# reg_ring_rotator

Fig. 1: reg_ring_rotator, routing congestion map
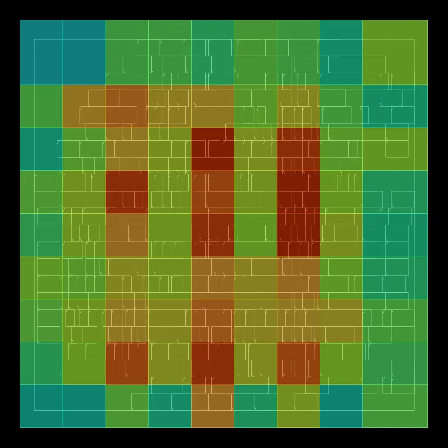
Fig. 2: reg_ring_rotator, routed metal, one color a layer
(6 px per um) Two of the layers only.
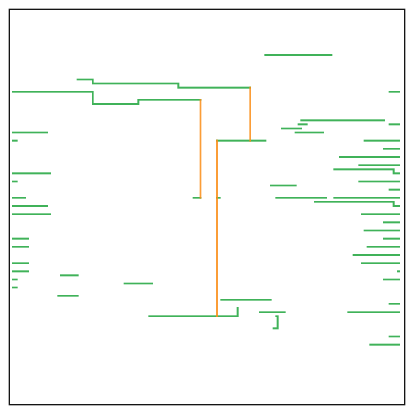
Fig. 3: reg_ring_rotator, logic cells by family
(8 px per um)
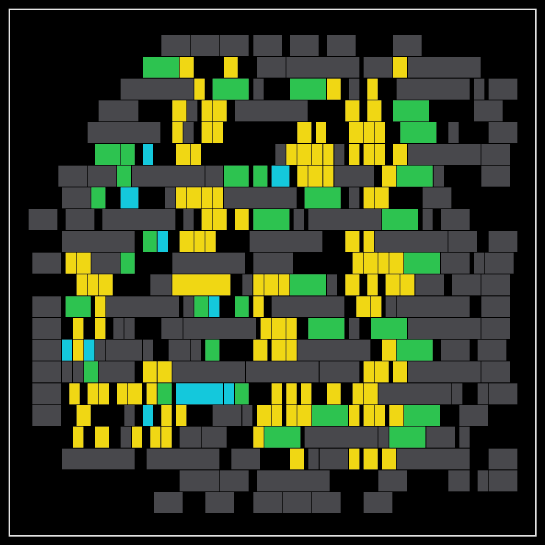
### src/rtl/reg_ring_pkg.sv
// Shared types and constants for the circular register ring rotator.
package reg_ring_pkg;

  // Controller states: waiting for a command, or stepping the ring.
  typedef enum logic {
    IDLE   = 1'b0,
    ROTATE = 1'b1
  } state_e;

  // Rotation direction encodings as seen on the dir input.
  localparam logic DIR_DOWN = 1'b0;  // stage[i] takes stage[i+1]
  localparam logic DIR_UP   = 1'b1;  // stage[i] takes stage[i-1]

endpackage

### src/rtl/reg_ring_rotator.sv
// Circular register ring of DEPTH stages, WIDTH bits each. Supports a parallel
// load and multi-step rotation in either direction with busy/done status.
module reg_ring_rotator
  import reg_ring_pkg::*;
#(
  parameter int WIDTH  = 8,
  parameter int DEPTH  = 3,
  parameter int STEP_W = $clog2(DEPTH) + 1
) (
  input  logic                   clk,
  input  logic                   rst,
  input  logic                   load,
  input  logic [DEPTH*WIDTH-1:0] load_data,
  input  logic                   start,
  input  logic                   dir,
  input  logic [STEP_W-1:0]      steps,
  output logic [DEPTH*WIDTH-1:0] ring_data,
  output logic                   busy,
  output logic                   done
);

  logic [DEPTH-1:0][WIDTH-1:0] stage_q, stage_d;
  logic [DEPTH-1:0][WIDTH-1:0] rot_down, rot_up;
  state_e                      state_q, state_d;
  logic                        dir_q, dir_d;
  logic [STEP_W-1:0]           rem_q, rem_d;
  logic                        busy_q, busy_d;
  logic                        done_q, done_d;

  // Neighbour taps for each stage; both directions wrap around the ring ends.
  for (genvar i = 0; i < DEPTH; i++) begin : g_tap
    localparam int NXT = (i + 1) % DEPTH;
    localparam int PRV = (i + DEPTH - 1) % DEPTH;
    assign rot_down[i] = stage_q[NXT];
    assign rot_up[i]   = stage_q[PRV];
  end

  // Next-state logic: commands only in IDLE, load wins over start.
  always_comb begin
    state_d = state_q;
    stage_d = stage_q;
    dir_d   = dir_q;
    rem_d   = rem_q;
    busy_d  = 1'b0;
    done_d  = 1'b0;
    case (state_q)
      IDLE: begin
        if (load) begin
          stage_d = load_data;
        end else if (start) begin
          if (steps == '0) begin
            done_d = 1'b1;
          end else begin
            dir_d   = dir;
            rem_d   = steps;
            state_d = ROTATE;
            busy_d  = 1'b1;
          end
        end
      end
      ROTATE: begin
        // Whole ring shifts from pre-edge values, so nothing is lost or duplicated.
        stage_d = (dir_q == DIR_UP) ? rot_up : rot_down;
        rem_d   = rem_q - STEP_W'(1);
        busy_d  = 1'b1;
        if (rem_q == STEP_W'(1)) begin
          state_d = IDLE;
          busy_d  = 1'b0;
          done_d  = 1'b1;
        end
      end
      default: state_d = IDLE;
    endcase
  end

  // State, stage register file and registered status outputs.
  always_ff @(posedge clk or posedge rst) begin
    if (rst) begin
      state_q <= IDLE;
      stage_q <= '0;
      dir_q   <= DIR_DOWN;
      rem_q   <= '0;
      busy_q  <= 1'b0;
      done_q  <= 1'b0;
    end else begin
      state_q <= state_d;
      stage_q <= stage_d;
      dir_q   <= dir_d;
      rem_q   <= rem_d;
      busy_q  <= busy_d;
      done_q  <= done_d;
    end
  end

  assign ring_data = stage_q;
  assign busy      = busy_q;
  assign done      = done_q;

endmodule

### config.mk
export PLATFORM = sky130hd
export DESIGN_NAME = reg_ring_rotator
export DESIGN_NICKNAME = d
export VERILOG_FILES = /design/src/rtl/reg_ring_pkg.sv /design/src/rtl/reg_ring_rotator.sv
export SDC_FILE = /design/constraint.sdc
export NUM_CORES = 1
export LEC_CHECK = 0
export ABC_AREA = 1
export CORE_MARGIN = 2
export CORE_UTILIZATION = 51
export CTS_CLUSTER_DIAMETER = 200
export DETAILED_ROUTE_END_ITERATION = 16
export PLACE_DENSITY = 0.84
export SKIP_LAST_GASP = 1
export SLEW_MARGIN = 20
export SYNTH_ARGS = -nofsm -noshare
export SYNTH_HDL_FRONTEND = slang
export SYNTH_SLANG_ARGS = --single-unit
### constraint.sdc
create_clock -name clk -period 2.4 [get_ports clk]
set_input_delay 0.6 -clock clk [delete_from_list [all_inputs] [get_ports clk]]
set_output_delay 0.6 -clock clk [all_outputs]
set_load 0.005 [all_outputs]
==> results.cfg <==
; yosys + openroad results
[final_timing]
worstMarginPinSlew_ns = 0.4766
worst_slack_ns = 0.4014
whs_ns = 0.5193

[route]
num_vias = 1785
met2_length_um = 1946
met3WireLength_um = 329

[synth]
synthMuxAreaShare_pct = 0
yosysMostFrequentCell = nand2_1
synth_nets = 276

[clock_network]
cts-root-buf = clkbuf_8

[worst_hold_path]
worstHoldStart = rem_q[1]

[global_route]
grt_pass1_vias = 1593

[status]
status = completed

[power_and_ir_drop]
power.leakage_nw = 1.219

[critical_path]
cp_slowest_cell = clkdlybuf4s50_1

[finish]
num-clock-buffers = 7

[placement]
pre_cts_slack_ns = 0.5672
## Picture notes: Fig. 1
Util after Layout: 69.45%
Avg WL per Cell: 12.45 um

## Picture notes: Fig. 2
legend:
  orange:
    layer: metal 4
    wire_length: 54.4 um
  green:
    layer: metal 3
    wire_length: 330 um
GRT Overall Usage: 22.03%
routed wire length: 4284 um

## Picture notes: Fig. 3
legend:
  green:
    family: aoi and oai cells
    cells: 33
    most_used: o211ai_2
  cyan:
    family: nor cells
    cells: 10
    most_used: nor2_1
  yellow:
    family: nand cells
    cells: 116
    most_used: nand2_1
most numerous logic cell after layout: nand2_1
Post-Layout Cell Count: 344
Comb area share: 35.58%


# wb32_sram_initiator

Fig. 4: wb32_sram_initiator, routing congestion map
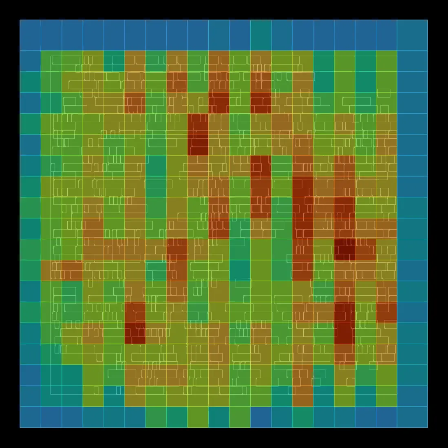
Fig. 5: wb32_sram_initiator, routed metal, one color a layer
(3 px per um) Two of the layers only.
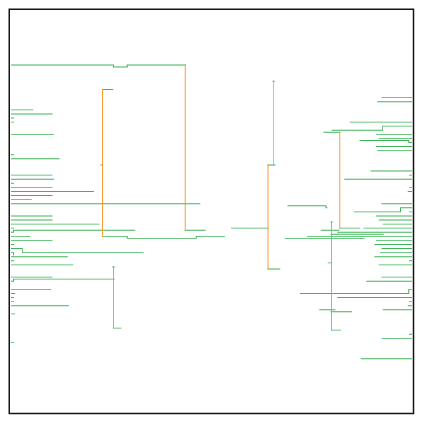
===== config.mk =====
export PLATFORM = sky130hd
export DESIGN_NAME = wb32_sram_initiator
export DESIGN_NICKNAME = d
export VERILOG_FILES = /design/src/rtl/wb32_sram_initiator.sv
export SDC_FILE = /design/constraint.sdc
export NUM_CORES = 1
export LEC_CHECK = 0
export ABC_AREA = 1
export CAP_MARGIN = 30
export CORE_MARGIN = 10
export CORE_UTILIZATION = 34
export CTS_CLUSTER_SIZE = 28
export DETAILED_ROUTE_END_ITERATION = 8
export DONT_BUFFER_PORTS = 1
export PLACE_DENSITY = 0.5
export RECOVER_POWER = 25
export SETUP_SLACK_MARGIN = 0.5
export SLEW_MARGIN = 10
export SYNTH_ARGS = -nofsm -noshare
export SYNTH_HDL_FRONTEND = slang
export SYNTH_SLANG_ARGS = --single-unit

===== constraint.sdc =====
create_clock -name clk_i -period 2.2 [get_ports clk_i]
set_clock_uncertainty 0.1 [all_clocks]
set_input_delay 0.44 -clock clk_i [delete_from_list [all_inputs] [get_ports clk_i]]
set_output_delay 0.44 -clock clk_i [all_outputs]
set_load 0.05 [all_outputs]

===== src/rtl/wb32_sram_initiator.sv =====
// -----------------------------------------------------------------------------
// wb32_sram_initiator
//
// Purpose:
//   Bridges a 32-bit Wishbone request onto the 16-bit Wishbone port of the
//   SRAM controller. Each 32-bit access becomes up to two halfword cycles:
//   the low halfword at {adr,0} first, then the high halfword at {adr,1}
//   (little-endian). With SKIP_EMPTY set, a write skips any half whose byte
//   selects are both clear. A write with no byte selects completes without
//   touching the SRAM.
//
// Parameters:
//   AW          downstream halfword address width (upstream word address is AW-1)
//   SKIP_EMPTY  1: writes skip halves with sel pair 00; 0: always run both halves
//
// Ports:
//   clk_i, rst_ni          clock, asynchronous active-low reset
//   s_cyc_i, s_stb_i       upstream cycle / strobe
//   s_we_i                 upstream write enable
//   s_adr_i  [AW-2:0]      upstream word address
//   s_sel_i  [3:0]         upstream byte selects
//   s_dat_i  [31:0]        upstream write data
//   s_dat_o  [31:0]        upstream read data, valid while s_ack_o is high
//   s_ack_o                upstream acknowledge (single-cycle pulse)
//   m_cyc_o, m_stb_o       downstream cycle / strobe
//   m_we_o                 downstream write enable
//   m_adr_o  [AW-1:0]      downstream halfword address
//   m_sel_o  [1:0]         downstream byte selects
//   m_dat_o  [15:0]        downstream write data
//   m_dat_i  [15:0]        downstream read data
//   m_ack_i                downstream acknowledge (may be combinational from m_stb_o)
// -----------------------------------------------------------------------------
module wb32_sram_initiator #(
  parameter int AW         = 19,
  parameter bit SKIP_EMPTY = 1'b1
) (
  input  logic          clk_i,
  input  logic          rst_ni,
  input  logic          s_cyc_i,
  input  logic          s_stb_i,
  input  logic          s_we_i,
  input  logic [AW-2:0] s_adr_i,
  input  logic [3:0]    s_sel_i,
  input  logic [31:0]   s_dat_i,
  output logic [31:0]   s_dat_o,
  output logic          s_ack_o,
  output logic          m_cyc_o,
  output logic          m_stb_o,
  output logic          m_we_o,
  output logic [AW-1:0] m_adr_o,
  output logic [1:0]    m_sel_o,
  output logic [15:0]   m_dat_o,
  input  logic [15:0]   m_dat_i,
  input  logic          m_ack_i
);

  typedef enum logic [1:0] {
    IDLE = 2'd0,
    LO   = 2'd1,
    HI   = 2'd2,
    ACK  = 2'd3
  } state_t;

  state_t        state;
  state_t        state_next;

  // Request latches, captured once per transaction in IDLE.
  logic [AW-2:0] adr_q;
  logic          we_q;
  logic [3:0]    sel_q;
  logic [31:0]   dat_q;
  // Read data assembled from the two halfword beats.
  logic [31:0]   rd_q;

  logic          req;
  logic          skip_hi;

  assign req     = s_cyc_i & s_stb_i;
  // High half of a latched write can be skipped once the low half is done.
  assign skip_hi = SKIP_EMPTY && we_q && (sel_q[3:2] == 2'b00);

  // ---------------------------------------------------------------------------
  // State register
  // ---------------------------------------------------------------------------
  always_ff @(posedge clk_i or negedge rst_ni) begin
    if (!rst_ni) begin
      state <= IDLE;
    end else begin
      state <= state_next;
    end
  end

  // ---------------------------------------------------------------------------
  // Next-state logic. m_ack_i may depend combinationally on m_stb_o; that is
  // safe because m_stb_o is decoded from state only, never from m_ack_i.
  // ---------------------------------------------------------------------------
  always_comb begin
    state_next = state;
    unique case (state)
      IDLE: begin
        if (req) begin
          if (!SKIP_EMPTY || !s_we_i || (s_sel_i[1:0] != 2'b00)) begin
            state_next = LO;
          end else if (s_sel_i[3:2] != 2'b00) begin
            state_next = HI;
          end else begin
            state_next = ACK;
          end
        end
      end
      LO: begin
        // Abort wins over completion; a half acked in the same cycle has
        // already been committed by the slave.
        if (!s_cyc_i) begin
          state_next = IDLE;
        end else if (m_ack_i) begin
          state_next = skip_hi ? ACK : HI;
        end
      end
      HI: begin
        if (!s_cyc_i) begin
          state_next = IDLE;
        end else if (m_ack_i) begin
          state_next = ACK;
        end
      end
      ACK: begin
        state_next = IDLE;
      end
      default: begin
        state_next = IDLE;
      end
    endcase
  end

  // ---------------------------------------------------------------------------
  // Request latches and read-data assembly
  // ---------------------------------------------------------------------------
  always_ff @(posedge clk_i or negedge rst_ni) begin
    if (!rst_ni) begin
      adr_q <= '0;
      we_q  <= 1'b0;
      sel_q <= 4'h0;
      dat_q <= 32'h0;
      rd_q  <= 32'h0;
    end else begin
      unique case (state)
        IDLE: begin
          if (req) begin
            adr_q <= s_adr_i;
            we_q  <= s_we_i;
            sel_q <= s_sel_i;
            dat_q <= s_dat_i;
            // Fresh transaction: nothing from the previous read leaks out.
            rd_q  <= 32'h0;
          end
        end
        LO: begin
          if (m_ack_i && !we_q) begin
            rd_q[15:0] <= m_dat_i;
          end
        end
        HI: begin
          if (m_ack_i && !we_q) begin
            rd_q[31:16] <= m_dat_i;
          end
        end
        default: begin
        end
      endcase
    end
  end

  // ---------------------------------------------------------------------------
  // Outputs, decoded from state and latches only. Because state resets
  // asynchronously, the bus strobes drop the moment rst_ni goes low.
  // Reads always fetch both bytes of each half so the full word is valid.
  // ---------------------------------------------------------------------------
  always_comb begin
    s_ack_o = 1'b0;
    s_dat_o = 32'h0;
    m_cyc_o = 1'b0;
    m_stb_o = 1'b0;
    m_we_o  = 1'b0;
    m_adr_o = '0;
    m_sel_o = 2'b00;
    m_dat_o = 16'h0;
    unique case (state)
      LO: begin
        m_cyc_o = 1'b1;
        m_stb_o = 1'b1;
        m_we_o  = we_q;
        m_adr_o = {adr_q, 1'b0};
        m_sel_o = we_q ? sel_q[1:0] : 2'b11;
        m_dat_o = dat_q[15:0];
      end
      HI: begin
        m_cyc_o = 1'b1;
        m_stb_o = 1'b1;
        m_we_o  = we_q;
        m_adr_o = {adr_q, 1'b1};
        m_sel_o = we_q ? sel_q[3:2] : 2'b11;
        m_dat_o = dat_q[31:16];
      end
      ACK: begin
        s_ack_o = 1'b1;
        s_dat_o = rd_q;
      end
      default: begin
      end
    endcase
  end

endmodule


==> results.cfg <==
; yosys + openroad results
[critical_path]
cp_slowest_cell = dfrtp_1
path_max_fanout = 4
timing.rr.end = rd_q[24]
start_kind = flip-flop

[synth]
yosysMostFrequentCell = nand2_1
ys_types = 19
synth_top_area_share_pct = 50.17

[final_timing]
setup_viol = 69
hold_violations = 89
whs_ns = -0.3092
slew_headroom_pct = 77.47
worst_slack_ns = -0.1952

[finish]
final-comb-area_um2 = 2396
buf_share_pct = 21.05
clock_area_share_pct = 4.513
design_area_um2 = 7264
fin_nets = 710
nNonClkInverters = 98

[status]
violations = negative hold slack, negative setup slack
status = complete, but fails checks

[power_and_ir_drop]
clock_power_mw = 1.67
p_per_area_nw_per_um2 = 1584

[global_route]
antenna_found_initial = 0

[floorplan]
io_pins = 149
core_um2 = 12720

[clock_network]
cts_setup_buffers = 10

[route]
avgViaCountPerCell = 4.739

[placement]
gp_congestion = 0.7555
Notes on Fig. 4 above:
GR peak layer: met2
Avg WL per Cell: 18.00 um
grt met3 use: 6.460%
Util after Layout: 57.10%
met1 Use GR: 16.92%

Notes on Fig. 5 above:
legend:
  orange:
    layer: metal 4
    wire_length: 255 um
  green:
    layer: metal 3
    wire_length: 1220 um


# mavg_param

Fig. 6: mavg_param, logic cells by family
(8 px per um)
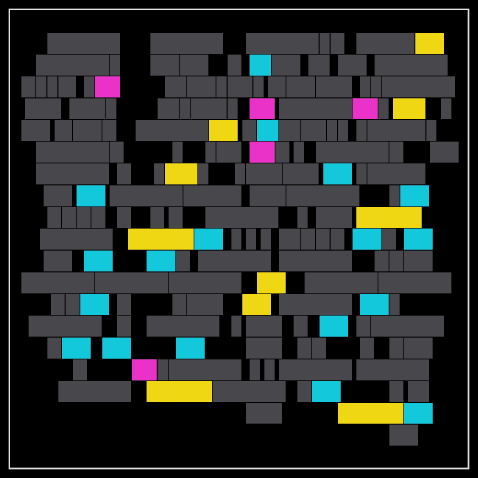
[config.mk]
export PLATFORM = sky130hd
export DESIGN_NAME = mavg_param
export DESIGN_NICKNAME = d
export VERILOG_FILES = /design/src/rtl/mavg_pkg.sv /design/src/rtl/mavg_ring.sv /design/src/rtl/mavg_param.sv
export SDC_FILE = /design/constraint.sdc
export NUM_CORES = 1
export LEC_CHECK = 0
export CAP_MARGIN = 30
export CORE_UTILIZATION = 60
export CTS_BUF_LIST = sky130_fd_sc_hd__clkbuf_16
export DETAILED_ROUTE_END_ITERATION = 16
export PLACE_DENSITY = 0.82
export SYNTH_ARGS = -nofsm -noshare
export SYNTH_HDL_FRONTEND = slang
export SYNTH_HIERARCHICAL = 1
export SYNTH_SLANG_ARGS = --single-unit
[constraint.sdc]
create_clock -name clk -period 6.2 [get_ports clk]
set_input_delay 1.24 -clock clk [delete_from_list [all_inputs] [get_ports clk]]
set_output_delay 1.24 -clock clk [all_outputs]
set_load 0.005 [all_outputs]
[src/rtl/mavg_pkg.sv]
// Shared constants and width helper for the moving-average block.
package mavg_pkg;

  localparam int unsigned DEF_W     = 4;
  localparam int unsigned DEF_LOG2N = 2;

  function automatic int unsigned sum_width(input int unsigned w, input int unsigned log2n);
    return w + log2n;
  endfunction

endpackage

[src/rtl/mavg_ring.sv]
// N-deep sample ring with wrapping write pointer; o_oldest is the slot about to be overwritten.
module mavg_ring
  import mavg_pkg::*;
#(
  parameter int unsigned W     = DEF_W,
  parameter int unsigned LOG2N = DEF_LOG2N
) (
  input  logic         clk,
  input  logic         rst_n,
  input  logic         i_clear,
  input  logic         i_wr,
  input  logic [W-1:0] i_data,
  output logic [W-1:0] o_oldest
);
  localparam int unsigned N = 1 << LOG2N;

  logic [W-1:0]     r_mem [N];
  logic [LOG2N-1:0] r_ptr;

  always_ff @(posedge clk or negedge rst_n) begin
    if (!rst_n) begin
      for (int unsigned i = 0; i < N; i++) r_mem[i] <= '0;
      r_ptr <= '0;
    end else if (i_clear) begin
      for (int unsigned i = 0; i < N; i++) r_mem[i] <= '0;
      r_ptr <= '0;
    end else if (i_wr) begin
      r_mem[r_ptr] <= i_data;
      // N is a power of two, so natural overflow gives the N-1 -> 0 wrap
      r_ptr        <= r_ptr + 1'b1;
    end
  end

  assign o_oldest = r_mem[r_ptr];

endmodule

[src/rtl/mavg_param.sv]
// Windowed moving average over the last 2**LOG2N samples, one-cycle latency.
// Optional macro MAVG_ROUND_EN selects round-half-up instead of truncation.
module mavg_param
  import mavg_pkg::*;
#(
  parameter int unsigned W     = DEF_W,
  parameter int unsigned LOG2N = DEF_LOG2N
) (
  input  logic         clk,
  input  logic         reset,
  input  logic         clear,
  input  logic         in_valid,
  input  logic [W-1:0] x,
  output logic [W-1:0] y,
  output logic         out_valid,
  output logic         full
);
  localparam int unsigned N  = 1 << LOG2N;
  localparam int unsigned SW = sum_width(W, LOG2N);

  logic [SW-1:0]  r_sum;
  logic [SW-1:0]  w_sum_next;
  logic [W-1:0]   w_oldest;
  logic [W-1:0]   w_avg;
  logic [W-1:0]   r_y;
  logic           r_out_valid;
  logic [LOG2N:0] r_fill;
  logic           w_full;

  mavg_ring #(
    .W     (W),
    .LOG2N (LOG2N)
  ) u_ring (
    .clk      (clk),
    .rst_n    (reset),
    .i_clear  (clear),
    .i_wr     (in_valid),
    .i_data   (x),
    .o_oldest (w_oldest)
  );

  // Empty slots read as zero, so the running sum needs no fill-dependent correction
  assign w_sum_next = r_sum + SW'(x) - SW'(w_oldest);

`ifdef MAVG_ROUND_EN
  assign w_avg = W'((w_sum_next + SW'(N / 2)) >> LOG2N);
`else
  assign w_avg = W'(w_sum_next >> LOG2N);
`endif

  assign w_full = (r_fill == (LOG2N + 1)'(N));

  always_ff @(posedge clk or negedge reset) begin
    if (!reset) begin
      r_sum       <= '0;
      r_y         <= '0;
      r_out_valid <= 1'b0;
      r_fill      <= '0;
    end else if (clear) begin
      r_sum       <= '0;
      r_y         <= '0;
      r_out_valid <= 1'b0;
      r_fill      <= '0;
    end else if (in_valid) begin
      r_sum       <= w_sum_next;
      r_y         <= w_avg;
      r_out_valid <= 1'b1;
      if (!w_full) r_fill <= r_fill + 1'b1;
    end else begin
      r_out_valid <= 1'b0;
    end
  end

  assign y         = r_y;
  assign out_valid = r_out_valid;
  assign full      = w_full;

endmodule

==> results.cfg <==
; yosys + openroad results
[synth]
topCellsByArea = dfrtp_1 38%, ha_1 8.2%, a21bo_2 6.6%, a21oi_1 5.2%, mux4_2 4.9%
ys_sh_simple_pct = 9.644

[power_and_ir_drop]
power_leader = combinational cells
p_sw_uw = 191.0

[clock_network]
htree_num_levels = 1
cts_hold_buf = 0
post_cts_resized = 0
numCtsBuffers = 3

[worst_hold_path]
worstHoldStart = r_sum[0]

[status]
status = complete, but fails checks
violations = design-rule violations

[final_timing]
setup_viol = 0
slew_headroom_pct = 32.43

[floorplan]
fp_util_pct = 64.66

[route]
drc = 1
dr.pass1.iters = 10
avgViaCountPerCell = 5.919

[critical_path]
crit_cells = 10
cp_num_buf_inv = 3

[placement]
gp_congestion = 0.7705

[finish]
seqCellArea_um2 = 700.7
Notes on Fig. 6 above:
legend:
  magenta:
    family: xor and xnor cells
    cells: 5
    most_used: xnor2_1
  yellow:
    family: mux cells
    cells: 10
  cyan:
    family: non-inverting ao/oa cells
    cells: 18
    most_used: a21bo_2
Post-Layout Cell Count: 210
most numerous logic cell after layout: dfrtp_1
Comb area share: 46.85%


# pe_input_feeder_flat

Fig. 7: pe_input_feeder_flat, close-up of the layout
Region (42, 64) to (72, 94) um. Cells in gray, sequential cells in the stronger gray; small squares are vias.
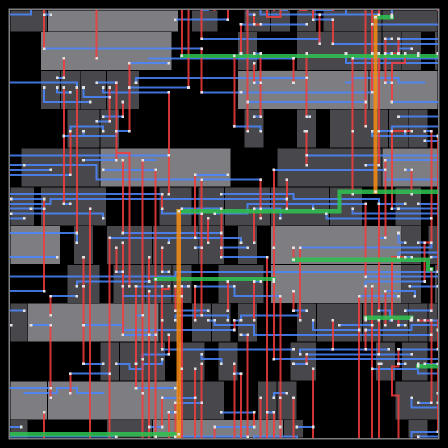
Fig. 8: pe_input_feeder_flat, routed metal, one color a layer
(3 px per um) Two of the layers only.
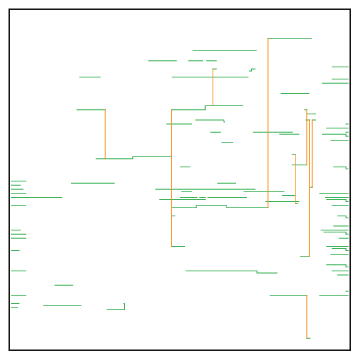
### src/rtl/pe_input_feeder_pkg.sv
// Shared types for the PE input feeder: configuration/instruction words, FSM states, counters.
// Optional build macro used by the feeder: PE_FEEDER_ZEROPAD_EN.
package pe_input_feeder_pkg;

  localparam int FEED_DW = 16;
  localparam int FEED_AW = 10;
  localparam int MAXPCH  = 8;
  localparam int MAXROWW = 9;

  typedef struct packed {
    logic [7:0] Pch;
    logic [7:0] Tw;
    logic [3:0] U;
    logic [3:0] R;
  } Conf;

  typedef struct packed {
    logic dval;
    logic start;
    logic reset;
    logic stall;
  } Inst;

  typedef enum logic [2:0] {
    IDLE,
    INIT,
    STREAM,
    STALL,
    DONE
  } FeedState;

  typedef struct packed {
    logic [MAXPCH-1:0]  ch;
    logic [MAXROWW-1:0] pix;
  } FeedCnt;

  // Pixels per row tile, Tw*U+R-1, kept to MAXROWW bits.
  function automatic logic [MAXROWW-1:0] row_tile_len(input Conf c);
    logic [15:0] t;
    t = 16'(c.Tw) * 16'(c.U) + 16'(c.R) - 16'd1;
    return t[MAXROWW-1:0];
  endfunction

endpackage

### src/rtl/pe_input_feeder_if.sv
// PE Input rdy/ack channel: the feeder drives rdy/data, the PE datapath controller drives ack.
interface pe_input_feeder_if
  import pe_input_feeder_pkg::*;
#(
  parameter int DW = FEED_DW
);
  logic          Input_rdy;
  logic          Input_ack;
  logic [DW-1:0] o_Input_data;

  modport master (output Input_rdy, output o_Input_data, input Input_ack);
  modport slave  (input Input_rdy, input o_Input_data, output Input_ack);
endinterface

### src/rtl/pe_feeder_skid.sv
// Small synchronous FIFO absorbing the one-cycle GLB read latency; head word is shown combinationally.
module pe_feeder_skid #(
  parameter int DW    = 16,
  parameter int DEPTH = 2
) (
  input  logic                     clk,
  input  logic                     rst_n,
  input  logic                     flush,
  input  logic                     push,
  input  logic [DW-1:0]            push_data,
  input  logic                     pop,
  output logic [DW-1:0]            pop_data,
  output logic [$clog2(DEPTH):0]   count,
  output logic                     empty
);
  localparam int PW = $clog2(DEPTH);

  logic [DW-1:0] mem [DEPTH];
  logic [PW-1:0] wr_ptr_reg, rd_ptr_reg;
  logic [PW:0]   count_reg, count_next;
  logic          do_push, do_pop, full;

  assign empty   = (count_reg == '0);
  assign full    = (count_reg == (PW+1)'(DEPTH));
  assign do_pop  = pop && !empty && !flush;
  // A full FIFO may still accept a word in the same cycle it releases one.
  assign do_push = push && (!full || do_pop) && !flush;

  always_comb begin
    count_next = count_reg;
    if (do_push && !do_pop) begin
      count_next = count_reg + 1'b1;
    end else if (!do_push && do_pop) begin
      count_next = count_reg - 1'b1;
    end
  end

  always_ff @(posedge clk) begin
    if (do_push) begin
      mem[wr_ptr_reg] <= push_data;
    end
  end

  always_ff @(posedge clk or negedge rst_n) begin
    if (!rst_n) begin
      wr_ptr_reg <= '0;
      rd_ptr_reg <= '0;
      count_reg  <= '0;
    end else if (flush) begin
      wr_ptr_reg <= '0;
      rd_ptr_reg <= '0;
      count_reg  <= '0;
    end else begin
      if (do_push) wr_ptr_reg <= wr_ptr_reg + 1'b1;
      if (do_pop)  rd_ptr_reg <= rd_ptr_reg + 1'b1;
      count_reg <= count_next;
    end
  end

  assign pop_data = mem[rd_ptr_reg];
  assign count    = count_reg;

endmodule

### src/rtl/pe_input_feeder.sv
// Streams one input row tile (Pch words per pixel, channel innermost) from the GLB to the PE.
// Define PE_FEEDER_ZEROPAD_EN to add i_pad: leading/trailing pixels emitted as zeros without reads.
module pe_input_feeder
  import pe_input_feeder_pkg::*;
#(
  parameter int DW         = FEED_DW,
  parameter int AW         = FEED_AW,
  parameter int FIFO_DEPTH = 2
) (
  input  logic              i_clk,
  input  logic              i_rst_n,
  input  Conf               i_PEconf,
  input  Inst               i_PEinst,
  input  logic [AW-1:0]     i_base_addr,
  output logic              o_rd_en,
  output logic [AW-1:0]     o_rd_addr,
  input  logic [DW-1:0]     i_rd_data,
`ifdef PE_FEEDER_ZEROPAD_EN
  input  logic [1:0]        i_pad,
`endif
  pe_input_feeder_if.master in_ch,
  output logic              o_done
);
  localparam int CW = $clog2(FIFO_DEPTH) + 1;

  FeedState           state_reg, state_next;
  FeedCnt             cnt_reg;
  logic [MAXPCH-1:0]  pch_reg;
  logic [MAXROWW-1:0] row_tile_reg;
  logic [1:0]         pad_reg;
  logic [AW-1:0]      addr_reg;
  logic               inflight_reg, inflight_pad_reg;

  logic [1:0]         pad_in;
  logic               flush, pop, push, issue, is_pad, all_issued, finish, empty_tile, last_ch;
  logic [CW:0]        slots_used;
  logic [CW-1:0]      fifo_count;
  logic               fifo_empty;
  logic [DW-1:0]      fifo_head, push_data;

`ifdef PE_FEEDER_ZEROPAD_EN
  assign pad_in = i_pad;
`else
  assign pad_in = 2'd0;
`endif

  assign flush      = i_PEinst.dval && i_PEinst.reset;
  assign pop        = !fifo_empty && in_ch.Input_ack;
  assign all_issued = (cnt_reg.pix == row_tile_reg);
  assign last_ch    = (cnt_reg.ch == pch_reg - 1'b1);
  assign is_pad     = ({1'b0, cnt_reg.pix} < (MAXROWW+1)'(pad_reg)) ||
                      (({1'b0, cnt_reg.pix} + (MAXROWW+1)'(pad_reg)) >= {1'b0, row_tile_reg});
  assign empty_tile = (i_PEconf.Pch == '0) || (row_tile_len(i_PEconf) == '0);

  // Credit the slot being popped this cycle so a continuous ack sustains one word per cycle.
  assign slots_used = (CW+1)'(fifo_count) + (CW+1)'(inflight_reg) - (CW+1)'(pop);
  assign issue      = (state_reg == STREAM) && !flush && !all_issued &&
                      (slots_used < (CW+1)'(FIFO_DEPTH));

  assign o_rd_en    = issue && !is_pad;
  assign o_rd_addr  = addr_reg;
  assign push       = inflight_reg && !flush;
  assign push_data  = inflight_pad_reg ? '0 : i_rd_data;
  assign finish     = all_issued && !inflight_reg &&
                      ((fifo_count == '0) || ((fifo_count == CW'(1)) && pop));
  assign o_done     = (state_reg == DONE);

  assign in_ch.Input_rdy    = !fifo_empty;
  assign in_ch.o_Input_data = fifo_empty ? '0 : fifo_head;

  always_comb begin
    state_next = state_reg;
    if (i_PEinst.dval) begin
      if (i_PEinst.reset) begin
        state_next = IDLE;
      end else begin
        case (state_reg)
          IDLE:    if (i_PEinst.start) state_next = INIT;
          INIT:    state_next = empty_tile ? DONE : STREAM;
          STREAM: begin
            if (finish)               state_next = DONE;
            else if (i_PEinst.stall)  state_next = STALL;
          end
          STALL:   if (!i_PEinst.stall) state_next = STREAM;
          DONE:    state_next = IDLE;
          default: state_next = IDLE;
        endcase
      end
    end
  end

  always_ff @(posedge i_clk or negedge i_rst_n) begin
    if (!i_rst_n) begin
      state_reg <= IDLE;
    end else begin
      state_reg <= state_next;
    end
  end

  always_ff @(posedge i_clk or negedge i_rst_n) begin
    if (!i_rst_n) begin
      cnt_reg          <= '0;
      pch_reg          <= '0;
      row_tile_reg     <= '0;
      pad_reg          <= '0;
      addr_reg         <= '0;
      inflight_reg     <= 1'b0;
      inflight_pad_reg <= 1'b0;
    end else if (flush) begin
      cnt_reg          <= '0;
      inflight_reg     <= 1'b0;
      inflight_pad_reg <= 1'b0;
    end else begin
      inflight_reg     <= issue;
      inflight_pad_reg <= issue && is_pad;
      if (state_reg == INIT && i_PEinst.dval) begin
        pch_reg      <= i_PEconf.Pch;
        row_tile_reg <= row_tile_len(i_PEconf);
        pad_reg      <= pad_in;
        addr_reg     <= i_base_addr;
        cnt_reg      <= '0;
      end else if (issue) begin
        if (last_ch) begin
          cnt_reg.ch  <= '0;
          cnt_reg.pix <= cnt_reg.pix + 1'b1;
        end else begin
          cnt_reg.ch  <= cnt_reg.ch + 1'b1;
        end
        // GLB addresses are contiguous over unpadded words, so a running pointer replaces pix*Pch+ch.
        if (!is_pad) addr_reg <= addr_reg + 1'b1;
      end
    end
  end

  pe_feeder_skid #(
    .DW    (DW),
    .DEPTH (FIFO_DEPTH)
  ) u_skid (
    .clk       (i_clk),
    .rst_n     (i_rst_n),
    .flush     (flush),
    .push      (push),
    .push_data (push_data),
    .pop       (pop),
    .pop_data  (fifo_head),
    .count     (fifo_count),
    .empty     (fifo_empty)
  );

endmodule

### src/flat_wrapper.sv
// flat-port wrapper written by rule: the top's interface ports become plain ports
module pe_input_feeder_flat import pe_input_feeder_pkg::*;
#(
  parameter int DW         = FEED_DW,
  parameter int AW         = FEED_AW,
  parameter int FIFO_DEPTH = 2
)
  (i_clk, i_rst_n, i_PEconf, i_PEinst, i_base_addr, o_rd_en, o_rd_addr, i_rd_data, o_done, in_ch_Input_rdy, in_ch_o_Input_data, in_ch_Input_ack);
  pe_input_feeder_if #(.DW(DW)) in_ch_i ();
  input  logic i_clk;
  input  logic i_rst_n;
  input  Conf i_PEconf;
  input  Inst i_PEinst;
  input  logic [AW-1:0] i_base_addr;
  output logic o_rd_en;
  output logic [AW-1:0] o_rd_addr;
  input  logic [DW-1:0] i_rd_data;
  output logic o_done;
  output wire logic [$bits(in_ch_i.Input_rdy)-1:0] in_ch_Input_rdy;
  output wire logic [$bits(in_ch_i.o_Input_data)-1:0] in_ch_o_Input_data;
  input wire logic [$bits(in_ch_i.Input_ack)-1:0] in_ch_Input_ack;
  assign in_ch_Input_rdy = in_ch_i.Input_rdy;
  assign in_ch_o_Input_data = in_ch_i.o_Input_data;
  assign in_ch_i.Input_ack = in_ch_Input_ack;
  pe_input_feeder #(.DW(DW), .AW(AW), .FIFO_DEPTH(FIFO_DEPTH)) u_core (.i_clk(i_clk), .i_rst_n(i_rst_n), .i_PEconf(i_PEconf), .i_PEinst(i_PEinst), .i_base_addr(i_base_addr), .o_rd_en(o_rd_en), .o_rd_addr(o_rd_addr), .i_rd_data(i_rd_data), .in_ch(in_ch_i), .o_done(o_done));
endmodule
### config.mk
export PLATFORM = sky130hd
export DESIGN_NAME = pe_input_feeder_flat
export DESIGN_NICKNAME = d
export VERILOG_FILES = /design/src/rtl/pe_input_feeder_pkg.sv /design/src/rtl/pe_input_feeder_if.sv /design/src/rtl/pe_feeder_skid.sv /design/src/rtl/pe_input_feeder.sv /design/src/flat_wrapper.sv
export SDC_FILE = /design/constraint.sdc
export NUM_CORES = 1
export LEC_CHECK = 0
export ABC_AREA = 1
export CAP_MARGIN = 15
export CORE_MARGIN = 2
export CORE_UTILIZATION = 50
export DETAILED_ROUTE_END_ITERATION = 7
export GPL_TIMING_DRIVEN = 0
export PLACE_DENSITY_LB_ADDON = 0.2
export SKIP_LAST_GASP = 1
export SLEW_MARGIN = 10
export SYNTH_ARGS = -nofsm -noshare
export SYNTH_HDL_FRONTEND = slang
export SYNTH_SLANG_ARGS = --single-unit
### constraint.sdc
create_clock -name i_clk -period 3.2 [get_ports i_clk]
set_input_delay 0.64 -clock i_clk [delete_from_list [all_inputs] [get_ports i_clk]]
set_output_delay 0.64 -clock i_clk [all_outputs]
set_load 0.01 [all_outputs]
==> results.cfg <==
; yosys + openroad results
[critical_path]
crit_top_cell = nand2_1
cp.arrival_ns = 3.78
critPathRequiredTime_ns = 3.48

[synth]
yosysMostFrequentCell = nand2_1
synthMuxAreaShare_pct = 0.3361
yosysWarnings = 0
syn_area_um2 = 5957
ys_types = 44

[clock_network]
cts_setup_buffers = 17
htree_num_levels = 3
clk_pin_slew_ns = 0.07

[power_and_ir_drop]
combPwrFrac_pct = 55.7

[final_timing]
fin_tns_setup_ns = -0.7221
worst_slack_ns = -0.3004
setup_viol = 4

[status]
violations = design-rule violations, negative setup slack
status = complete, but fails checks

[floorplan]
fp_util_pct = 51.73

[route]
drtIter0Drc = 330
ant_nets = 0
met3WireLength_um = 672
drc = 7

[job]
drv_cap = 0

[placement]
pre_cts_slack_ns = -1.095
Notes on Fig. 7 above:
legend:
  red:
    layer: metal 2
  blue:
    layer: metal 1
  orange:
    layer: metal 4
  green:
    layer: metal 3
sequential cells in the window: 9
netlist names of flops here include: `u_core.cnt_reg` (6), `u_core.o_rd_addr` (3)
cells with their middle in the window: 73
most frequent: nand2_1 (17), nor2_1 (9), dfrtp_1 (9)

Notes on Fig. 8 above:
legend:
  green:
    layer: metal 3
    wire_length: 673 um
  orange:
    layer: metal 4
    wire_length: 248 um


# router_ahb_csr_master

Fig. 9: router_ahb_csr_master, routed metal, one color a layer
(3 px per um) Two of the layers only.
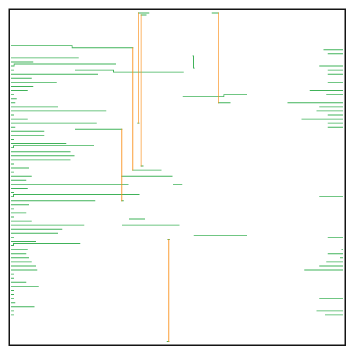
Fig. 10: router_ahb_csr_master, M1 wires
(3 px per um) Supply wires on this layer in gray.
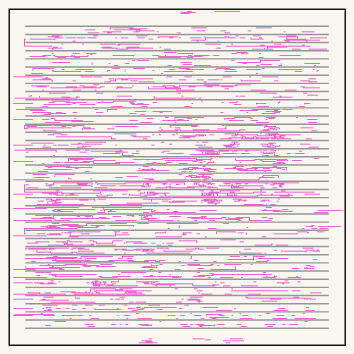
**src/rtl/router_csr_pkg.sv**
```systemverilog
// Shared definitions for the router AHB CSR initiator: AHB-lite encodings and
// the bus-master FSM state type.
package router_csr_pkg;

    localparam logic [1:0] HTRANS_IDLE   = 2'b00;
    localparam logic [1:0] HTRANS_BUSY   = 2'b01;
    localparam logic [1:0] HTRANS_NONSEQ = 2'b10;
    localparam logic [1:0] HTRANS_SEQ    = 2'b11;

    localparam logic [1:0] HRESP_OKAY  = 2'b00;
    localparam logic [1:0] HRESP_ERROR = 2'b01;

    localparam logic [2:0] HSIZE_WORD    = 3'b010;
    localparam logic [2:0] HBURST_SINGLE = 3'b000;

    typedef enum logic [1:0] {
        ST_IDLE = 2'b00,
        ST_ADDR = 2'b01,
        ST_DATA = 2'b10,
        ST_RESP = 2'b11
    } ahb_mst_state_e;

endpackage

```
**src/rtl/router_ahb_wait_timer.sv**
```systemverilog
// Wait-state counter for one AHB phase: cleared on phase entry, counts enabled
// cycles, flags expiry on the cycle that would reach TIMEOUT_CYCLES.
module router_ahb_wait_timer #(
    parameter int unsigned TIMEOUT_CYCLES = 256
) (
    input  logic clk,
    input  logic rst_n,
    input  logic clr,
    input  logic en,
    output logic expired
);

    generate
        if (TIMEOUT_CYCLES == 0) begin : g_disabled
            assign expired = 1'b0;
        end else begin : g_enabled
            localparam int unsigned CW = $clog2(TIMEOUT_CYCLES + 1);
            localparam logic [CW-1:0] TC_LAST = CW'(TIMEOUT_CYCLES - 1);
            localparam logic [CW-1:0] TC_FULL = CW'(TIMEOUT_CYCLES);

            logic [CW-1:0] cnt_r;

            // Wait-cycle counter; saturates at TIMEOUT_CYCLES so it never wraps.
            always_ff @(posedge clk or negedge rst_n) begin
                if (!rst_n) begin
                    cnt_r <= '0;
                end else if (clr) begin
                    cnt_r <= '0;
                end else if (en && (cnt_r != TC_FULL)) begin
                    cnt_r <= cnt_r + CW'(1);
                end else begin
                    cnt_r <= cnt_r;
                end
            end

            assign expired = en && (cnt_r == TC_LAST);
        end
    endgenerate

endmodule

```
**src/rtl/router_ahb_csr_master.sv**
```systemverilog
// AHB-lite single-transfer initiator: turns a valid/ready CSR request into one
// NONSEQ word transfer and returns read data / error on a response channel.
module router_ahb_csr_master
    import router_csr_pkg::*;
#(
    parameter int unsigned AWIDTH         = 32,
    parameter int unsigned DWIDTH         = 32,
    parameter int unsigned TIMEOUT_CYCLES = 256
) (
    input  logic              i_hclk,
    input  logic              i_hreset,
    input  logic              i_req_valid,
    output logic              o_req_ready,
    input  logic              i_req_write,
    input  logic [AWIDTH-1:0] i_req_addr,
    input  logic [DWIDTH-1:0] i_req_wdata,
    output logic              o_rsp_valid,
    input  logic              i_rsp_ready,
    output logic [DWIDTH-1:0] o_rsp_rdata,
    output logic              o_rsp_error,
    output logic              o_rsp_timeout,
    output logic              o_hsel,
    output logic [AWIDTH-1:0] o_haddr,
    output logic              o_hwrite,
    output logic [1:0]        o_htrans,
    output logic [2:0]        o_hsize,
    output logic [2:0]        o_hburst,
    output logic [DWIDTH-1:0] o_hwdata,
    input  logic              i_hready,
    input  logic [DWIDTH-1:0] i_hrdata,
    input  logic [1:0]        i_hresp
);

    ahb_mst_state_e    state_r;
    ahb_mst_state_e    next_state_s;
    logic              req_ready_r;
    logic              hsel_r;
    logic [1:0]        htrans_r;
    logic [AWIDTH-1:0] haddr_r;
    logic              hwrite_r;
    logic [DWIDTH-1:0] hwdata_r;
    logic              rsp_valid_r;
    logic [DWIDTH-1:0] rsp_rdata_r;
    logic              rsp_error_r;
    logic              rsp_timeout_r;

    logic accept_s;
    logic misalign_s;
    logic bus_err_s;
    logic timer_clr_s;
    logic timer_en_s;
    logic expired_s;

    assign accept_s    = req_ready_r & i_req_valid;
    assign misalign_s  = |i_req_addr[1:0];
    assign bus_err_s   = (i_hresp == HRESP_ERROR);
    assign timer_en_s  = ((state_r == ST_ADDR) || (state_r == ST_DATA)) && !i_hready;
    assign timer_clr_s = (next_state_s != state_r);

    router_ahb_wait_timer #(
        .TIMEOUT_CYCLES(TIMEOUT_CYCLES)
    ) u_wait_timer (
        .clk     (i_hclk),
        .rst_n   (i_hreset),
        .clr     (timer_clr_s),
        .en      (timer_en_s),
        .expired (expired_s)
    );

    // Next-state decode; a completing data phase takes priority over expiry.
    always_comb begin
        next_state_s = state_r;
        case (state_r)
            ST_IDLE: begin
                if (accept_s) begin
                    next_state_s = misalign_s ? ST_RESP : ST_ADDR;
                end else begin
                    next_state_s = ST_IDLE;
                end
            end
            ST_ADDR: begin
                if (expired_s) begin
                    next_state_s = ST_RESP;
                end else if (i_hready) begin
                    next_state_s = ST_DATA;
                end else begin
                    next_state_s = ST_ADDR;
                end
            end
            ST_DATA: begin
                if (i_hready || expired_s) begin
                    next_state_s = ST_RESP;
                end else begin
                    next_state_s = ST_DATA;
                end
            end
            ST_RESP: begin
                if (i_rsp_ready) begin
                    next_state_s = ST_IDLE;
                end else begin
                    next_state_s = ST_RESP;
                end
            end
            default: next_state_s = ST_IDLE;
        endcase
    end

    // State and bus-side outputs, registered from the upcoming state.
    always_ff @(posedge i_hclk or negedge i_hreset) begin
        if (!i_hreset) begin
            state_r     <= ST_IDLE;
            req_ready_r <= 1'b0;
            hsel_r      <= 1'b0;
            htrans_r    <= HTRANS_IDLE;
            haddr_r     <= '0;
            hwrite_r    <= 1'b0;
            hwdata_r    <= '0;
        end else begin
            state_r     <= next_state_s;
            req_ready_r <= (next_state_s == ST_IDLE);
            hsel_r      <= (next_state_s == ST_ADDR);
            htrans_r    <= (next_state_s == ST_ADDR) ? HTRANS_NONSEQ : HTRANS_IDLE;
            if (accept_s) begin
                haddr_r  <= i_req_addr;
                hwrite_r <= i_req_write;
                hwdata_r <= i_req_wdata;
            end else begin
                haddr_r  <= haddr_r;
                hwrite_r <= hwrite_r;
                hwdata_r <= hwdata_r;
            end
        end
    end

    // Response capture: misaligned reject, data-phase completion or timeout.
    always_ff @(posedge i_hclk or negedge i_hreset) begin
        if (!i_hreset) begin
            rsp_valid_r   <= 1'b0;
            rsp_rdata_r   <= '0;
            rsp_error_r   <= 1'b0;
            rsp_timeout_r <= 1'b0;
        end else begin
            rsp_valid_r <= (next_state_s == ST_RESP);
            if (accept_s && misalign_s) begin
                rsp_rdata_r   <= '0;
                rsp_error_r   <= 1'b1;
                rsp_timeout_r <= 1'b0;
            end else if ((state_r == ST_DATA) && i_hready) begin
                rsp_rdata_r   <= (!hwrite_r && !bus_err_s) ? i_hrdata : '0;
                rsp_error_r   <= bus_err_s;
                rsp_timeout_r <= 1'b0;
            end else if (expired_s) begin
                rsp_rdata_r   <= '0;
                rsp_error_r   <= 1'b1;
                rsp_timeout_r <= 1'b1;
            end else if ((state_r == ST_RESP) && i_rsp_ready) begin
                rsp_rdata_r   <= '0;
                rsp_error_r   <= 1'b0;
                rsp_timeout_r <= 1'b0;
            end else begin
                rsp_rdata_r   <= rsp_rdata_r;
                rsp_error_r   <= rsp_error_r;
                rsp_timeout_r <= rsp_timeout_r;
            end
        end
    end

    assign o_req_ready   = req_ready_r;
    assign o_hsel        = hsel_r;
    assign o_htrans      = htrans_r;
    assign o_haddr       = haddr_r;
    assign o_hwrite      = hwrite_r;
    assign o_hwdata      = hwdata_r;
    assign o_hsize       = HSIZE_WORD;
    assign o_hburst      = HBURST_SINGLE;
    assign o_rsp_valid   = rsp_valid_r;
    assign o_rsp_rdata   = rsp_rdata_r;
    assign o_rsp_error   = rsp_error_r;
    assign o_rsp_timeout = rsp_timeout_r;

endmodule
```
**config.mk**
```make
export PLATFORM = sky130hd
export DESIGN_NAME = router_ahb_csr_master
export DESIGN_NICKNAME = d
export VERILOG_FILES = /design/src/rtl/router_csr_pkg.sv /design/src/rtl/router_ahb_wait_timer.sv /design/src/rtl/router_ahb_csr_master.sv
export SDC_FILE = /design/constraint.sdc
export NUM_CORES = 1
export LEC_CHECK = 0
export ABC_CLOCK_PERIOD_IN_PS = 8000
export CAP_MARGIN = 20
export CORE_MARGIN = 5
export CORE_UTILIZATION = 44
export DETAILED_ROUTE_END_ITERATION = 10
export PLACE_DENSITY_LB_ADDON = 0.05
export SLEW_MARGIN = 5
export SYNTH_ARGS = -nofsm -noshare
export SYNTH_HDL_FRONTEND = slang
export SYNTH_SLANG_ARGS = --single-unit
export TNS_END_PERCENT = 1
```
**constraint.sdc**
```tcl
create_clock -name i_hclk -period 8 [get_ports i_hclk]
set_clock_uncertainty 0.05 [all_clocks]
set_input_delay 1.6 -clock i_hclk [delete_from_list [all_inputs] [get_ports i_hclk]]
set_output_delay 1.6 -clock i_hclk [all_outputs]
set_load 0.01 [all_outputs]
```
==> results.cfg <==
; yosys + openroad results
[final_timing]
period_used_pct = 44.04
worst_slack_ns = 4.477
rsz0062_at_grt = false

[finish]
seq_cells = 113
num-multi-input-gates = 178
n_all_buffers = 211
largest_class = flip-flops and latches
comb_area_share_pct = 21.89

[global_route]
grt_use_met3_pct = 9.185
met1_usage_pct = 20.93

[synth]
logic_family = multiplexers
ys_sh_simple_pct = 4.306
ys_ff = 113
ys_sh_aoi_pct = 10.27

[critical_path]
worstSetupPathType = primary input to flip-flop
critPathTopFamily = buffers and inverters
path_cells = clkdlybuf4s50_1 > nand2_2 > buf_4 > nor2_1 > nor4_2 > buf_4 > a22o_1

[placement]
gp_congestion = 0.7798
place_area_um2 = 6713

[power_and_ir_drop]
switching_share_pct = 29.99
power.leakage_nw = 3.157

[status]
status = completed

[worst_hold_path]
hold_path.class = flip-flop to flip-flop
About Fig. 9:
legend:
  orange:
    layer: metal 4
    wire_length: 216 um
  green:
    layer: metal 3
    wire_length: 1030 um
Avg WL per Cell: 17.99 um
GRT Overall Usage: 19.86%
routed wire length: 12130 um
routed vias: 3374

About Fig. 10:
wire length on this layer: 4440 um
longest straight run: 28.1 um
nets with wire on the layer: 550
share of all routed wire: 37%
main direction: horizontal


# uart_rx_cmd_parser_flat

Fig. 11: uart_rx_cmd_parser_flat, logic cells by family
(6 px per um)
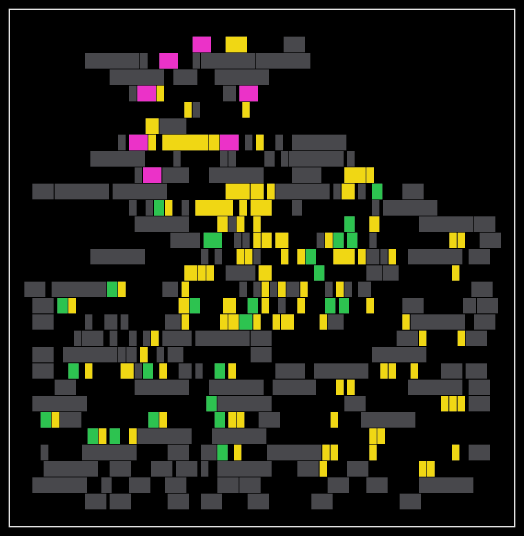
## src/rtl/uart_rx_cmd_parser_if.sv

```systemverilog
// Bundles the parser's byte-stream, register-file, transmit and status signals.
// master = parser side, slave = receiver/register-file/transmitter side.
interface uart_rx_cmd_parser_if #(
    parameter int W      = 8,
    parameter int ADDR_W = 4
);
    logic [W-1:0]      rx_data;
    logic              rx_valid;
    logic              rx_par_err;
    logic              rx_stp_err;
    logic              wr_en;
    logic              rd_en;
    logic [ADDR_W-1:0] addr;
    logic [W-1:0]      wr_data;
    logic [W-1:0]      rd_data;
    logic              rd_data_valid;
    logic [W-1:0]      tx_data;
    logic              tx_valid;
    logic              tx_ready;
    logic              cmd_err;
    logic              rx_overrun;
    logic              busy;

    modport master (
        input  rx_data, rx_valid, rx_par_err, rx_stp_err, rd_data, rd_data_valid, tx_ready,
        output wr_en, rd_en, addr, wr_data, tx_data, tx_valid, cmd_err, rx_overrun, busy
    );

    modport slave (
        output rx_data, rx_valid, rx_par_err, rx_stp_err, rd_data, rd_data_valid, tx_ready,
        input  wr_en, rd_en, addr, wr_data, tx_data, tx_valid, cmd_err, rx_overrun, busy
    );
endinterface

```

## src/rtl/uart_rx_cmd_parser.sv

```systemverilog
// Decodes UART command frames (AA addr data / BB addr) into register writes/reads and
// returns read data over a valid/ready handshake; all outputs are registered.
module uart_rx_cmd_parser #(
    parameter int W       = 8,
    parameter int ADDR_W  = 4,
    parameter int TIMEOUT = 255
) (
    input  logic                  clk,
    input  logic                  rst,
    uart_rx_cmd_parser_if.master  bus
);
    localparam int TW = $clog2(TIMEOUT + 1);
    localparam logic [TW-1:0] T_LAST = TW'(TIMEOUT - 1);
    localparam logic [W-1:0]  CMD_WR = W'(8'hAA);
    localparam logic [W-1:0]  CMD_RD = W'(8'hBB);

    localparam logic [2:0] IDLE    = 3'd0;
    localparam logic [2:0] WR_ADDR = 3'd1;
    localparam logic [2:0] WR_DATA = 3'd2;
    localparam logic [2:0] WR_EXEC = 3'd3;
    localparam logic [2:0] RD_ADDR = 3'd4;
    localparam logic [2:0] RD_EXEC = 3'd5;
    localparam logic [2:0] RD_WAIT = 3'd6;
    localparam logic [2:0] TX_SEND = 3'd7;

    logic [2:0]    state, state_nxt;
    logic [TW-1:0] timer;
    logic          err_nxt, ovr_nxt, ld_addr, ld_wr, ld_tx;
    logic          rx_err, tmo, waiting, addr_bad;

    assign rx_err   = bus.rx_par_err | bus.rx_stp_err;
    assign tmo      = (timer == T_LAST);
    assign addr_bad = (bus.rx_data[W-1:ADDR_W] != '0);
    assign waiting  = (state == WR_ADDR) || (state == WR_DATA) ||
                      (state == RD_ADDR) || (state == RD_WAIT);

    always_comb begin
        state_nxt = state;
        err_nxt   = 1'b0;
        ovr_nxt   = 1'b0;
        ld_addr   = 1'b0;
        ld_wr     = 1'b0;
        ld_tx     = 1'b0;
        case (state)
            IDLE: begin
                if (bus.rx_valid && !rx_err) begin
                    if (bus.rx_data == CMD_WR)      state_nxt = WR_ADDR;
                    else if (bus.rx_data == CMD_RD) state_nxt = RD_ADDR;
                    else                            err_nxt   = 1'b1;
                end
            end
            WR_ADDR, RD_ADDR: begin
                // A receiver error discards any byte arriving in the same cycle
                if (rx_err) begin
                    state_nxt = IDLE;
                    err_nxt   = 1'b1;
                end else if (bus.rx_valid) begin
                    if (addr_bad) begin
                        state_nxt = IDLE;
                        err_nxt   = 1'b1;
                    end else begin
                        ld_addr   = 1'b1;
                        state_nxt = (state == WR_ADDR) ? WR_DATA : RD_EXEC;
                    end
                end else if (tmo) begin
                    state_nxt = IDLE;
                    err_nxt   = 1'b1;
                end
            end
            WR_DATA: begin
                if (rx_err) begin
                    state_nxt = IDLE;
                    err_nxt   = 1'b1;
                end else if (bus.rx_valid) begin
                    ld_wr     = 1'b1;
                    state_nxt = WR_EXEC;
                end else if (tmo) begin
                    state_nxt = IDLE;
                    err_nxt   = 1'b1;
                end
            end
            WR_EXEC: begin
                ovr_nxt   = bus.rx_valid;
                state_nxt = IDLE;
            end
            RD_EXEC: begin
                ovr_nxt   = bus.rx_valid;
                state_nxt = RD_WAIT;
            end
            RD_WAIT: begin
                if (rx_err) begin
                    state_nxt = IDLE;
                    err_nxt   = 1'b1;
                end else begin
                    ovr_nxt = bus.rx_valid;
                    if (bus.rd_data_valid) begin
                        ld_tx     = 1'b1;
                        state_nxt = TX_SEND;
                    end else if (tmo) begin
                        state_nxt = IDLE;
                        err_nxt   = 1'b1;
                    end
                end
            end
            TX_SEND: begin
                ovr_nxt = bus.rx_valid;
                if (bus.tx_ready) state_nxt = IDLE;
            end
            default: state_nxt = IDLE;
        endcase
    end

    always_ff @(posedge clk or negedge rst) begin
        if (!rst) begin
            state          <= IDLE;
            timer          <= '0;
            bus.wr_en      <= 1'b0;
            bus.rd_en      <= 1'b0;
            bus.addr       <= '0;
            bus.wr_data    <= '0;
            bus.tx_data    <= '0;
            bus.tx_valid   <= 1'b0;
            bus.cmd_err    <= 1'b0;
            bus.rx_overrun <= 1'b0;
            bus.busy       <= 1'b0;
        end else begin
            state <= state_nxt;
            // Any state change re-arms the timer for the next waiting state
            if (state_nxt != state) timer <= '0;
            else if (waiting)       timer <= timer + TW'(1);
            if (ld_addr) bus.addr    <= bus.rx_data[ADDR_W-1:0];
            if (ld_wr)   bus.wr_data <= bus.rx_data;
            if (ld_tx)   bus.tx_data <= bus.rd_data;
            bus.wr_en      <= (state_nxt == WR_EXEC);
            bus.rd_en      <= (state_nxt == RD_EXEC);
            bus.tx_valid   <= (state_nxt == TX_SEND);
            bus.busy       <= (state_nxt != IDLE);
            bus.cmd_err    <= err_nxt;
            bus.rx_overrun <= ovr_nxt;
        end
    end
endmodule
```

## src/flat_wrapper.sv

```systemverilog
// flat-port wrapper written by rule: the top's interface ports become plain ports
module uart_rx_cmd_parser_flat 
#(
    parameter int W       = 8,
    parameter int ADDR_W  = 4,
    parameter int TIMEOUT = 255
)
  (clk, rst, bus_rx_data, bus_rx_valid, bus_rx_par_err, bus_rx_stp_err, bus_rd_data, bus_rd_data_valid, bus_tx_ready, bus_wr_en, bus_rd_en, bus_addr, bus_wr_data, bus_tx_data, bus_tx_valid, bus_cmd_err, bus_rx_overrun, bus_busy);
  uart_rx_cmd_parser_if #(.W(W), .ADDR_W(ADDR_W)) bus_i ();
  input  logic clk;
  input  logic rst;
  input wire logic [$bits(bus_i.rx_data)-1:0] bus_rx_data;
  input wire logic [$bits(bus_i.rx_valid)-1:0] bus_rx_valid;
  input wire logic [$bits(bus_i.rx_par_err)-1:0] bus_rx_par_err;
  input wire logic [$bits(bus_i.rx_stp_err)-1:0] bus_rx_stp_err;
  input wire logic [$bits(bus_i.rd_data)-1:0] bus_rd_data;
  input wire logic [$bits(bus_i.rd_data_valid)-1:0] bus_rd_data_valid;
  input wire logic [$bits(bus_i.tx_ready)-1:0] bus_tx_ready;
  output wire logic [$bits(bus_i.wr_en)-1:0] bus_wr_en;
  output wire logic [$bits(bus_i.rd_en)-1:0] bus_rd_en;
  output wire logic [$bits(bus_i.addr)-1:0] bus_addr;
  output wire logic [$bits(bus_i.wr_data)-1:0] bus_wr_data;
  output wire logic [$bits(bus_i.tx_data)-1:0] bus_tx_data;
  output wire logic [$bits(bus_i.tx_valid)-1:0] bus_tx_valid;
  output wire logic [$bits(bus_i.cmd_err)-1:0] bus_cmd_err;
  output wire logic [$bits(bus_i.rx_overrun)-1:0] bus_rx_overrun;
  output wire logic [$bits(bus_i.busy)-1:0] bus_busy;
  assign bus_i.rx_data = bus_rx_data;
  assign bus_i.rx_valid = bus_rx_valid;
  assign bus_i.rx_par_err = bus_rx_par_err;
  assign bus_i.rx_stp_err = bus_rx_stp_err;
  assign bus_i.rd_data = bus_rd_data;
  assign bus_i.rd_data_valid = bus_rd_data_valid;
  assign bus_i.tx_ready = bus_tx_ready;
  assign bus_wr_en = bus_i.wr_en;
  assign bus_rd_en = bus_i.rd_en;
  assign bus_addr = bus_i.addr;
  assign bus_wr_data = bus_i.wr_data;
  assign bus_tx_data = bus_i.tx_data;
  assign bus_tx_valid = bus_i.tx_valid;
  assign bus_cmd_err = bus_i.cmd_err;
  assign bus_rx_overrun = bus_i.rx_overrun;
  assign bus_busy = bus_i.busy;
  uart_rx_cmd_parser #(.W(W), .ADDR_W(ADDR_W), .TIMEOUT(TIMEOUT)) u_core (.clk(clk), .rst(rst), .bus(bus_i));
endmodule
```

## config.mk

```make
export PLATFORM = sky130hd
export DESIGN_NAME = uart_rx_cmd_parser_flat
export DESIGN_NICKNAME = d
export VERILOG_FILES = /design/src/rtl/uart_rx_cmd_parser_if.sv /design/src/rtl/uart_rx_cmd_parser.sv /design/src/flat_wrapper.sv
export SDC_FILE = /design/constraint.sdc
export NUM_CORES = 1
export LEC_CHECK = 0
export ABC_AREA = 1
export CAP_MARGIN = 20
export CORE_AREA = 2 2 82 84
export DETAILED_ROUTE_END_ITERATION = 6
export DIE_AREA = 0 0 84 86
export HOLD_SLACK_MARGIN = 0.02
export PLACE_DENSITY = 0.5
export SLEW_MARGIN = 10
export SYNTH_ARGS = -nofsm -noshare
export SYNTH_HDL_FRONTEND = slang
export SYNTH_SLANG_ARGS = --single-unit
export TNS_END_PERCENT = 100
```

## constraint.sdc

```tcl
create_clock -name clk -period 2.1 [get_ports clk]
set_clock_uncertainty 0.1 [all_clocks]
set_input_delay 0.315 -clock clk [delete_from_list [all_inputs] [get_ports clk]]
set_output_delay 0.315 -clock clk [all_outputs]
set_load 0.005 [all_outputs]
```

==> results.cfg <==
; yosys + openroad results
[status]
status = completed

[finish]
finish.utilization_pct = 40.70
fillers = 664
nNonClkInverters = 29

[final_timing]
final_max_slew_viol_count = 0
period_needed_ns = 1.881

[power_and_ir_drop]
power.leakage_nw = 1.223
switching_share_pct = 31.47
power_mw = 1.820

[synth]
syn_inst = 225
synthMuxAreaShare_pct = 0
topCellsByArea = dfrtp_1 50%, nand2_1 15%, inv_1 4.6%, o21ai_0 4.3%, nor2_1 3.4%
avgSynthCellArea_um2 = 8.258

[critical_path]
crit_start = u_core.timer[0]
crit_end = u_core.timer[3]
critical-path-max-stage-delay_ns = 0.41

[clock_network]
insertion_delay_ns = 0.28
htree_num_levels = 2
clk_pin_slew_ns = 0.07

[floorplan]
fp_util_pct = 29.60

[global_route]
antenna_found_initial = 0

[route]
dr.pass1.iters = 4
About Fig. 11:
legend:
  yellow:
    family: nand cells
    cells: 94
    most_used: nand2_1
  magenta:
    family: xor and xnor cells
    cells: 7
    most_used: xor2_1
  green:
    family: aoi and oai cells
    cells: 25
    most_used: o21ai_0
Comb area share: 31.00%
most numerous logic cell after layout: nand2_1
Post-Layout Cell Count: 361


# instr_fetch

==> src/rtl/instr_fetch.sv <==
// Single-outstanding instruction fetch stage: request, hold for decode, wait for next PC.
// Optional macro FETCH_ALIGN_CHECK_EN: misaligned targets raise a sticky fetch_fault instead of being truncated.
module instr_fetch #(
  parameter logic [31:0] RESET_PC = 32'h0000_0000,
  parameter int          CNT_W    = 16
) (
  input  logic             clk,
  input  logic             reset,
  input  logic [31:0]      next_pc,
  input  logic             next_pc_valid,
  input  logic             flush,
  output logic [31:0]      pc,
  output logic             imem_req,
  output logic [31:0]      imem_addr,
  input  logic             imem_ack,
  input  logic [31:0]      imem_rdata,
  output logic [31:0]      instr,
  output logic [31:0]      instr_pc,
  output logic             instr_valid,
  input  logic             instr_ready,
  output logic [CNT_W-1:0] fetch_count,
  output logic             fetch_fault
);

  typedef enum logic [2:0] {IDLE, FETCH, HOLD, WAIT_PC, DRAIN} state_t;

  state_t             state_q, state_d;
  logic [31:0]        pc_q, pc_d, pend_q, pend_d;
  logic [31:0]        instr_q, instr_d, ipc_q, ipc_d;
  logic               vld_q, vld_d;
  logic [CNT_W-1:0]   cnt_q, cnt_d;
  logic               fault_q, fault_d;
  logic               tgt_load;
  logic [31:0]        tgt;

  always_ff @(posedge clk or posedge reset) begin
    if (reset) begin
      state_q <= IDLE;
      pc_q    <= RESET_PC;
      pend_q  <= '0;
      instr_q <= '0;
      ipc_q   <= '0;
      vld_q   <= 1'b0;
      cnt_q   <= '0;
      fault_q <= 1'b0;
    end else begin
      state_q <= state_d;
      pc_q    <= pc_d;
      pend_q  <= pend_d;
      instr_q <= instr_d;
      ipc_q   <= ipc_d;
      vld_q   <= vld_d;
      cnt_q   <= cnt_d;
      fault_q <= fault_d;
    end
  end

  always_comb begin
    state_d  = state_q;
    pc_d     = pc_q;
    pend_d   = pend_q;
    instr_d  = instr_q;
    ipc_d    = ipc_q;
    vld_d    = vld_q;
    cnt_d    = cnt_q;
    fault_d  = fault_q;
    tgt_load = 1'b0;
    tgt      = next_pc;
    case (state_q)
      IDLE: begin
        if (flush) tgt_load = 1'b1;
        else       state_d  = FETCH;
      end
      FETCH: begin
        if (flush) begin
          if (imem_ack) tgt_load = 1'b1;
          else begin
            pend_d  = next_pc;
            state_d = DRAIN;
          end
        end else if (imem_ack) begin
          instr_d = imem_rdata;
          ipc_d   = pc_q;
          vld_d   = 1'b1;
          state_d = HOLD;
        end
      end
      HOLD: begin
        if (flush) begin
          vld_d    = 1'b0;
          tgt_load = 1'b1;
        end else if (vld_q && instr_ready) begin
          vld_d   = 1'b0;
          cnt_d   = cnt_q + CNT_W'(1);
          state_d = WAIT_PC;
        end
      end
      WAIT_PC: begin
        if (flush || next_pc_valid) tgt_load = 1'b1;
      end
      DRAIN: begin
        // A flush arriving with the ack is newer than the stored target.
        if (imem_ack) begin
          tgt_load = 1'b1;
          if (!flush) tgt = pend_q;
        end else if (flush) begin
          pend_d = next_pc;
        end
      end
      default: state_d = IDLE;
    endcase
`ifdef FETCH_ALIGN_CHECK_EN
    if (flush && next_pc[1:0] == 2'b00) fault_d = 1'b0;
    if (tgt_load) begin
      pc_d = tgt;
      if (tgt[1:0] != 2'b00) begin
        fault_d = 1'b1;
        state_d = WAIT_PC;
      end else begin
        state_d = FETCH;
      end
    end
`else
    if (tgt_load) begin
      pc_d    = tgt & ~32'h3;
      state_d = FETCH;
    end
`endif
  end

  assign pc          = pc_q;
  assign imem_req    = (state_q == FETCH) || (state_q == DRAIN);
  assign imem_addr   = pc_q;
  assign instr       = instr_q;
  assign instr_pc    = ipc_q;
  assign instr_valid = vld_q;
  assign fetch_count = cnt_q;
`ifdef FETCH_ALIGN_CHECK_EN
  assign fetch_fault = fault_q;
`else
  assign fetch_fault = 1'b0;
`endif

endmodule

==> config.mk <==
export PLATFORM = sky130hd
export DESIGN_NAME = instr_fetch
export DESIGN_NICKNAME = d
export VERILOG_FILES = /design/src/rtl/instr_fetch.sv
export SDC_FILE = /design/constraint.sdc
export NUM_CORES = 1
export LEC_CHECK = 0
export CORE_MARGIN = 4
export CORE_UTILIZATION = 45
export DETAILED_ROUTE_END_ITERATION = 8
export PLACE_DENSITY = 0.75
export SLEW_MARGIN = 20
export SYNTH_ARGS = -nofsm -noshare
export SYNTH_HDL_FRONTEND = slang
export SYNTH_SLANG_ARGS = --single-unit
export TNS_END_PERCENT = 5
==> constraint.sdc <==
create_clock -name clk -period 4.8 [get_ports clk]
set_input_delay 0.48 -clock clk [delete_from_list [all_inputs] [get_ports clk]]
set_output_delay 0.48 -clock clk [all_outputs]
set_load 0.01 [all_outputs]
Fig. 12: instr_fetch, close-up of the layout
Region (49, 74) to (79, 104) um. Cells in gray, sequential cells in the stronger gray; small squares are vias.
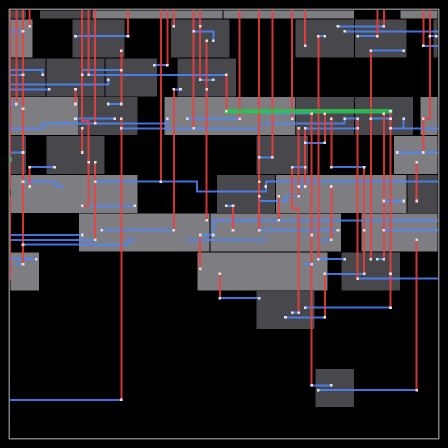
legend:
  green:
    layer: metal 3
  red:
    layer: metal 2
  blue:
    layer: metal 1
most frequent: mux2_1 (8), dfrtp_1 (8)
sequential cells in the window: 8
cells with their middle in the window: 25
netlist names of flops here include: `pend_q` (5), `imem_addr` (2)

==> results.cfg <==
; yosys + openroad results
[critical_path]
path_cells = clkdlybuf4s50_1 > and2b_1 > nand2_1 > or2_4 > buf_4 > mux2_1

[synth]
ys_ff = 142
avgSynthCellArea_um2 = 15.01
logic_family = multiplexers

[final_timing]
worst_slack_ns = 2.147
fmax_mhz = 376.9
rsz0062_at_grt = false

[clock_network]
insertion_delay_ns = 0.41
cts_tree = yes
cts_buffer_depth = 2

[power_and_ir_drop]
switching_share_pct = 28.24
p_seq_mw = 2.13

[job]
drv_cap = 0

[finish]
sh_seq_area_pct = 39.37

[status]
status = completed

# typed_stream_fifo

Fig. 13: typed_stream_fifo, M1 wires
(4 px per um) Supply wires on this layer in gray.
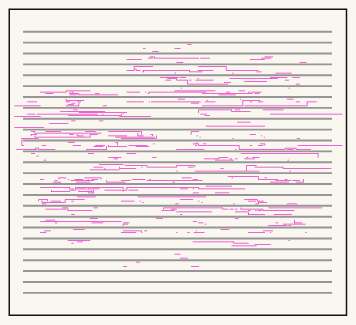
Fig. 14: typed_stream_fifo, logic cells by family
(6 px per um)
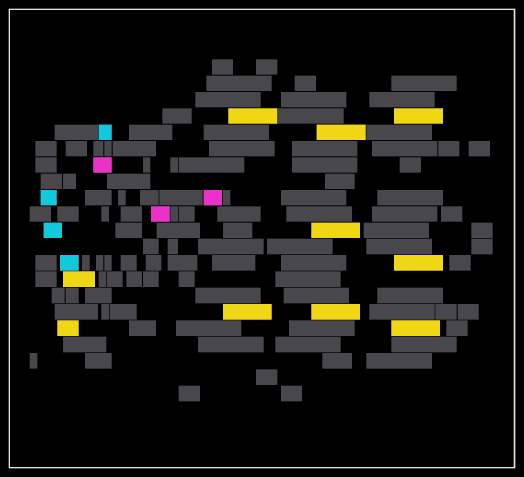
Fig. 15: typed_stream_fifo, routed metal, one color a layer
(4 px per um) Two of the layers only.
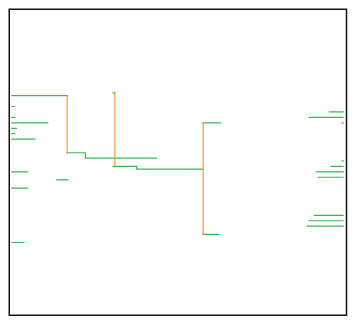
**src/rtl/typed_stream_fifo.sv**
```systemverilog
// typed_stream_fifo: show-ahead valid/ready FIFO whose payload is a type parameter,
// exporting the elaboration-time type(T) == type(CHECK_T) result as type_match.
module typed_stream_fifo #(
  parameter type T = logic [7:0],
  parameter type CHECK_T = T,
  parameter int DEPTH = 4,
  localparam int CW = $clog2(DEPTH + 1)
) (
  input  logic          clk,
  input  logic          rst,
  input  logic          in_valid,
  output logic          in_ready,
  input  T              in_data,
  output logic          out_valid,
  input  logic          out_ready,
  output T              out_data,
  output logic [CW-1:0] count,
  output logic          type_match
);
  localparam int AW = DEPTH > 1 ? $clog2(DEPTH) : 1;
  localparam bit MATCH = type(T) == type(CHECK_T);
  if (DEPTH < 2 || (DEPTH & (DEPTH - 1)) != 0) begin : g_bad_depth
    $error("typed_stream_fifo: DEPTH must be a power of two >= 2");
  end
  if ($bits(T) == 0) begin : g_bad_type
    $error("typed_stream_fifo: T must have nonzero width");
  end
  T              mem [DEPTH];
  logic [AW-1:0] wptr, rptr;
  logic          push, pop;
  // full/empty come from the occupancy counter, so pointers may wrap freely
  assign in_ready   = count != CW'(DEPTH);
  assign out_valid  = count != '0;
  assign push       = in_valid && in_ready;
  assign pop        = out_valid && out_ready;
  assign out_data   = mem[rptr];
  assign type_match = MATCH;
  always_ff @(posedge clk) begin
    if (rst) begin
      wptr  <= '0;
      rptr  <= '0;
      count <= '0;
    end else begin
      wptr  <= push ? wptr + AW'(1) : wptr;
      rptr  <= pop ? rptr + AW'(1) : rptr;
      count <= count + CW'(push) - CW'(pop);
    end
  end
  always_ff @(posedge clk) begin
    if (push && !rst) mem[wptr] <= in_data;
  end
endmodule
```
**config.mk**
```make
export PLATFORM = sky130hd
export DESIGN_NAME = typed_stream_fifo
export DESIGN_NICKNAME = d
export VERILOG_FILES = /design/src/rtl/typed_stream_fifo.sv
export SDC_FILE = /design/constraint.sdc
export NUM_CORES = 1
export LEC_CHECK = 0
export CAP_MARGIN = 40
export CORE_ASPECT_RATIO = 0.9
export CORE_MARGIN = 3
export CORE_UTILIZATION = 30
export DETAILED_ROUTE_END_ITERATION = 8
export PLACE_DENSITY = 0.59
export SYNTH_ARGS = -nofsm -noshare
export SYNTH_HDL_FRONTEND = slang
export SYNTH_SLANG_ARGS = --single-unit
```
**constraint.sdc**
```tcl
create_clock -name clk -period 5.01 [get_ports clk]
set_input_delay 1.2525 -clock clk [delete_from_list [all_inputs] [get_ports clk]]
set_output_delay 1.2525 -clock clk [all_outputs]
set_load 0.02 [all_outputs]
```
==> results.cfg <==
; yosys + openroad results
[synth]
async_reset_ff_share_pct = 0
ys_types = 26
synth_top_area_share_pct = 58.58
synth_nets = 111
edf_count = 32

[global_route]
grt_busiest_layer = met2

[final_timing]
slew_headroom_pct = 63.10
worst_slack_ns = 1.663

[status]
status = completed

[finish]
fin_nets = 142
num-multi-input-gates = 42

[critical_path]
critical-path-max-stage-delay_ns = 0.67
crit_cells = 2

[power_and_ir_drop]
switching_share_pct = 28.05

[placement]
pre_cts_slack_ns = 1.665

[clock_network]
cts-root-buf = clkbuf_8
About Fig. 13:
nets with wire on the layer: 122
main direction: horizontal
longest straight run: 20.2 um
wire length on this layer: 1200 um
share of all routed wire: 45%
routed wire length: 2639 um
met1 Use GR: 11.38%
routed vias: 835

About Fig. 14:
legend:
  cyan:
    family: and/or cells
    cells: 4
    where: middle left
  yellow:
    family: mux cells
    cells: 10
    most_used: mux4_2
  magenta:
    family: xor and xnor cells
    cells: 3
    most_used: xor2_1

About Fig. 15:
legend:
  orange:
    layer: metal 4
    wire_length: 60.5 um
  green:
    layer: metal 3
    wire_length: 153 um


# wb_stage

Fig. 16: wb_stage, M1 wires
(4 px per um) Supply wires on this layer in gray.
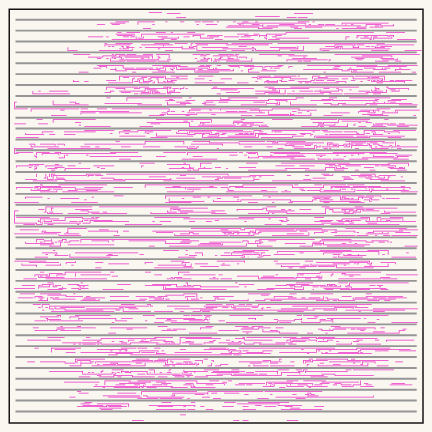
<file path="config.mk">
export PLATFORM = sky130hd
export DESIGN_NAME = wb_stage
export DESIGN_NICKNAME = d
export VERILOG_FILES = /design/src/rtl/wb_stage_pkg.sv /design/src/rtl/wb_fifo.sv /design/src/rtl/wb_stage.sv
export SDC_FILE = /design/constraint.sdc
export NUM_CORES = 1
export LEC_CHECK = 0
export CORE_MARGIN = 1
export CORE_UTILIZATION = 47
export DETAILED_ROUTE_END_ITERATION = 6
export PLACE_DENSITY = 0.86
export SLEW_MARGIN = 10
export SYNTH_ARGS = -nofsm -noshare
export SYNTH_HDL_FRONTEND = slang
export SYNTH_SLANG_ARGS = --single-unit
</file>
<file path="constraint.sdc">
create_clock -name clk_i -period 3.5 [get_ports clk_i]
set_clock_uncertainty 0.05 [all_clocks]
set_input_delay 0.7 -clock clk_i [delete_from_list [all_inputs] [get_ports clk_i]]
set_output_delay 0.7 -clock clk_i [all_outputs]
set_load 0.01 [all_outputs]
</file>
<file path="src/rtl/wb_stage_pkg.sv">
// Shared widths and constants for the write-back stage.
package wb_stage_pkg;

    localparam int unsigned RADDR_WIDTH = 5;
    localparam int unsigned RDATA_WIDTH = 32;
    localparam int unsigned WB_DEPTH    = 2;

    localparam logic [RADDR_WIDTH-1:0] ZERO_REG = 5'd0;

endpackage

</file>
<file path="src/rtl/wb_fifo.sv">
// Generic pending-write FIFO; exposes entries ordered oldest-first so the
// owner can run an age-ordered compare across all occupied slots.
module wb_fifo #(
    parameter int unsigned DEPTH = 2,
    parameter int unsigned W     = 37
) (
    input  logic                         clk,
    input  logic                         rst,
    input  logic                         push,
    input  logic                         pop,
    input  logic [W-1:0]                 wdata,
    output logic [W-1:0]                 head,
    output logic [$clog2(DEPTH):0]       count,
    output logic                         full,
    output logic                         empty,
    output logic [DEPTH-1:0][W-1:0]      ord_data,
    output logic [DEPTH-1:0]             ord_valid
);

    localparam int unsigned PW = $clog2(DEPTH);
    localparam int unsigned CW = PW + 1;

    logic [W-1:0]  mem [DEPTH];
    logic [PW-1:0] head_ptr;
    logic [PW-1:0] tail_ptr;
    logic [CW-1:0] cnt;

    // Storage, pointers and occupancy; pointers wrap naturally at DEPTH.
    always_ff @(posedge clk or posedge rst) begin
        if (rst) begin
            head_ptr <= '0;
            tail_ptr <= '0;
            cnt      <= '0;
            for (int unsigned i = 0; i < DEPTH; i++) begin
                mem[i] <= '0;
            end
        end else begin
            if (push) begin
                mem[tail_ptr] <= wdata;
                tail_ptr      <= tail_ptr + PW'(1);
            end
            if (pop) begin
                head_ptr <= head_ptr + PW'(1);
            end
            case ({push, pop})
                2'b10:   cnt <= cnt + CW'(1);
                2'b01:   cnt <= cnt - CW'(1);
                default: cnt <= cnt;
            endcase
        end
    end

    assign count = cnt;
    assign full  = (cnt == CW'(DEPTH));
    assign empty = (cnt == '0);
    assign head  = empty ? '0 : mem[head_ptr];

    // Slot i is the i-th oldest entry; higher index means newer.
    always_comb begin
        for (int unsigned i = 0; i < DEPTH; i++) begin
            ord_data[i]  = mem[head_ptr + PW'(i)];
            ord_valid[i] = (CW'(i) < cnt);
        end
    end

endmodule

</file>
<file path="src/rtl/wb_stage.sv">
// Write-back stage: filters results, queues pending regfile writes, drains
// them on grant and forwards pending data to ID. Option: WB_BYPASS_EN.
module wb_stage
    import wb_stage_pkg::*;
#(
    parameter int unsigned DEPTH = WB_DEPTH,
    parameter int unsigned AW    = RADDR_WIDTH,
    parameter int unsigned DW    = RDATA_WIDTH
) (
    input  logic                   clk_i,
    input  logic                   rst_i,
    input  logic                   valid_i,
    output logic                   ready_o,
    input  logic                   reg_we_i,
    input  logic [AW-1:0]          reg_waddr_i,
    input  logic [DW-1:0]          reg_wdata_i,
    output logic                   we_o,
    output logic [AW-1:0]          waddr_o,
    output logic [DW-1:0]          wdata_o,
    input  logic                   wr_gnt_i,
    input  logic [AW-1:0]          raddr1_i,
    input  logic [AW-1:0]          raddr2_i,
    output logic                   fwd1_hit_o,
    output logic [DW-1:0]          fwd1_data_o,
    output logic                   fwd2_hit_o,
    output logic [DW-1:0]          fwd2_data_o,
    output logic [$clog2(DEPTH):0] pending_o
);

    localparam int unsigned W = AW + DW;

    logic                    keep;
    logic                    accept;
    logic                    bypass;
    logic                    push;
    logic                    pop;
    logic                    full;
    logic                    empty;
    logic [W-1:0]            head;
    logic [DEPTH-1:0][W-1:0] ord_data;
    logic [DEPTH-1:0]        ord_valid;

    assign ready_o = !full && !rst_i;
    assign accept  = valid_i && ready_o;
    assign keep    = reg_we_i && (reg_waddr_i != AW'(ZERO_REG));

`ifdef WB_BYPASS_EN
    // An empty queue with the port granted lets the beat go straight through.
    assign bypass = accept && keep && empty && wr_gnt_i;
`else
    assign bypass = 1'b0;
`endif

    assign push = accept && keep && !bypass;
    assign pop  = !empty && wr_gnt_i;

    wb_fifo #(
        .DEPTH (DEPTH),
        .W     (W)
    ) u_fifo (
        .clk       (clk_i),
        .rst       (rst_i),
        .push      (push),
        .pop       (pop),
        .wdata     ({reg_waddr_i, reg_wdata_i}),
        .head      (head),
        .count     (pending_o),
        .full      (full),
        .empty     (empty),
        .ord_data  (ord_data),
        .ord_valid (ord_valid)
    );

    // Regfile write port driven from the head entry (or the bypassed beat).
    always_comb begin
        we_o    = !empty;
        waddr_o = head[W-1:DW];
        wdata_o = head[DW-1:0];
        if (bypass) begin
            we_o    = 1'b1;
            waddr_o = reg_waddr_i;
            wdata_o = reg_wdata_i;
        end
    end

    // Oldest-to-newest scan so the last match (newest) wins.
    function automatic logic [DW:0] fwd_lookup(
        input logic [AW-1:0]          raddr,
        input logic [DEPTH-1:0]       ov,
        input logic [DEPTH-1:0][W-1:0] od,
        input logic                   byp,
        input logic [AW-1:0]          baddr,
        input logic [DW-1:0]          bdata
    );
        logic [DW:0] r;
        r = '0;
        if (raddr != AW'(ZERO_REG)) begin
            for (int unsigned i = 0; i < DEPTH; i++) begin
                if (ov[i] && (od[i][W-1:DW] == raddr)) begin
                    r = {1'b1, od[i][DW-1:0]};
                end
            end
            if (byp && (baddr == raddr)) begin
                r = {1'b1, bdata};
            end
        end
        return r;
    endfunction

    always_comb begin
        {fwd1_hit_o, fwd1_data_o} = fwd_lookup(raddr1_i, ord_valid, ord_data,
                                               bypass, reg_waddr_i, reg_wdata_i);
        {fwd2_hit_o, fwd2_data_o} = fwd_lookup(raddr2_i, ord_valid, ord_data,
                                               bypass, reg_waddr_i, reg_wdata_i);
    end

endmodule
</file>
==> results.cfg <==
; yosys + openroad results
[status]
status = complete, but fails checks
violations = negative setup slack

[placement]
io_buffers = 158
gp_congestion = 0.8831

[floorplan]
die_h_um = 103.1
io_pins = 159
fp_util_pct = 48.90

[final_timing]
worst_slack_ns = -0.5147
period_needed_ns = 4.015
setup_viol = 64

[global_route]
grt_pass1_wl_um = 26390
met1_usage_pct = 41.86

[power_and_ir_drop]
p_int_mw = 3.711
p_sw_mw = 2.867
p_seq_share_pct = 31.5

[route]
dr.pass1.iters = 5

[critical_path]
crit_start = u_fifo.head_ptr
timing.rr.end = u_fifo.mem[68]
path_cells = buf_8 > mux2i_4 > xor2_1 > nand4_1 > or4_4 > buf_12 > mux2_4 > buf_4 > buf_12 > a22oi_2 > nor2_1 > buf_2
path_max_fanout = 5
reg2reg_slack_ns = 1.01

[worst_hold_path]
holdPathStages = 2

[clock_network]
numCtsBuffers = 9
cts_tree = yes
post_cts_resized = 282

[synth]
ys_ff = 78
yosysMostFrequentCell = nor2_1
synth_nets = 516
ys_sh_aoi_pct = 10.50

[finish]
nNonClkInverters = 5
About Fig. 16:
nets with wire on the layer: 694
wire length on this layer: 7450 um
main direction: horizontal
share of all routed wire: 37%
longest straight run: 30.4 um


# uart_tx_unit

Fig. 17: uart_tx_unit, close-up of the layout
Region (35, 55) to (65, 85) um. Cells in gray, sequential cells in the stronger gray; small squares are vias.
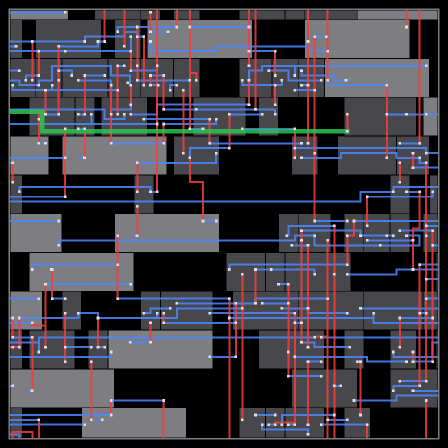
Fig. 18: uart_tx_unit, logic cells by family
(4 px per um)
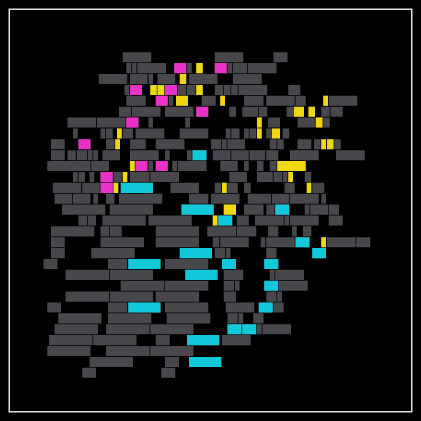
==> config.mk <==
export PLATFORM = sky130hd
export DESIGN_NAME = uart_tx_unit
export DESIGN_NICKNAME = d
export VERILOG_FILES = /design/src/rtl/uart_tx_unit.sv
export SDC_FILE = /design/constraint.sdc
export NUM_CORES = 1
export LEC_CHECK = 0
export CAP_MARGIN = 20
export CORE_MARGIN = 8
export CORE_UTILIZATION = 42
export DETAILED_ROUTE_END_ITERATION = 12
export PLACE_DENSITY_LB_ADDON = 0.25
export SLEW_MARGIN = 20
export SYNTH_ARGS = -nofsm -noshare
export SYNTH_HDL_FRONTEND = slang
export SYNTH_SLANG_ARGS = --single-unit
==> constraint.sdc <==
create_clock -name clk -period 2.5 [get_ports clk]
set_input_delay 0.75 -clock clk [delete_from_list [all_inputs] [get_ports clk]]
set_output_delay 0.75 -clock clk [all_outputs]
set_load 0.01 [all_outputs]
==> src/rtl/uart_tx_unit.sv <==
// uart_tx_unit: transmit half of the UART link.
//   A baud tick generator, a small TX FIFO and an 8N1 transmitter FSM.
//   The FSM drains the FIFO and sends each byte as: start bit, DBIT data
//   bits LSB first, then a stop period of SB_TICK oversample ticks.
// Ports:
//   clk          system clock, rising edge
//   rst_n        synchronous active-low reset
//   wr_uart      write strobe, pushes w_data when tx_full is low
//   w_data[7:0]  byte to transmit
//   tx_full      TX FIFO full (registered)
//   tx           serial line, registered, idle high
//   tx_busy      frame in progress
//   tx_done_tick one-cycle pulse at the end of each stop period
module uart_tx_unit #(
  parameter int DBIT       = 8,
  parameter int SB_TICK    = 16,
  parameter int DVSR       = 326,
  parameter int DVSR_WIDTH = 9,
  parameter int FIFO_W     = 2
) (
  input  logic       clk,
  input  logic       rst_n,
  input  logic       wr_uart,
  input  logic [7:0] w_data,
  output logic       tx_full,
  output logic       tx,
  output logic       tx_busy,
  output logic       tx_done_tick
);

  localparam int SW = (SB_TICK > 16) ? $clog2(SB_TICK) : 4;
  localparam int NW = $clog2(DBIT);

  localparam logic [DVSR_WIDTH-1:0] DV_LAST = DVSR_WIDTH'(DVSR - 1);
  localparam logic [DVSR_WIDTH-1:0] DV_ONE  = DVSR_WIDTH'(1);
  localparam logic [SW-1:0]         S_BIT   = SW'(15);
  localparam logic [SW-1:0]         S_STOP  = SW'(SB_TICK - 1);
  localparam logic [SW-1:0]         S_ONE   = SW'(1);
  localparam logic [NW-1:0]         N_LAST  = NW'(DBIT - 1);
  localparam logic [NW-1:0]         N_ONE   = NW'(1);
  localparam logic [FIFO_W-1:0]     P_ONE   = FIFO_W'(1);

  typedef enum logic [1:0] {IDLE, START, DATA, STOP} state_t;

  typedef struct packed {
    state_t         st;
    logic [SW-1:0]  s;   // oversample tick count within the current bit
    logic [NW-1:0]  n;   // data bit index
    logic [7:0]     b;   // shift register, LSB goes out first
  } fsm_t;

  fsm_t cur, nxt;
  logic tx_nx, done_nx, pop;

  // ---------------- baud tick generator ----------------
  // Held at zero while idle so every frame starts on a fresh bit boundary.
  logic [DVSR_WIDTH-1:0] cnt;
  logic                  s_tick;

  always_ff @(posedge clk) begin
    if (!rst_n)                          cnt <= '0;
    else if (cur.st == IDLE || s_tick)   cnt <= '0;
    else                                 cnt <= cnt + DV_ONE;
  end

  assign s_tick = (cnt == DV_LAST);

  // ---------------- TX FIFO ----------------
  logic [7:0]        mem [2**FIFO_W];
  logic [FIFO_W-1:0] wp, rp;
  logic              full, empty;
  logic              wr_en, rd_en;
  logic [7:0]        head;

  assign wr_en = wr_uart & ~full;
  assign rd_en = pop & ~empty;
  assign head  = mem[rp];

  always_ff @(posedge clk) begin
    if (wr_en) mem[wp] <= w_data;
  end

  // Flags are registered; a simultaneous push and pop leaves them unchanged.
  always_ff @(posedge clk) begin
    if (!rst_n) begin
      wp    <= '0;
      rp    <= '0;
      full  <= 1'b0;
      empty <= 1'b1;
    end else begin
      case ({wr_en, rd_en})
        2'b10: begin
          wp    <= wp + P_ONE;
          empty <= 1'b0;
          full  <= ((wp + P_ONE) == rp);
        end
        2'b01: begin
          rp    <= rp + P_ONE;
          full  <= 1'b0;
          empty <= ((rp + P_ONE) == wp);
        end
        2'b11: begin
          wp <= wp + P_ONE;
          rp <= rp + P_ONE;
        end
        default: ;
      endcase
    end
  end

  // ---------------- transmitter FSM ----------------
  always_ff @(posedge clk) begin
    if (!rst_n) cur <= '{st: IDLE, s: '0, n: '0, b: '0};
    else        cur <= nxt;
  end

  always_comb begin
    nxt     = cur;
    pop     = 1'b0;
    done_nx = 1'b0;
    tx_nx   = 1'b1;
    case (cur.st)
      IDLE: begin
        if (!empty) begin
          nxt.b  = head;
          nxt.s  = '0;
          nxt.st = START;
          pop    = 1'b1;
        end
      end
      START: begin
        tx_nx = 1'b0;
        if (s_tick) begin
          if (cur.s == S_BIT) begin
            nxt.s  = '0;
            nxt.n  = '0;
            nxt.st = DATA;
          end else begin
            nxt.s = cur.s + S_ONE;
          end
        end
      end
      DATA: begin
        tx_nx = cur.b[0];
        if (s_tick) begin
          if (cur.s == S_BIT) begin
            nxt.s = '0;
            nxt.b = cur.b >> 1;
            if (cur.n == N_LAST) nxt.st = STOP;
            else                 nxt.n  = cur.n + N_ONE;
          end else begin
            nxt.s = cur.s + S_ONE;
          end
        end
      end
      STOP: begin
        if (s_tick) begin
          if (cur.s == S_STOP) begin
            done_nx = 1'b1;
            nxt.st  = IDLE;
          end else begin
            nxt.s = cur.s + S_ONE;
          end
        end
      end
      default: nxt.st = IDLE;
    endcase
  end

  // Output registers. tx, tx_busy and tx_done_tick share one register
  // stage so they stay aligned on the line: busy rises with the start
  // bit and drops after the cycle carrying the done pulse.
  logic tx_r, busy_r, done_r;

  always_ff @(posedge clk) begin
    if (!rst_n) begin
      tx_r   <= 1'b1;
      busy_r <= 1'b0;
      done_r <= 1'b0;
    end else begin
      tx_r   <= tx_nx;
      busy_r <= (cur.st != IDLE);
      done_r <= done_nx;
    end
  end

  assign tx           = tx_r;
  assign tx_busy      = busy_r;
  assign tx_done_tick = done_r;
  assign tx_full      = full;

endmodule

==> results.cfg <==
; yosys + openroad results
[status]
status = completed

[critical_path]
critical-path-max-stage-delay_ns = 0.63
crit_start = cnt[7]
end_kind = flip-flop

[synth]
synth_top_area_share_pct = 32.26
ys_sh_simple_pct = 13.36

[worst_hold_path]
holdPathStages = 2

[finish]
final-comb-area_um2 = 1194
finish.utilization_pct = 50.11
mostFrequentLayoutCell = dfxtp_1

[floorplan]
die_h_um = 100.2

[route]
met3WireLength_um = 160
drtIter0Drc = 51

[power_and_ir_drop]
p_int_mw = 2.201
pwr-share-clk_pct = 26.8

[clock_network]
cts_buffer_depth = 2

[placement]
pre_cts_slack_ns = 0.2682
io_buffers = 14

[final_timing]
period_used_pct = 87.93
worstMarginPinSlew_ns = 0.6201
rsz0062_at_grt = false
setup_viol = 0
About Fig. 17:
legend:
  red:
    layer: metal 2
  blue:
    layer: metal 1
  green:
    layer: metal 3
cells with their middle in the window: 61
sequential cells in the window: 9
most frequent: nor2_1 (9), dfxtp_1 (9), ha_1 (6)
netlist names of flops here include: `cnt` (4)

About Fig. 18:
legend:
  magenta:
    family: xor and xnor cells
    cells: 12
    most_used: xor2_1
  cyan:
    family: mux cells
    cells: 19
    most_used: mux2i_1
  yellow:
    family: nand cells
    cells: 28
    most_used: nand2_1


# timer_mmss_countdown

<file path="src/rtl/timer_mmss_countdown.sv">
// MM:SS BCD countdown timer with tick prescaler, run/pause/done control and terminal-count pulse.
// One register stage: outputs update on the edge after load/start/stop/tick; zero is combinational from the digits.
module timer_mmss_countdown #(
  parameter int MIN_DIGITS = 2,
  parameter int TICK_DIV   = 1
) (
  input  logic                        clk,
  input  logic                        clear,
  input  logic                        load,
  input  logic                        start,
  input  logic                        stop,
  input  logic [4*(MIN_DIGITS+2)-1:0] bcd_digits_input,
  output logic [4*(MIN_DIGITS+2)-1:0] bcd_digits_output,
  output logic                        zero,
  output logic                        tc,
  output logic                        running
);

  localparam int NDIG = MIN_DIGITS + 2;
  localparam int W    = 4 * NDIG;
  localparam int PW   = (TICK_DIV > 2) ? $clog2(TICK_DIV) : 1;
  localparam logic [PW-1:0] PRE_LAST = PW'(TICK_DIV - 1);

  typedef enum logic [1:0] {IDLE, RUNNING, PAUSED, DONE} state_t;

  state_t          state, state_nxt;
  logic [W-1:0]    digits, digits_nxt, dec_val;
  logic [PW-1:0]   pre, pre_nxt;
  logic            tc_nxt;

  // Digit 1 is the seconds-tens digit (mod 6); every other digit is mod 10.
  function automatic logic [W-1:0] sanitize(input logic [W-1:0] v);
    logic [W-1:0] r;
    logic [3:0]   d;
    r = '0;
    for (int i = 0; i < NDIG; i++) begin
      d = v[4*i +: 4];
      if (i == 1) r[4*i +: 4] = (d > 4'd5) ? 4'd5 : d;
      else        r[4*i +: 4] = (d > 4'd9) ? 4'd9 : d;
    end
    return r;
  endfunction

  function automatic logic [W-1:0] decrement(input logic [W-1:0] v);
    logic [W-1:0] r;
    logic [3:0]   d;
    logic         borrow;
    r      = v;
    borrow = 1'b1;
    for (int i = 0; i < NDIG; i++) begin
      d = v[4*i +: 4];
      if (borrow) begin
        if (d == 4'd0) begin
          r[4*i +: 4] = (i == 1) ? 4'd5 : 4'd9;
        end else begin
          r[4*i +: 4] = d - 4'd1;
          borrow      = 1'b0;
        end
      end
    end
    return r;
  endfunction

  assign dec_val = decrement(digits);

  always_comb begin
    state_nxt  = state;
    digits_nxt = digits;
    pre_nxt    = pre;
    tc_nxt     = 1'b0;
    if (load) begin
      digits_nxt = sanitize(bcd_digits_input);
      pre_nxt    = '0;
      state_nxt  = IDLE;
    end else begin
      case (state)
        IDLE: begin
          if (!stop && start && !zero) begin
            state_nxt = RUNNING;
            pre_nxt   = '0;
          end
        end
        RUNNING: begin
          if (stop) begin
            state_nxt = PAUSED;
          end else if (pre == PRE_LAST) begin
            pre_nxt    = '0;
            digits_nxt = dec_val;
            if (dec_val == '0) begin
              state_nxt = DONE;
              tc_nxt    = 1'b1;
            end
          end else begin
            pre_nxt = pre + 1'b1;
          end
        end
        PAUSED: begin
          // Second stop while paused cancels the cook time.
          if (stop) begin
            digits_nxt = '0;
            pre_nxt    = '0;
            state_nxt  = IDLE;
          end else if (start) begin
            state_nxt = RUNNING;
          end
        end
        DONE: begin
          if (stop) state_nxt = IDLE;
        end
        default: state_nxt = IDLE;
      endcase
    end
  end

  always_ff @(posedge clk or posedge clear) begin
    if (clear) begin
      state  <= IDLE;
      digits <= '0;
      pre    <= '0;
      tc     <= 1'b0;
    end else begin
      state  <= state_nxt;
      digits <= digits_nxt;
      pre    <= pre_nxt;
      tc     <= tc_nxt;
    end
  end

  assign bcd_digits_output = digits;
  assign zero              = (digits == '0);
  assign running           = (state == RUNNING);

endmodule

</file>
<file path="config.mk">
export PLATFORM = sky130hd
export DESIGN_NAME = timer_mmss_countdown
export DESIGN_NICKNAME = d
export VERILOG_FILES = /design/src/rtl/timer_mmss_countdown.sv
export SDC_FILE = /design/constraint.sdc
export NUM_CORES = 1
export LEC_CHECK = 0
export ABC_AREA = 1
export ABC_CLOCK_PERIOD_IN_PS = 3370
export CORE_ASPECT_RATIO = 1.2
export CORE_MARGIN = 2
export CORE_UTILIZATION = 51
export DETAILED_ROUTE_END_ITERATION = 16
export GPL_ROUTABILITY_DRIVEN = 1
export HOLD_SLACK_MARGIN = 0.1
export PLACE_DENSITY = 0.91
export REMOVE_ABC_BUFFERS = 1
export SKIP_CTS_REPAIR_TIMING = 1
export SYNTH_ARGS = -nofsm -noshare
export SYNTH_HDL_FRONTEND = slang
export SYNTH_SLANG_ARGS = --single-unit
</file>
<file path="constraint.sdc">
create_clock -name clk -period 3.37 [get_ports clk]
set_input_delay 0.674 -clock clk [delete_from_list [all_inputs] [get_ports clk]]
set_output_delay 0.674 -clock clk [all_outputs]
set_load 0.01 [all_outputs]
</file>
Fig. 19: timer_mmss_countdown, routing congestion map
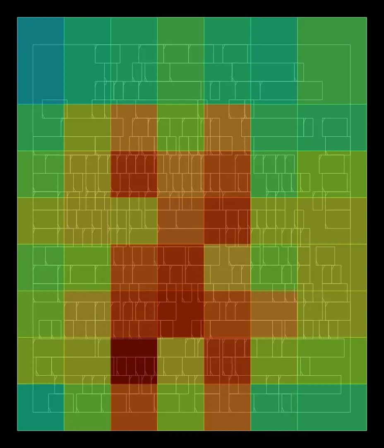
grt met3 use: 2.427%
Util after Layout: 72.45%
GR peak layer: met2
GRT Overall Usage: 25.65%

Fig. 20: timer_mmss_countdown, M1 wires
(6 px per um) Supply wires on this layer in gray.
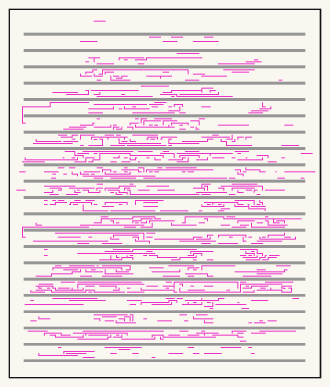
longest straight run: 14.7 um
share of all routed wire: 42%
main direction: horizontal

Fig. 21: timer_mmss_countdown, close-up of the layout
Region (11, 28) to (41, 58) um. Cells in gray, sequential cells in the stronger gray; small squares are vias.
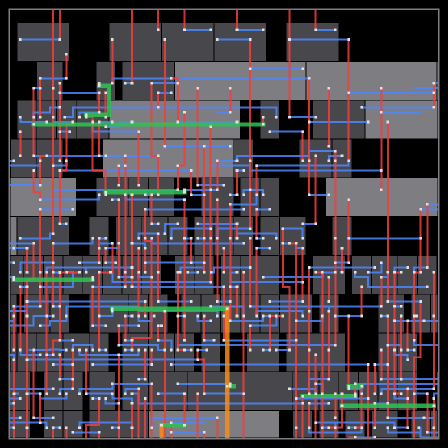
legend:
  red:
    layer: metal 2
  blue:
    layer: metal 1
  green:
    layer: metal 3
  orange:
    layer: metal 4
netlist names of flops here include: `bcd_digits_output` (7), `tc` (1)
sequential cells in the window: 8
most frequent: nand2_1 (36), nor2_1 (17), nand3_1 (11)
cells with their middle in the window: 109

==> results.cfg <==
; yosys + openroad results
[synth]
synthMuxAreaShare_pct = 0
avgSynthCellArea_um2 = 6.400
ys_sh_simple_pct = 41.53
yosysWarnings = 0

[final_timing]
final_max_slew_viol_count = 0
hold_violations = 0
worstMarginPinSlew_ns = 0.7435

[floorplan]
fp.dieW_um = 51.64
die_area_um2 = 3158
io_pins = 40
die_h_um = 61.17

[finish]
clock_area_share_pct = 1.489
largest_reg_flops = 16
seqCellArea_um2 = 475.5

[critical_path]
timing.rr.end = bcd_digits_output[10]
crit_cells = 8
reg2reg_depth = 8

[route]
routedWlPerCell_um = 12.42
ant_nets = 0

[clock_network]
numCtsBuffers = 3

[power_and_ir_drop]
power.leakage_nw = 0.9370
p_seq_uw = 488

[status]
status = completed

[job]
tool_warnings = 25

[placement]
place_inst = 286

# bcd_converter_seq_flat

[config.mk]
export PLATFORM = sky130hd
export DESIGN_NAME = bcd_converter_seq_flat
export DESIGN_NICKNAME = d
export VERILOG_FILES = /design/src/rtl/bcd_converter_seq_if.sv /design/src/rtl/bcd_converter_seq.sv /design/src/flat_wrapper.sv
export SDC_FILE = /design/constraint.sdc
export NUM_CORES = 1
export LEC_CHECK = 0
export CAP_MARGIN = 5
export CORE_MARGIN = 2
export CORE_UTILIZATION = 45
export CTS_CLUSTER_DIAMETER = 30
export DETAILED_ROUTE_END_ITERATION = 16
export MAX_ROUTING_LAYER = met4
export PLACE_DENSITY = 0.76
export SKIP_LAST_GASP = 1
export SYNTH_ARGS = -nofsm -noshare
export SYNTH_HDL_FRONTEND = slang
export SYNTH_SLANG_ARGS = --single-unit
[constraint.sdc]
create_clock -name clk -period 3.7 [get_ports clk]
set_input_delay 0.37 -clock clk [delete_from_list [all_inputs] [get_ports clk]]
set_output_delay 0.37 -clock clk [all_outputs]
set_load 0.01 [all_outputs]
[src/rtl/bcd_converter_seq_if.sv]
// bcd_converter_seq_if: start/busy/done handshake and result bus of the binary-to-BCD converter
interface bcd_converter_seq_if #(
   parameter int IN_WIDTH = 6,
   parameter int DIGITS   = 2
);
   logic                  start;
   logic [IN_WIDTH-1:0]   val_in;
   logic                  busy;
   logic                  done;
   logic [4*DIGITS-1:0]   bcd_out;
   logic                  overflow;
   modport master (output start, val_in, input busy, done, bcd_out, overflow);
   modport slave  (input start, val_in, output busy, done, bcd_out, overflow);
endinterface

[src/rtl/bcd_converter_seq.sv]
// bcd_converter_seq: double-dabble binary-to-BCD, one input bit per clock
module bcd_converter_seq #(
   parameter int IN_WIDTH = 6,
   parameter int DIGITS   = 2
) (
   input logic               clk,
   input logic               reset,
   bcd_converter_seq_if.slave bus
);
   localparam int CW = $clog2(IN_WIDTH + 1);
   localparam int SW = 4 * DIGITS;

   function automatic logic [63:0] pow10(input int n);
      logic [63:0] p;
      p = 64'd1;
      for (int i = 0; i < n; i++) p = p * 64'd10;
      return p;
   endfunction

   localparam logic [63:0] LIMIT = pow10(DIGITS);
   localparam logic [CW-1:0] LAST = CW'(IN_WIDTH - 1);

   typedef enum logic {IDLE, SHIFT} state_t;

   state_t              state;
   logic [CW-1:0]       cnt;
   logic [IN_WIDTH-1:0] bin;
   logic [SW-1:0]       scr;
   logic [SW-1:0]       adj;
   logic [SW-1:0]       nxt_scr;
   logic                ovf_next;

   for (genvar d = 0; d < DIGITS; d++) begin : g_adj
      assign adj[4*d+:4] = scr[4*d+:4] >= 4'd5 ? scr[4*d+:4] + 4'd3 : scr[4*d+:4];
   end

   // the bit leaving the top digit is dropped, giving the value mod 10^DIGITS
   assign nxt_scr = SW'({adj, bin[IN_WIDTH-1]});

   always_ff @(posedge clk) begin
      if (reset) begin
         state        <= IDLE;
         cnt          <= '0;
         bin          <= '0;
         scr          <= '0;
         ovf_next     <= 1'b0;
         bus.busy     <= 1'b0;
         bus.done     <= 1'b0;
         bus.bcd_out  <= '0;
         bus.overflow <= 1'b0;
      end else begin
         bus.done <= 1'b0;
         if (state == IDLE) begin
            if (bus.start) begin
               state    <= SHIFT;
               bus.busy <= 1'b1;
               bin      <= bus.val_in;
               scr      <= '0;
               cnt      <= '0;
               ovf_next <= 64'(bus.val_in) >= LIMIT;
            end
         end else begin
            scr <= nxt_scr;
            bin <= bin << 1;
            cnt <= cnt + 1'b1;
            if (cnt == LAST) begin
               state        <= IDLE;
               bus.busy     <= 1'b0;
               bus.done     <= 1'b1;
               bus.bcd_out  <= nxt_scr;
               bus.overflow <= ovf_next;
            end
         end
      end
   end
endmodule
[src/flat_wrapper.sv]
// flat-port wrapper written by rule: the top's interface ports become plain ports
module bcd_converter_seq_flat 
#(
   parameter int IN_WIDTH = 6,
   parameter int DIGITS   = 2
)
  (clk, reset, bus_start, bus_val_in, bus_busy, bus_done, bus_bcd_out, bus_overflow);
  bcd_converter_seq_if #(.IN_WIDTH(IN_WIDTH), .DIGITS(DIGITS)) bus_i ();
  input logic clk;
  input logic reset;
  input wire logic [$bits(bus_i.start)-1:0] bus_start;
  input wire logic [$bits(bus_i.val_in)-1:0] bus_val_in;
  output wire logic [$bits(bus_i.busy)-1:0] bus_busy;
  output wire logic [$bits(bus_i.done)-1:0] bus_done;
  output wire logic [$bits(bus_i.bcd_out)-1:0] bus_bcd_out;
  output wire logic [$bits(bus_i.overflow)-1:0] bus_overflow;
  assign bus_i.start = bus_start;
  assign bus_i.val_in = bus_val_in;
  assign bus_busy = bus_i.busy;
  assign bus_done = bus_i.done;
  assign bus_bcd_out = bus_i.bcd_out;
  assign bus_overflow = bus_i.overflow;
  bcd_converter_seq #(.IN_WIDTH(IN_WIDTH), .DIGITS(DIGITS)) u_core (.clk(clk), .reset(reset), .bus(bus_i));
endmodule
Fig. 22: bcd_converter_seq_flat, routed metal, one color a layer
(6 px per um) Two of the layers only.
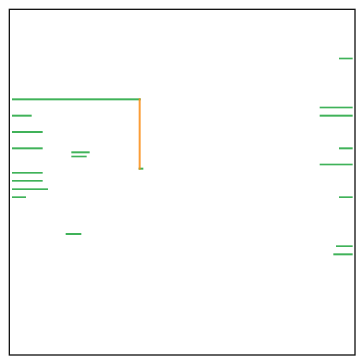
legend:
  orange:
    layer: metal 4
    wire_length: 11.6 um
  green:
    layer: metal 3
    wire_length: 86.0 um
routed vias: 975
Avg WL per Cell: 12.43 um
routed wire length: 2288 um
GRT Overall Usage: 15.35%

==> results.cfg <==
; yosys + openroad results
[status]
status = completed

[synth]
yosys.area.top_type = dfxtp_1
yosysWarnings = 0
synth_nets = 155
ys_sh_simple_pct = 18.44

[final_timing]
fin_tns_setup_ns = 0

[finish]
mostFrequentLayoutCell = dfxtp_1
sh_seq_area_pct = 38.03
seq_cells = 28

[floorplan]
io_pins = 20
core.rowCount = 19

[global_route]
grt_overflow_total = 0

[clock_network]
cts-root-buf = clkbuf_4
cts_hold_buf = 0

[power_and_ir_drop]
comb_power_uw = 43.1

[critical_path]
reg2reg_from = u_core.state

# uart_tx_frame

Fig. 23: uart_tx_frame, close-up of the layout
Region (16, 28) to (46, 58) um. Cells in gray, sequential cells in the stronger gray; small squares are vias.
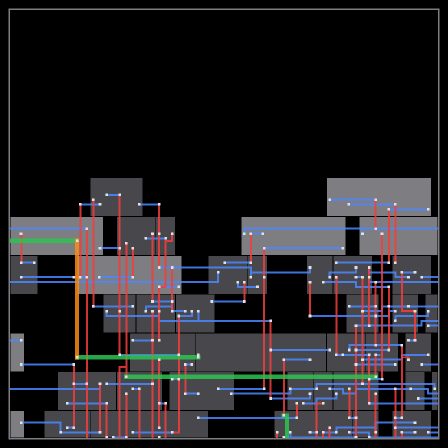
Fig. 24: uart_tx_frame, logic cells by family
(8 px per um)
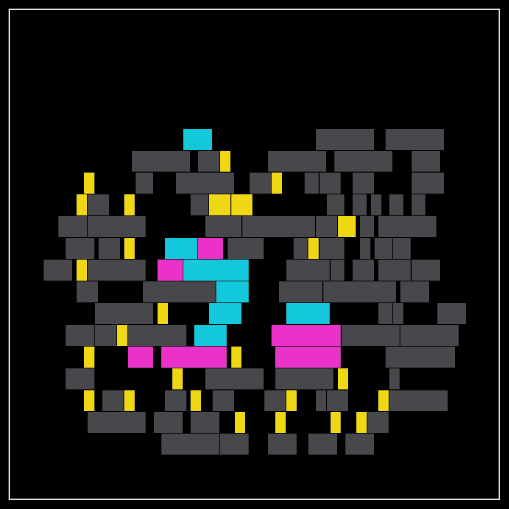
### src/rtl/uart_pkg.sv
// Shared UART definitions: FSM state encoding, parity select values,
// serial line levels and the parity equation used by both TX and RX paths.
package uart_pkg;

  // Widest data word any UART frame in this family carries.
  localparam int MAX_DATA_WIDTH = 9;

  // Frame sequencer states.
  typedef enum logic [2:0] {
    IDLE   = 3'd0,
    START  = 3'd1,
    DATA   = 3'd2,
    PARITY = 3'd3,
    STOP   = 3'd4
  } tx_state_e;

  // Parity type select.
  localparam logic PAR_EVEN = 1'b0;
  localparam logic PAR_ODD  = 1'b1;

  // Serial line levels.
  localparam logic LINE_IDLE = 1'b1;
  localparam logic START_BIT = 1'b0;

  // Parity bit for a data word. Unused upper bits must be zero, which leaves
  // the XOR-reduce unchanged. Even parity makes the total count of ones even;
  // odd parity makes it odd.
  function automatic logic parity_bit(input logic [MAX_DATA_WIDTH-1:0] data,
                                      input logic                      par_typ);
    logic par_s;
    par_s = (^data) ^ (par_typ == PAR_ODD);
    return par_s;
  endfunction

endpackage

### src/rtl/uart_tx_parity_calc.sv
// Combinational parity generator for the UART transmitter. Uses the same
// package equation as the receive-side parity checker.
module uart_tx_parity_calc
  import uart_pkg::*;
#(
  parameter int DATA_WIDTH = 8
) (
  input  logic [DATA_WIDTH-1:0] data,
  input  logic                  par_typ,
  output logic                  parity
);

  logic [MAX_DATA_WIDTH-1:0] data_ext_s;

  // Zero-extend the word to the package width and apply the parity equation.
  always_comb begin
    data_ext_s = MAX_DATA_WIDTH'(data);
    parity     = parity_bit(data_ext_s, par_typ);
  end

endmodule

### src/rtl/uart_tx_frame.sv
// UART transmit framer. One bit per CLK cycle: start bit, DATA_WIDTH data
// bits LSB first, optional parity bit, one stop bit. The frame contents are
// latched on acceptance so the source may change its inputs mid-frame.
module uart_tx_frame
  import uart_pkg::*;
#(
  parameter int DATA_WIDTH = 8
) (
  input  logic                  CLK,
  input  logic                  RST,
  input  logic [DATA_WIDTH-1:0] P_DATA,
  input  logic                  DATA_VALID,
  input  logic                  PAR_EN,
  input  logic                  PAR_TYP,
  output logic                  TX_OUT,
  output logic                  BUSY
);

  localparam int CNT_W = (DATA_WIDTH > 1) ? $clog2(DATA_WIDTH) : 1;
  localparam logic [CNT_W-1:0] LAST_BIT = CNT_W'(DATA_WIDTH - 1);
  localparam logic [CNT_W-1:0] CNT_ONE  = CNT_W'(1);

  tx_state_e             state_r;
  logic [CNT_W-1:0]      cnt_r;
  logic [CNT_W-1:0]      cnt_next_s;
  logic [DATA_WIDTH-1:0] data_r;
  logic                  par_en_r;
  logic                  par_typ_r;
  logic                  tx_r;
  logic                  busy_r;
  logic                  parity_s;

  assign cnt_next_s = cnt_r + CNT_ONE;

  uart_tx_parity_calc #(
    .DATA_WIDTH (DATA_WIDTH)
  ) u_parity (
    .data    (data_r),
    .par_typ (par_typ_r),
    .parity  (parity_s)
  );

  // Frame sequencer. The line value for the next state is computed here so
  // TX_OUT comes straight from a flop and never glitches.
  always_ff @(posedge CLK) begin
    if (!RST) begin
      state_r   <= IDLE;
      cnt_r     <= {CNT_W{1'b0}};
      data_r    <= {DATA_WIDTH{1'b0}};
      par_en_r  <= 1'b0;
      par_typ_r <= 1'b0;
      tx_r      <= LINE_IDLE;
      busy_r    <= 1'b0;
    end else begin
      case (state_r)
        IDLE: begin
          if (DATA_VALID) begin
            data_r    <= P_DATA;
            par_en_r  <= PAR_EN;
            par_typ_r <= PAR_TYP;
            state_r   <= START;
            tx_r      <= START_BIT;
            busy_r    <= 1'b1;
          end else begin
            tx_r      <= LINE_IDLE;
            busy_r    <= 1'b0;
          end
        end
        START: begin
          state_r <= DATA;
          cnt_r   <= {CNT_W{1'b0}};
          tx_r    <= data_r[0];
          busy_r  <= 1'b1;
        end
        DATA: begin
          busy_r <= 1'b1;
          if (cnt_r == LAST_BIT) begin
            if (par_en_r) begin
              state_r <= PARITY;
              tx_r    <= parity_s;
            end else begin
              state_r <= STOP;
              tx_r    <= LINE_IDLE;
            end
          end else begin
            cnt_r <= cnt_next_s;
            tx_r  <= data_r[cnt_next_s];
          end
        end
        PARITY: begin
          state_r <= STOP;
          tx_r    <= LINE_IDLE;
          busy_r  <= 1'b1;
        end
        STOP: begin
          // BUSY drops as we enter IDLE so a new word can be accepted there.
          state_r <= IDLE;
          tx_r    <= LINE_IDLE;
          busy_r  <= 1'b0;
        end
        default: begin
          state_r <= IDLE;
          cnt_r   <= {CNT_W{1'b0}};
          tx_r    <= LINE_IDLE;
          busy_r  <= 1'b0;
        end
      endcase
    end
  end

  assign TX_OUT = tx_r;
  assign BUSY   = busy_r;

endmodule

### config.mk
export PLATFORM = sky130hd
export DESIGN_NAME = uart_tx_frame
export DESIGN_NICKNAME = d
export VERILOG_FILES = /design/src/rtl/uart_pkg.sv /design/src/rtl/uart_tx_parity_calc.sv /design/src/rtl/uart_tx_frame.sv
export SDC_FILE = /design/constraint.sdc
export NUM_CORES = 1
export LEC_CHECK = 0
export CORE_MARGIN = 4
export CORE_UTILIZATION = 35
export CTS_BUF_LIST = sky130_fd_sc_hd__clkbuf_16
export DETAILED_ROUTE_END_ITERATION = 10
export GPL_TIMING_DRIVEN = 0
export PLACE_DENSITY = 0.65
export SLEW_MARGIN = 0
export SYNTH_ARGS = -nofsm -noshare
export SYNTH_HDL_FRONTEND = slang
export SYNTH_SLANG_ARGS = --single-unit
### constraint.sdc
create_clock -name CLK -period 2.42 [get_ports CLK]
set_input_delay 0.484 -clock CLK [delete_from_list [all_inputs] [get_ports CLK]]
set_output_delay 0.484 -clock CLK [all_outputs]
set_load 0.01 [all_outputs]
==> results.cfg <==
; yosys + openroad results
[status]
status = completed

[route]
drc = 0
met3WireLength_um = 103
met2_length_um = 853
wl_met1_um = 814
drtIter0Drc = 34

[critical_path]
path_max_fanout = 5
end_kind = flip-flop
cp_num_buf_inv = 0
timing.rr.end = TX_OUT

[finish]
buf_share_pct = 13.23
drive_gt1_share_pct = 11.97
largest_reg_flops = 8
fillers = 248

[synth]
edf_count = 0
yosysWarnings = 0
topCellsByArea = dfxtp_1 37%, nand2_1 8.8%, a21boi_1 7.6%, xnor3_1 4.6%, a2111oi_2 3.0%
yosys.area.top_type = dfxtp_1

[clock_network]
cts-root-buf = clkbuf_16
htree_num_levels = 1
clk_pin_slew_ns = 0.05

[power_and_ir_drop]
irDropWorstVdd_v = 0.0005300
clock_power_uw = 320
p_per_area_nw_per_um2 = 641.8

[final_timing]
setup_viol = 0

[job]
tool_warnings = 26
## Picture notes: Fig. 23
legend:
  green:
    layer: metal 3
  orange:
    layer: metal 4
  red:
    layer: metal 2
  blue:
    layer: metal 1
sequential cells in the window: 5
most frequent: dfxtp_1 (5), a21oi_1 (4)
cells with their middle in the window: 37
netlist names of flops here include: `cnt_r` (3)

## Picture notes: Fig. 24
legend:
  magenta:
    family: xor and xnor cells
    cells: 6
  yellow:
    family: nand cells
    cells: 26
    most_used: nand2_1
  cyan:
    family: mux cells
    cells: 7
    where: center


# ascon_axil_master

**config.mk**
```make
export PLATFORM = sky130hd
export DESIGN_NAME = ascon_axil_master
export DESIGN_NICKNAME = d
export VERILOG_FILES = /design/src/rtl/ascon_axil_master.sv
export SDC_FILE = /design/constraint.sdc
export NUM_CORES = 1
export LEC_CHECK = 0
export ABC_AREA = 1
export CORE_MARGIN = 4
export CORE_UTILIZATION = 35
export DETAILED_ROUTE_END_ITERATION = 7
export GPL_TIMING_DRIVEN = 0
export MAX_ROUTING_LAYER = met4
export PLACE_DENSITY = 0.85
export SETUP_SLACK_MARGIN = 0.3
export SLEW_MARGIN = 20
export SYNTH_ARGS = -nofsm -noshare
export SYNTH_HDL_FRONTEND = slang
export SYNTH_SLANG_ARGS = --single-unit
export TNS_END_PERCENT = 20
```
**constraint.sdc**
```tcl
create_clock -name clk_i -period 1.5 [get_ports clk_i]
set_input_delay 0.15 -clock clk_i [delete_from_list [all_inputs] [get_ports clk_i]]
set_output_delay 0.15 -clock clk_i [all_outputs]
set_load 0.01 [all_outputs]
```
**src/rtl/ascon_axil_master.sv**
```systemverilog
// Single-outstanding AXI4-Lite master bridging a simple cmd/rsp handshake.
// Optional watchdog abort enabled with `define ASCON_AXIL_TIMEOUT_EN.
module ascon_axil_master #(
  parameter int unsigned TIMEOUT_CYCLES = 256
) (
  input  logic        clk_i,
  input  logic        rst_ni,
  input  logic        cmd_valid_i,
  output logic        cmd_ready_o,
  input  logic        cmd_write_i,
  input  logic [31:0] cmd_addr_i,
  input  logic [31:0] cmd_wdata_i,
  input  logic [3:0]  cmd_be_i,
  output logic        rsp_valid_o,
  input  logic        rsp_ready_i,
  output logic [31:0] rsp_rdata_o,
  output logic [1:0]  rsp_resp_o,
  output logic        awvalid_o,
  input  logic        awready_i,
  output logic [31:0] awaddr_o,
  output logic        wvalid_o,
  input  logic        wready_i,
  output logic [31:0] wdata_o,
  output logic [3:0]  wstrb_o,
  input  logic        bvalid_i,
  output logic        bready_o,
  input  logic [1:0]  bresp_i,
  output logic        arvalid_o,
  input  logic        arready_i,
  output logic [31:0] araddr_o,
  input  logic        rvalid_i,
  output logic        rready_o,
  input  logic [31:0] rdata_i,
  input  logic [1:0]  rresp_i
);

  typedef enum logic [2:0] {IDLE, WRITE, WRESP, READ, RDATA, RESP} state_t;

  state_t      state_q, state_d;
  logic        aw_done_q, w_done_q;
  logic        aw_hs, w_hs, abort, active;
  logic [31:0] addr_q, wdata_q, rdata_q;
  logic [3:0]  be_q;
  logic [1:0]  resp_q;

  assign active = (state_q == WRITE) || (state_q == WRESP) ||
                  (state_q == READ)  || (state_q == RDATA);

`ifdef ASCON_AXIL_TIMEOUT_EN
  logic [31:0] timer_q;

  always_ff @(posedge clk_i) begin
    if (!rst_ni) begin
      timer_q <= '0;
    end else if (cmd_valid_i && cmd_ready_o) begin
      timer_q <= '0;
    end else if (active) begin
      timer_q <= timer_q + 32'd1;
    end
  end

  // Abort cycle itself drives no AXI valid/ready, so no handshake can race it.
  assign abort = active && (timer_q == TIMEOUT_CYCLES);
`else
  logic unused_timeout;
  assign unused_timeout = |TIMEOUT_CYCLES;
  assign abort          = 1'b0;
`endif

  always_ff @(posedge clk_i) begin
    if (!rst_ni) begin
      state_q <= IDLE;
    end else begin
      state_q <= state_d;
    end
  end

  always_comb begin
    state_d     = state_q;
    cmd_ready_o = 1'b0;
    awvalid_o   = 1'b0;
    wvalid_o    = 1'b0;
    bready_o    = 1'b0;
    arvalid_o   = 1'b0;
    rready_o    = 1'b0;
    rsp_valid_o = 1'b0;
    unique case (state_q)
      IDLE: begin
        cmd_ready_o = rst_ni;
        if (cmd_valid_i && rst_ni) state_d = cmd_write_i ? WRITE : READ;
      end
      WRITE: begin
        awvalid_o = !aw_done_q;
        wvalid_o  = !w_done_q;
        if ((aw_done_q || awready_i) && (w_done_q || wready_i)) state_d = WRESP;
      end
      WRESP: begin
        bready_o = 1'b1;
        if (bvalid_i) state_d = RESP;
      end
      READ: begin
        arvalid_o = 1'b1;
        if (arready_i) state_d = RDATA;
      end
      RDATA: begin
        rready_o = 1'b1;
        if (rvalid_i) state_d = RESP;
      end
      RESP: begin
        rsp_valid_o = 1'b1;
        if (rsp_ready_i) state_d = IDLE;
      end
      default: state_d = IDLE;
    endcase
    if (abort) begin
      awvalid_o = 1'b0;
      wvalid_o  = 1'b0;
      bready_o  = 1'b0;
      arvalid_o = 1'b0;
      rready_o  = 1'b0;
      state_d   = RESP;
    end
  end

  assign aw_hs = awvalid_o && awready_i;
  assign w_hs  = wvalid_o && wready_i;

  always_ff @(posedge clk_i) begin
    if (!rst_ni) begin
      addr_q    <= '0;
      wdata_q   <= '0;
      be_q      <= '0;
      aw_done_q <= 1'b0;
      w_done_q  <= 1'b0;
      rdata_q   <= '0;
      resp_q    <= '0;
    end else begin
      if (cmd_valid_i && cmd_ready_o) begin
        addr_q    <= cmd_addr_i;
        wdata_q   <= cmd_wdata_i;
        be_q      <= cmd_be_i;
        aw_done_q <= 1'b0;
        w_done_q  <= 1'b0;
      end else begin
        if (aw_hs) aw_done_q <= 1'b1;
        if (w_hs)  w_done_q  <= 1'b1;
      end
      if (abort) begin
        rdata_q <= '0;
        resp_q  <= 2'b10;
      end else if (bready_o && bvalid_i) begin
        rdata_q <= '0;
        resp_q  <= bresp_i;
      end else if (rready_o && rvalid_i) begin
        rdata_q <= rdata_i;
        resp_q  <= rresp_i;
      end
    end
  end

  assign awaddr_o    = addr_q;
  assign araddr_o    = addr_q;
  assign wdata_o     = wdata_q;
  assign wstrb_o     = be_q;
  assign rsp_rdata_o = rdata_q;
  assign rsp_resp_o  = resp_q;

endmodule

```
Fig. 25: ascon_axil_master, M1 wires
(3 px per um) Supply wires on this layer in gray.
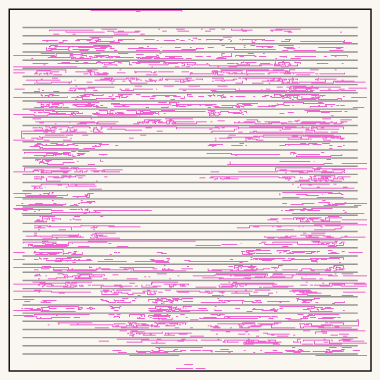
longest straight run: 35.9 um
share of all routed wire: 40%
wire length on this layer: 6350 um
main direction: horizontal
met1 Use GR: 23.93%
routed vias: 4811
routed wire length: 15900 um

Fig. 26: ascon_axil_master, routing congestion map
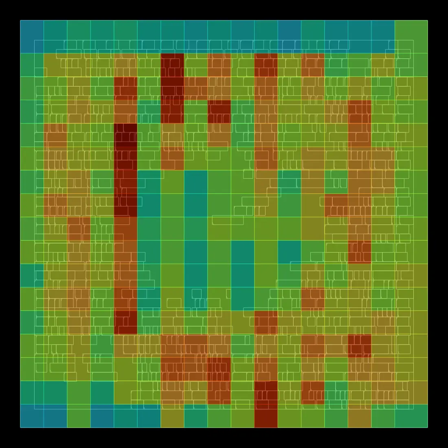
grt met3 use: 5.749%
Avg WL per Cell: 15.49 um
Util after Layout: 65.86%

==> results.cfg <==
; yosys + openroad results
[finish]
fillers = 962
buf_share_pct = 42.28
seq_cells = 107

[floorplan]
core_um2 = 12160

[critical_path]
reg2reg_from = state_q[1]
worstSetupPathType = flip-flop to output pin

[final_timing]
worstMarginPinSlew_ns = 0.5997
fmax_mhz = 710.8

[power_and_ir_drop]
pwr-share-clk_pct = 21.4
p_sw_mw = 3.812

[worst_hold_path]
worst_hold_path.endpoint = araddr_o[3]

[placement]
gp_congestion = 0.8106

[status]
status = completed

[synth]
syn_area_um2 = 4397

[clock_network]
cts_buffer_depth = 2


==> screenshots <==
Logic cells by family.
(a)
(8 px per um)
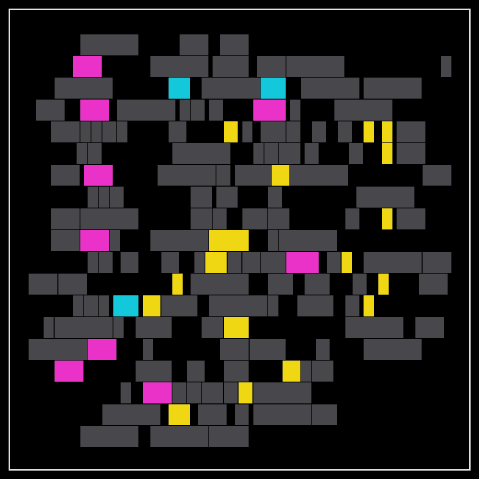
(b)
(4 px per um)
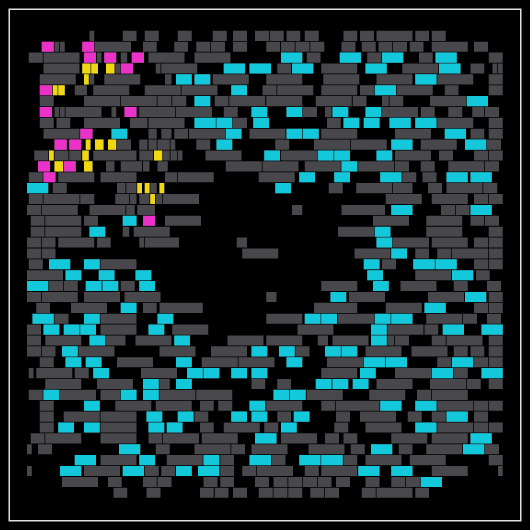
(c)
(4 px per um)
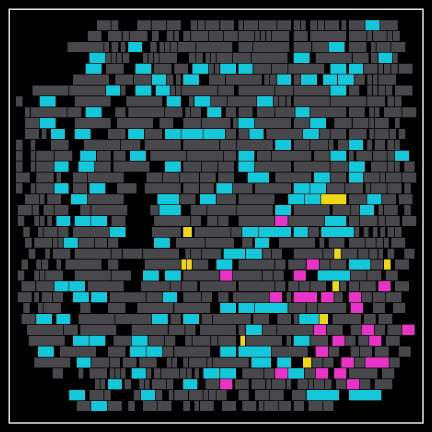
(d)
(8 px per um)
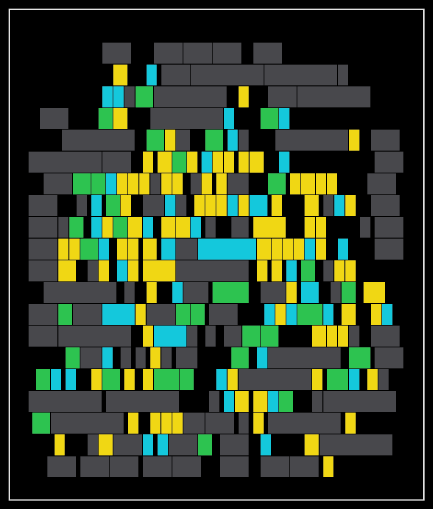
(e)
(4 px per um)
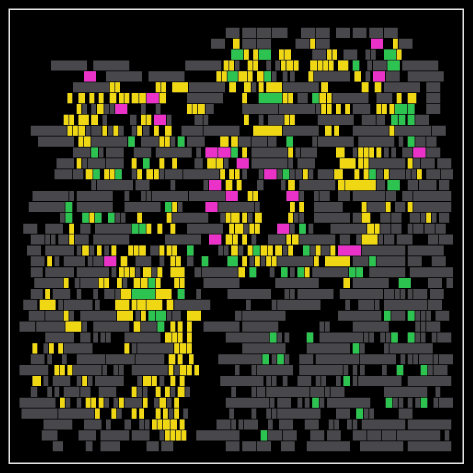
(f)
(4 px per um)
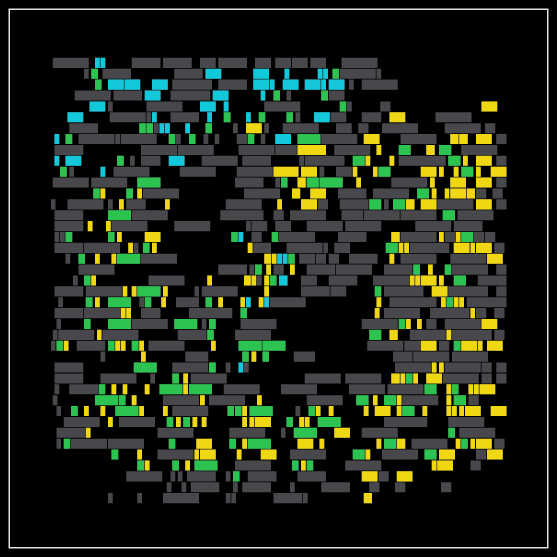
Of these, most cells: (e)
Of these, fewest cells: (a)
(c): wb_stage
(d): timer_mmss_countdown
(a): bcd_converter_seq_flat
(e): pe_input_feeder_flat
(f): wb32_sram_initiator
(b): instr_fetch


==> screenshots <==
Routing congestion map.
picture 1
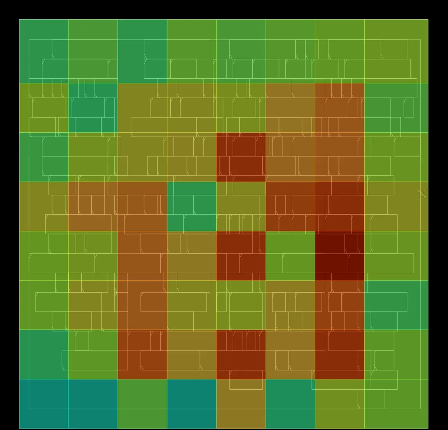
picture 2
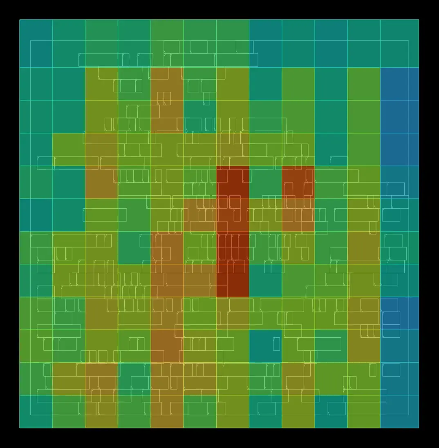
picture 3
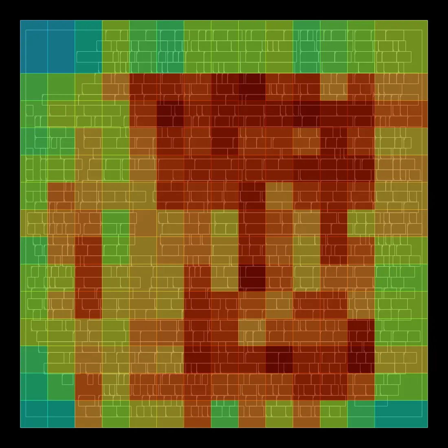
picture 4
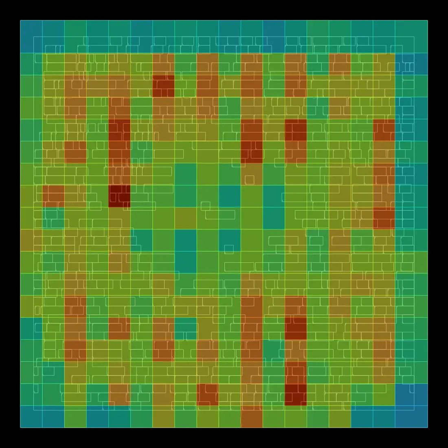
picture 5
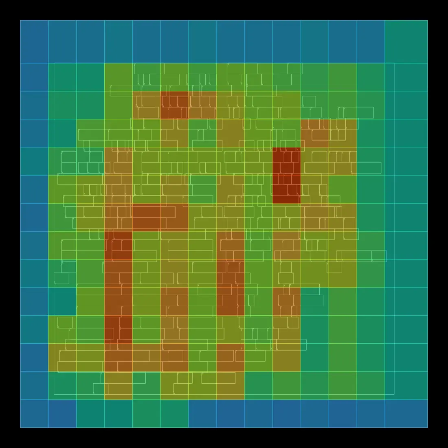
picture 6
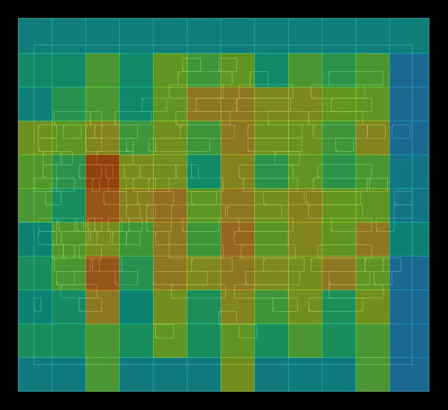
Picture 5 comes from uart_tx_unit.
Picture 2 comes from uart_rx_cmd_parser_flat.
Picture 3 comes from wb_stage.
Picture 4 comes from instr_fetch.
Picture 6 comes from typed_stream_fifo.
Picture 1 comes from mavg_param.
Of these, highest track usage: picture 3
Of these, most wire per cell: picture 3

Power figures rest on the tool's default switching activity, not on a simulated workload.
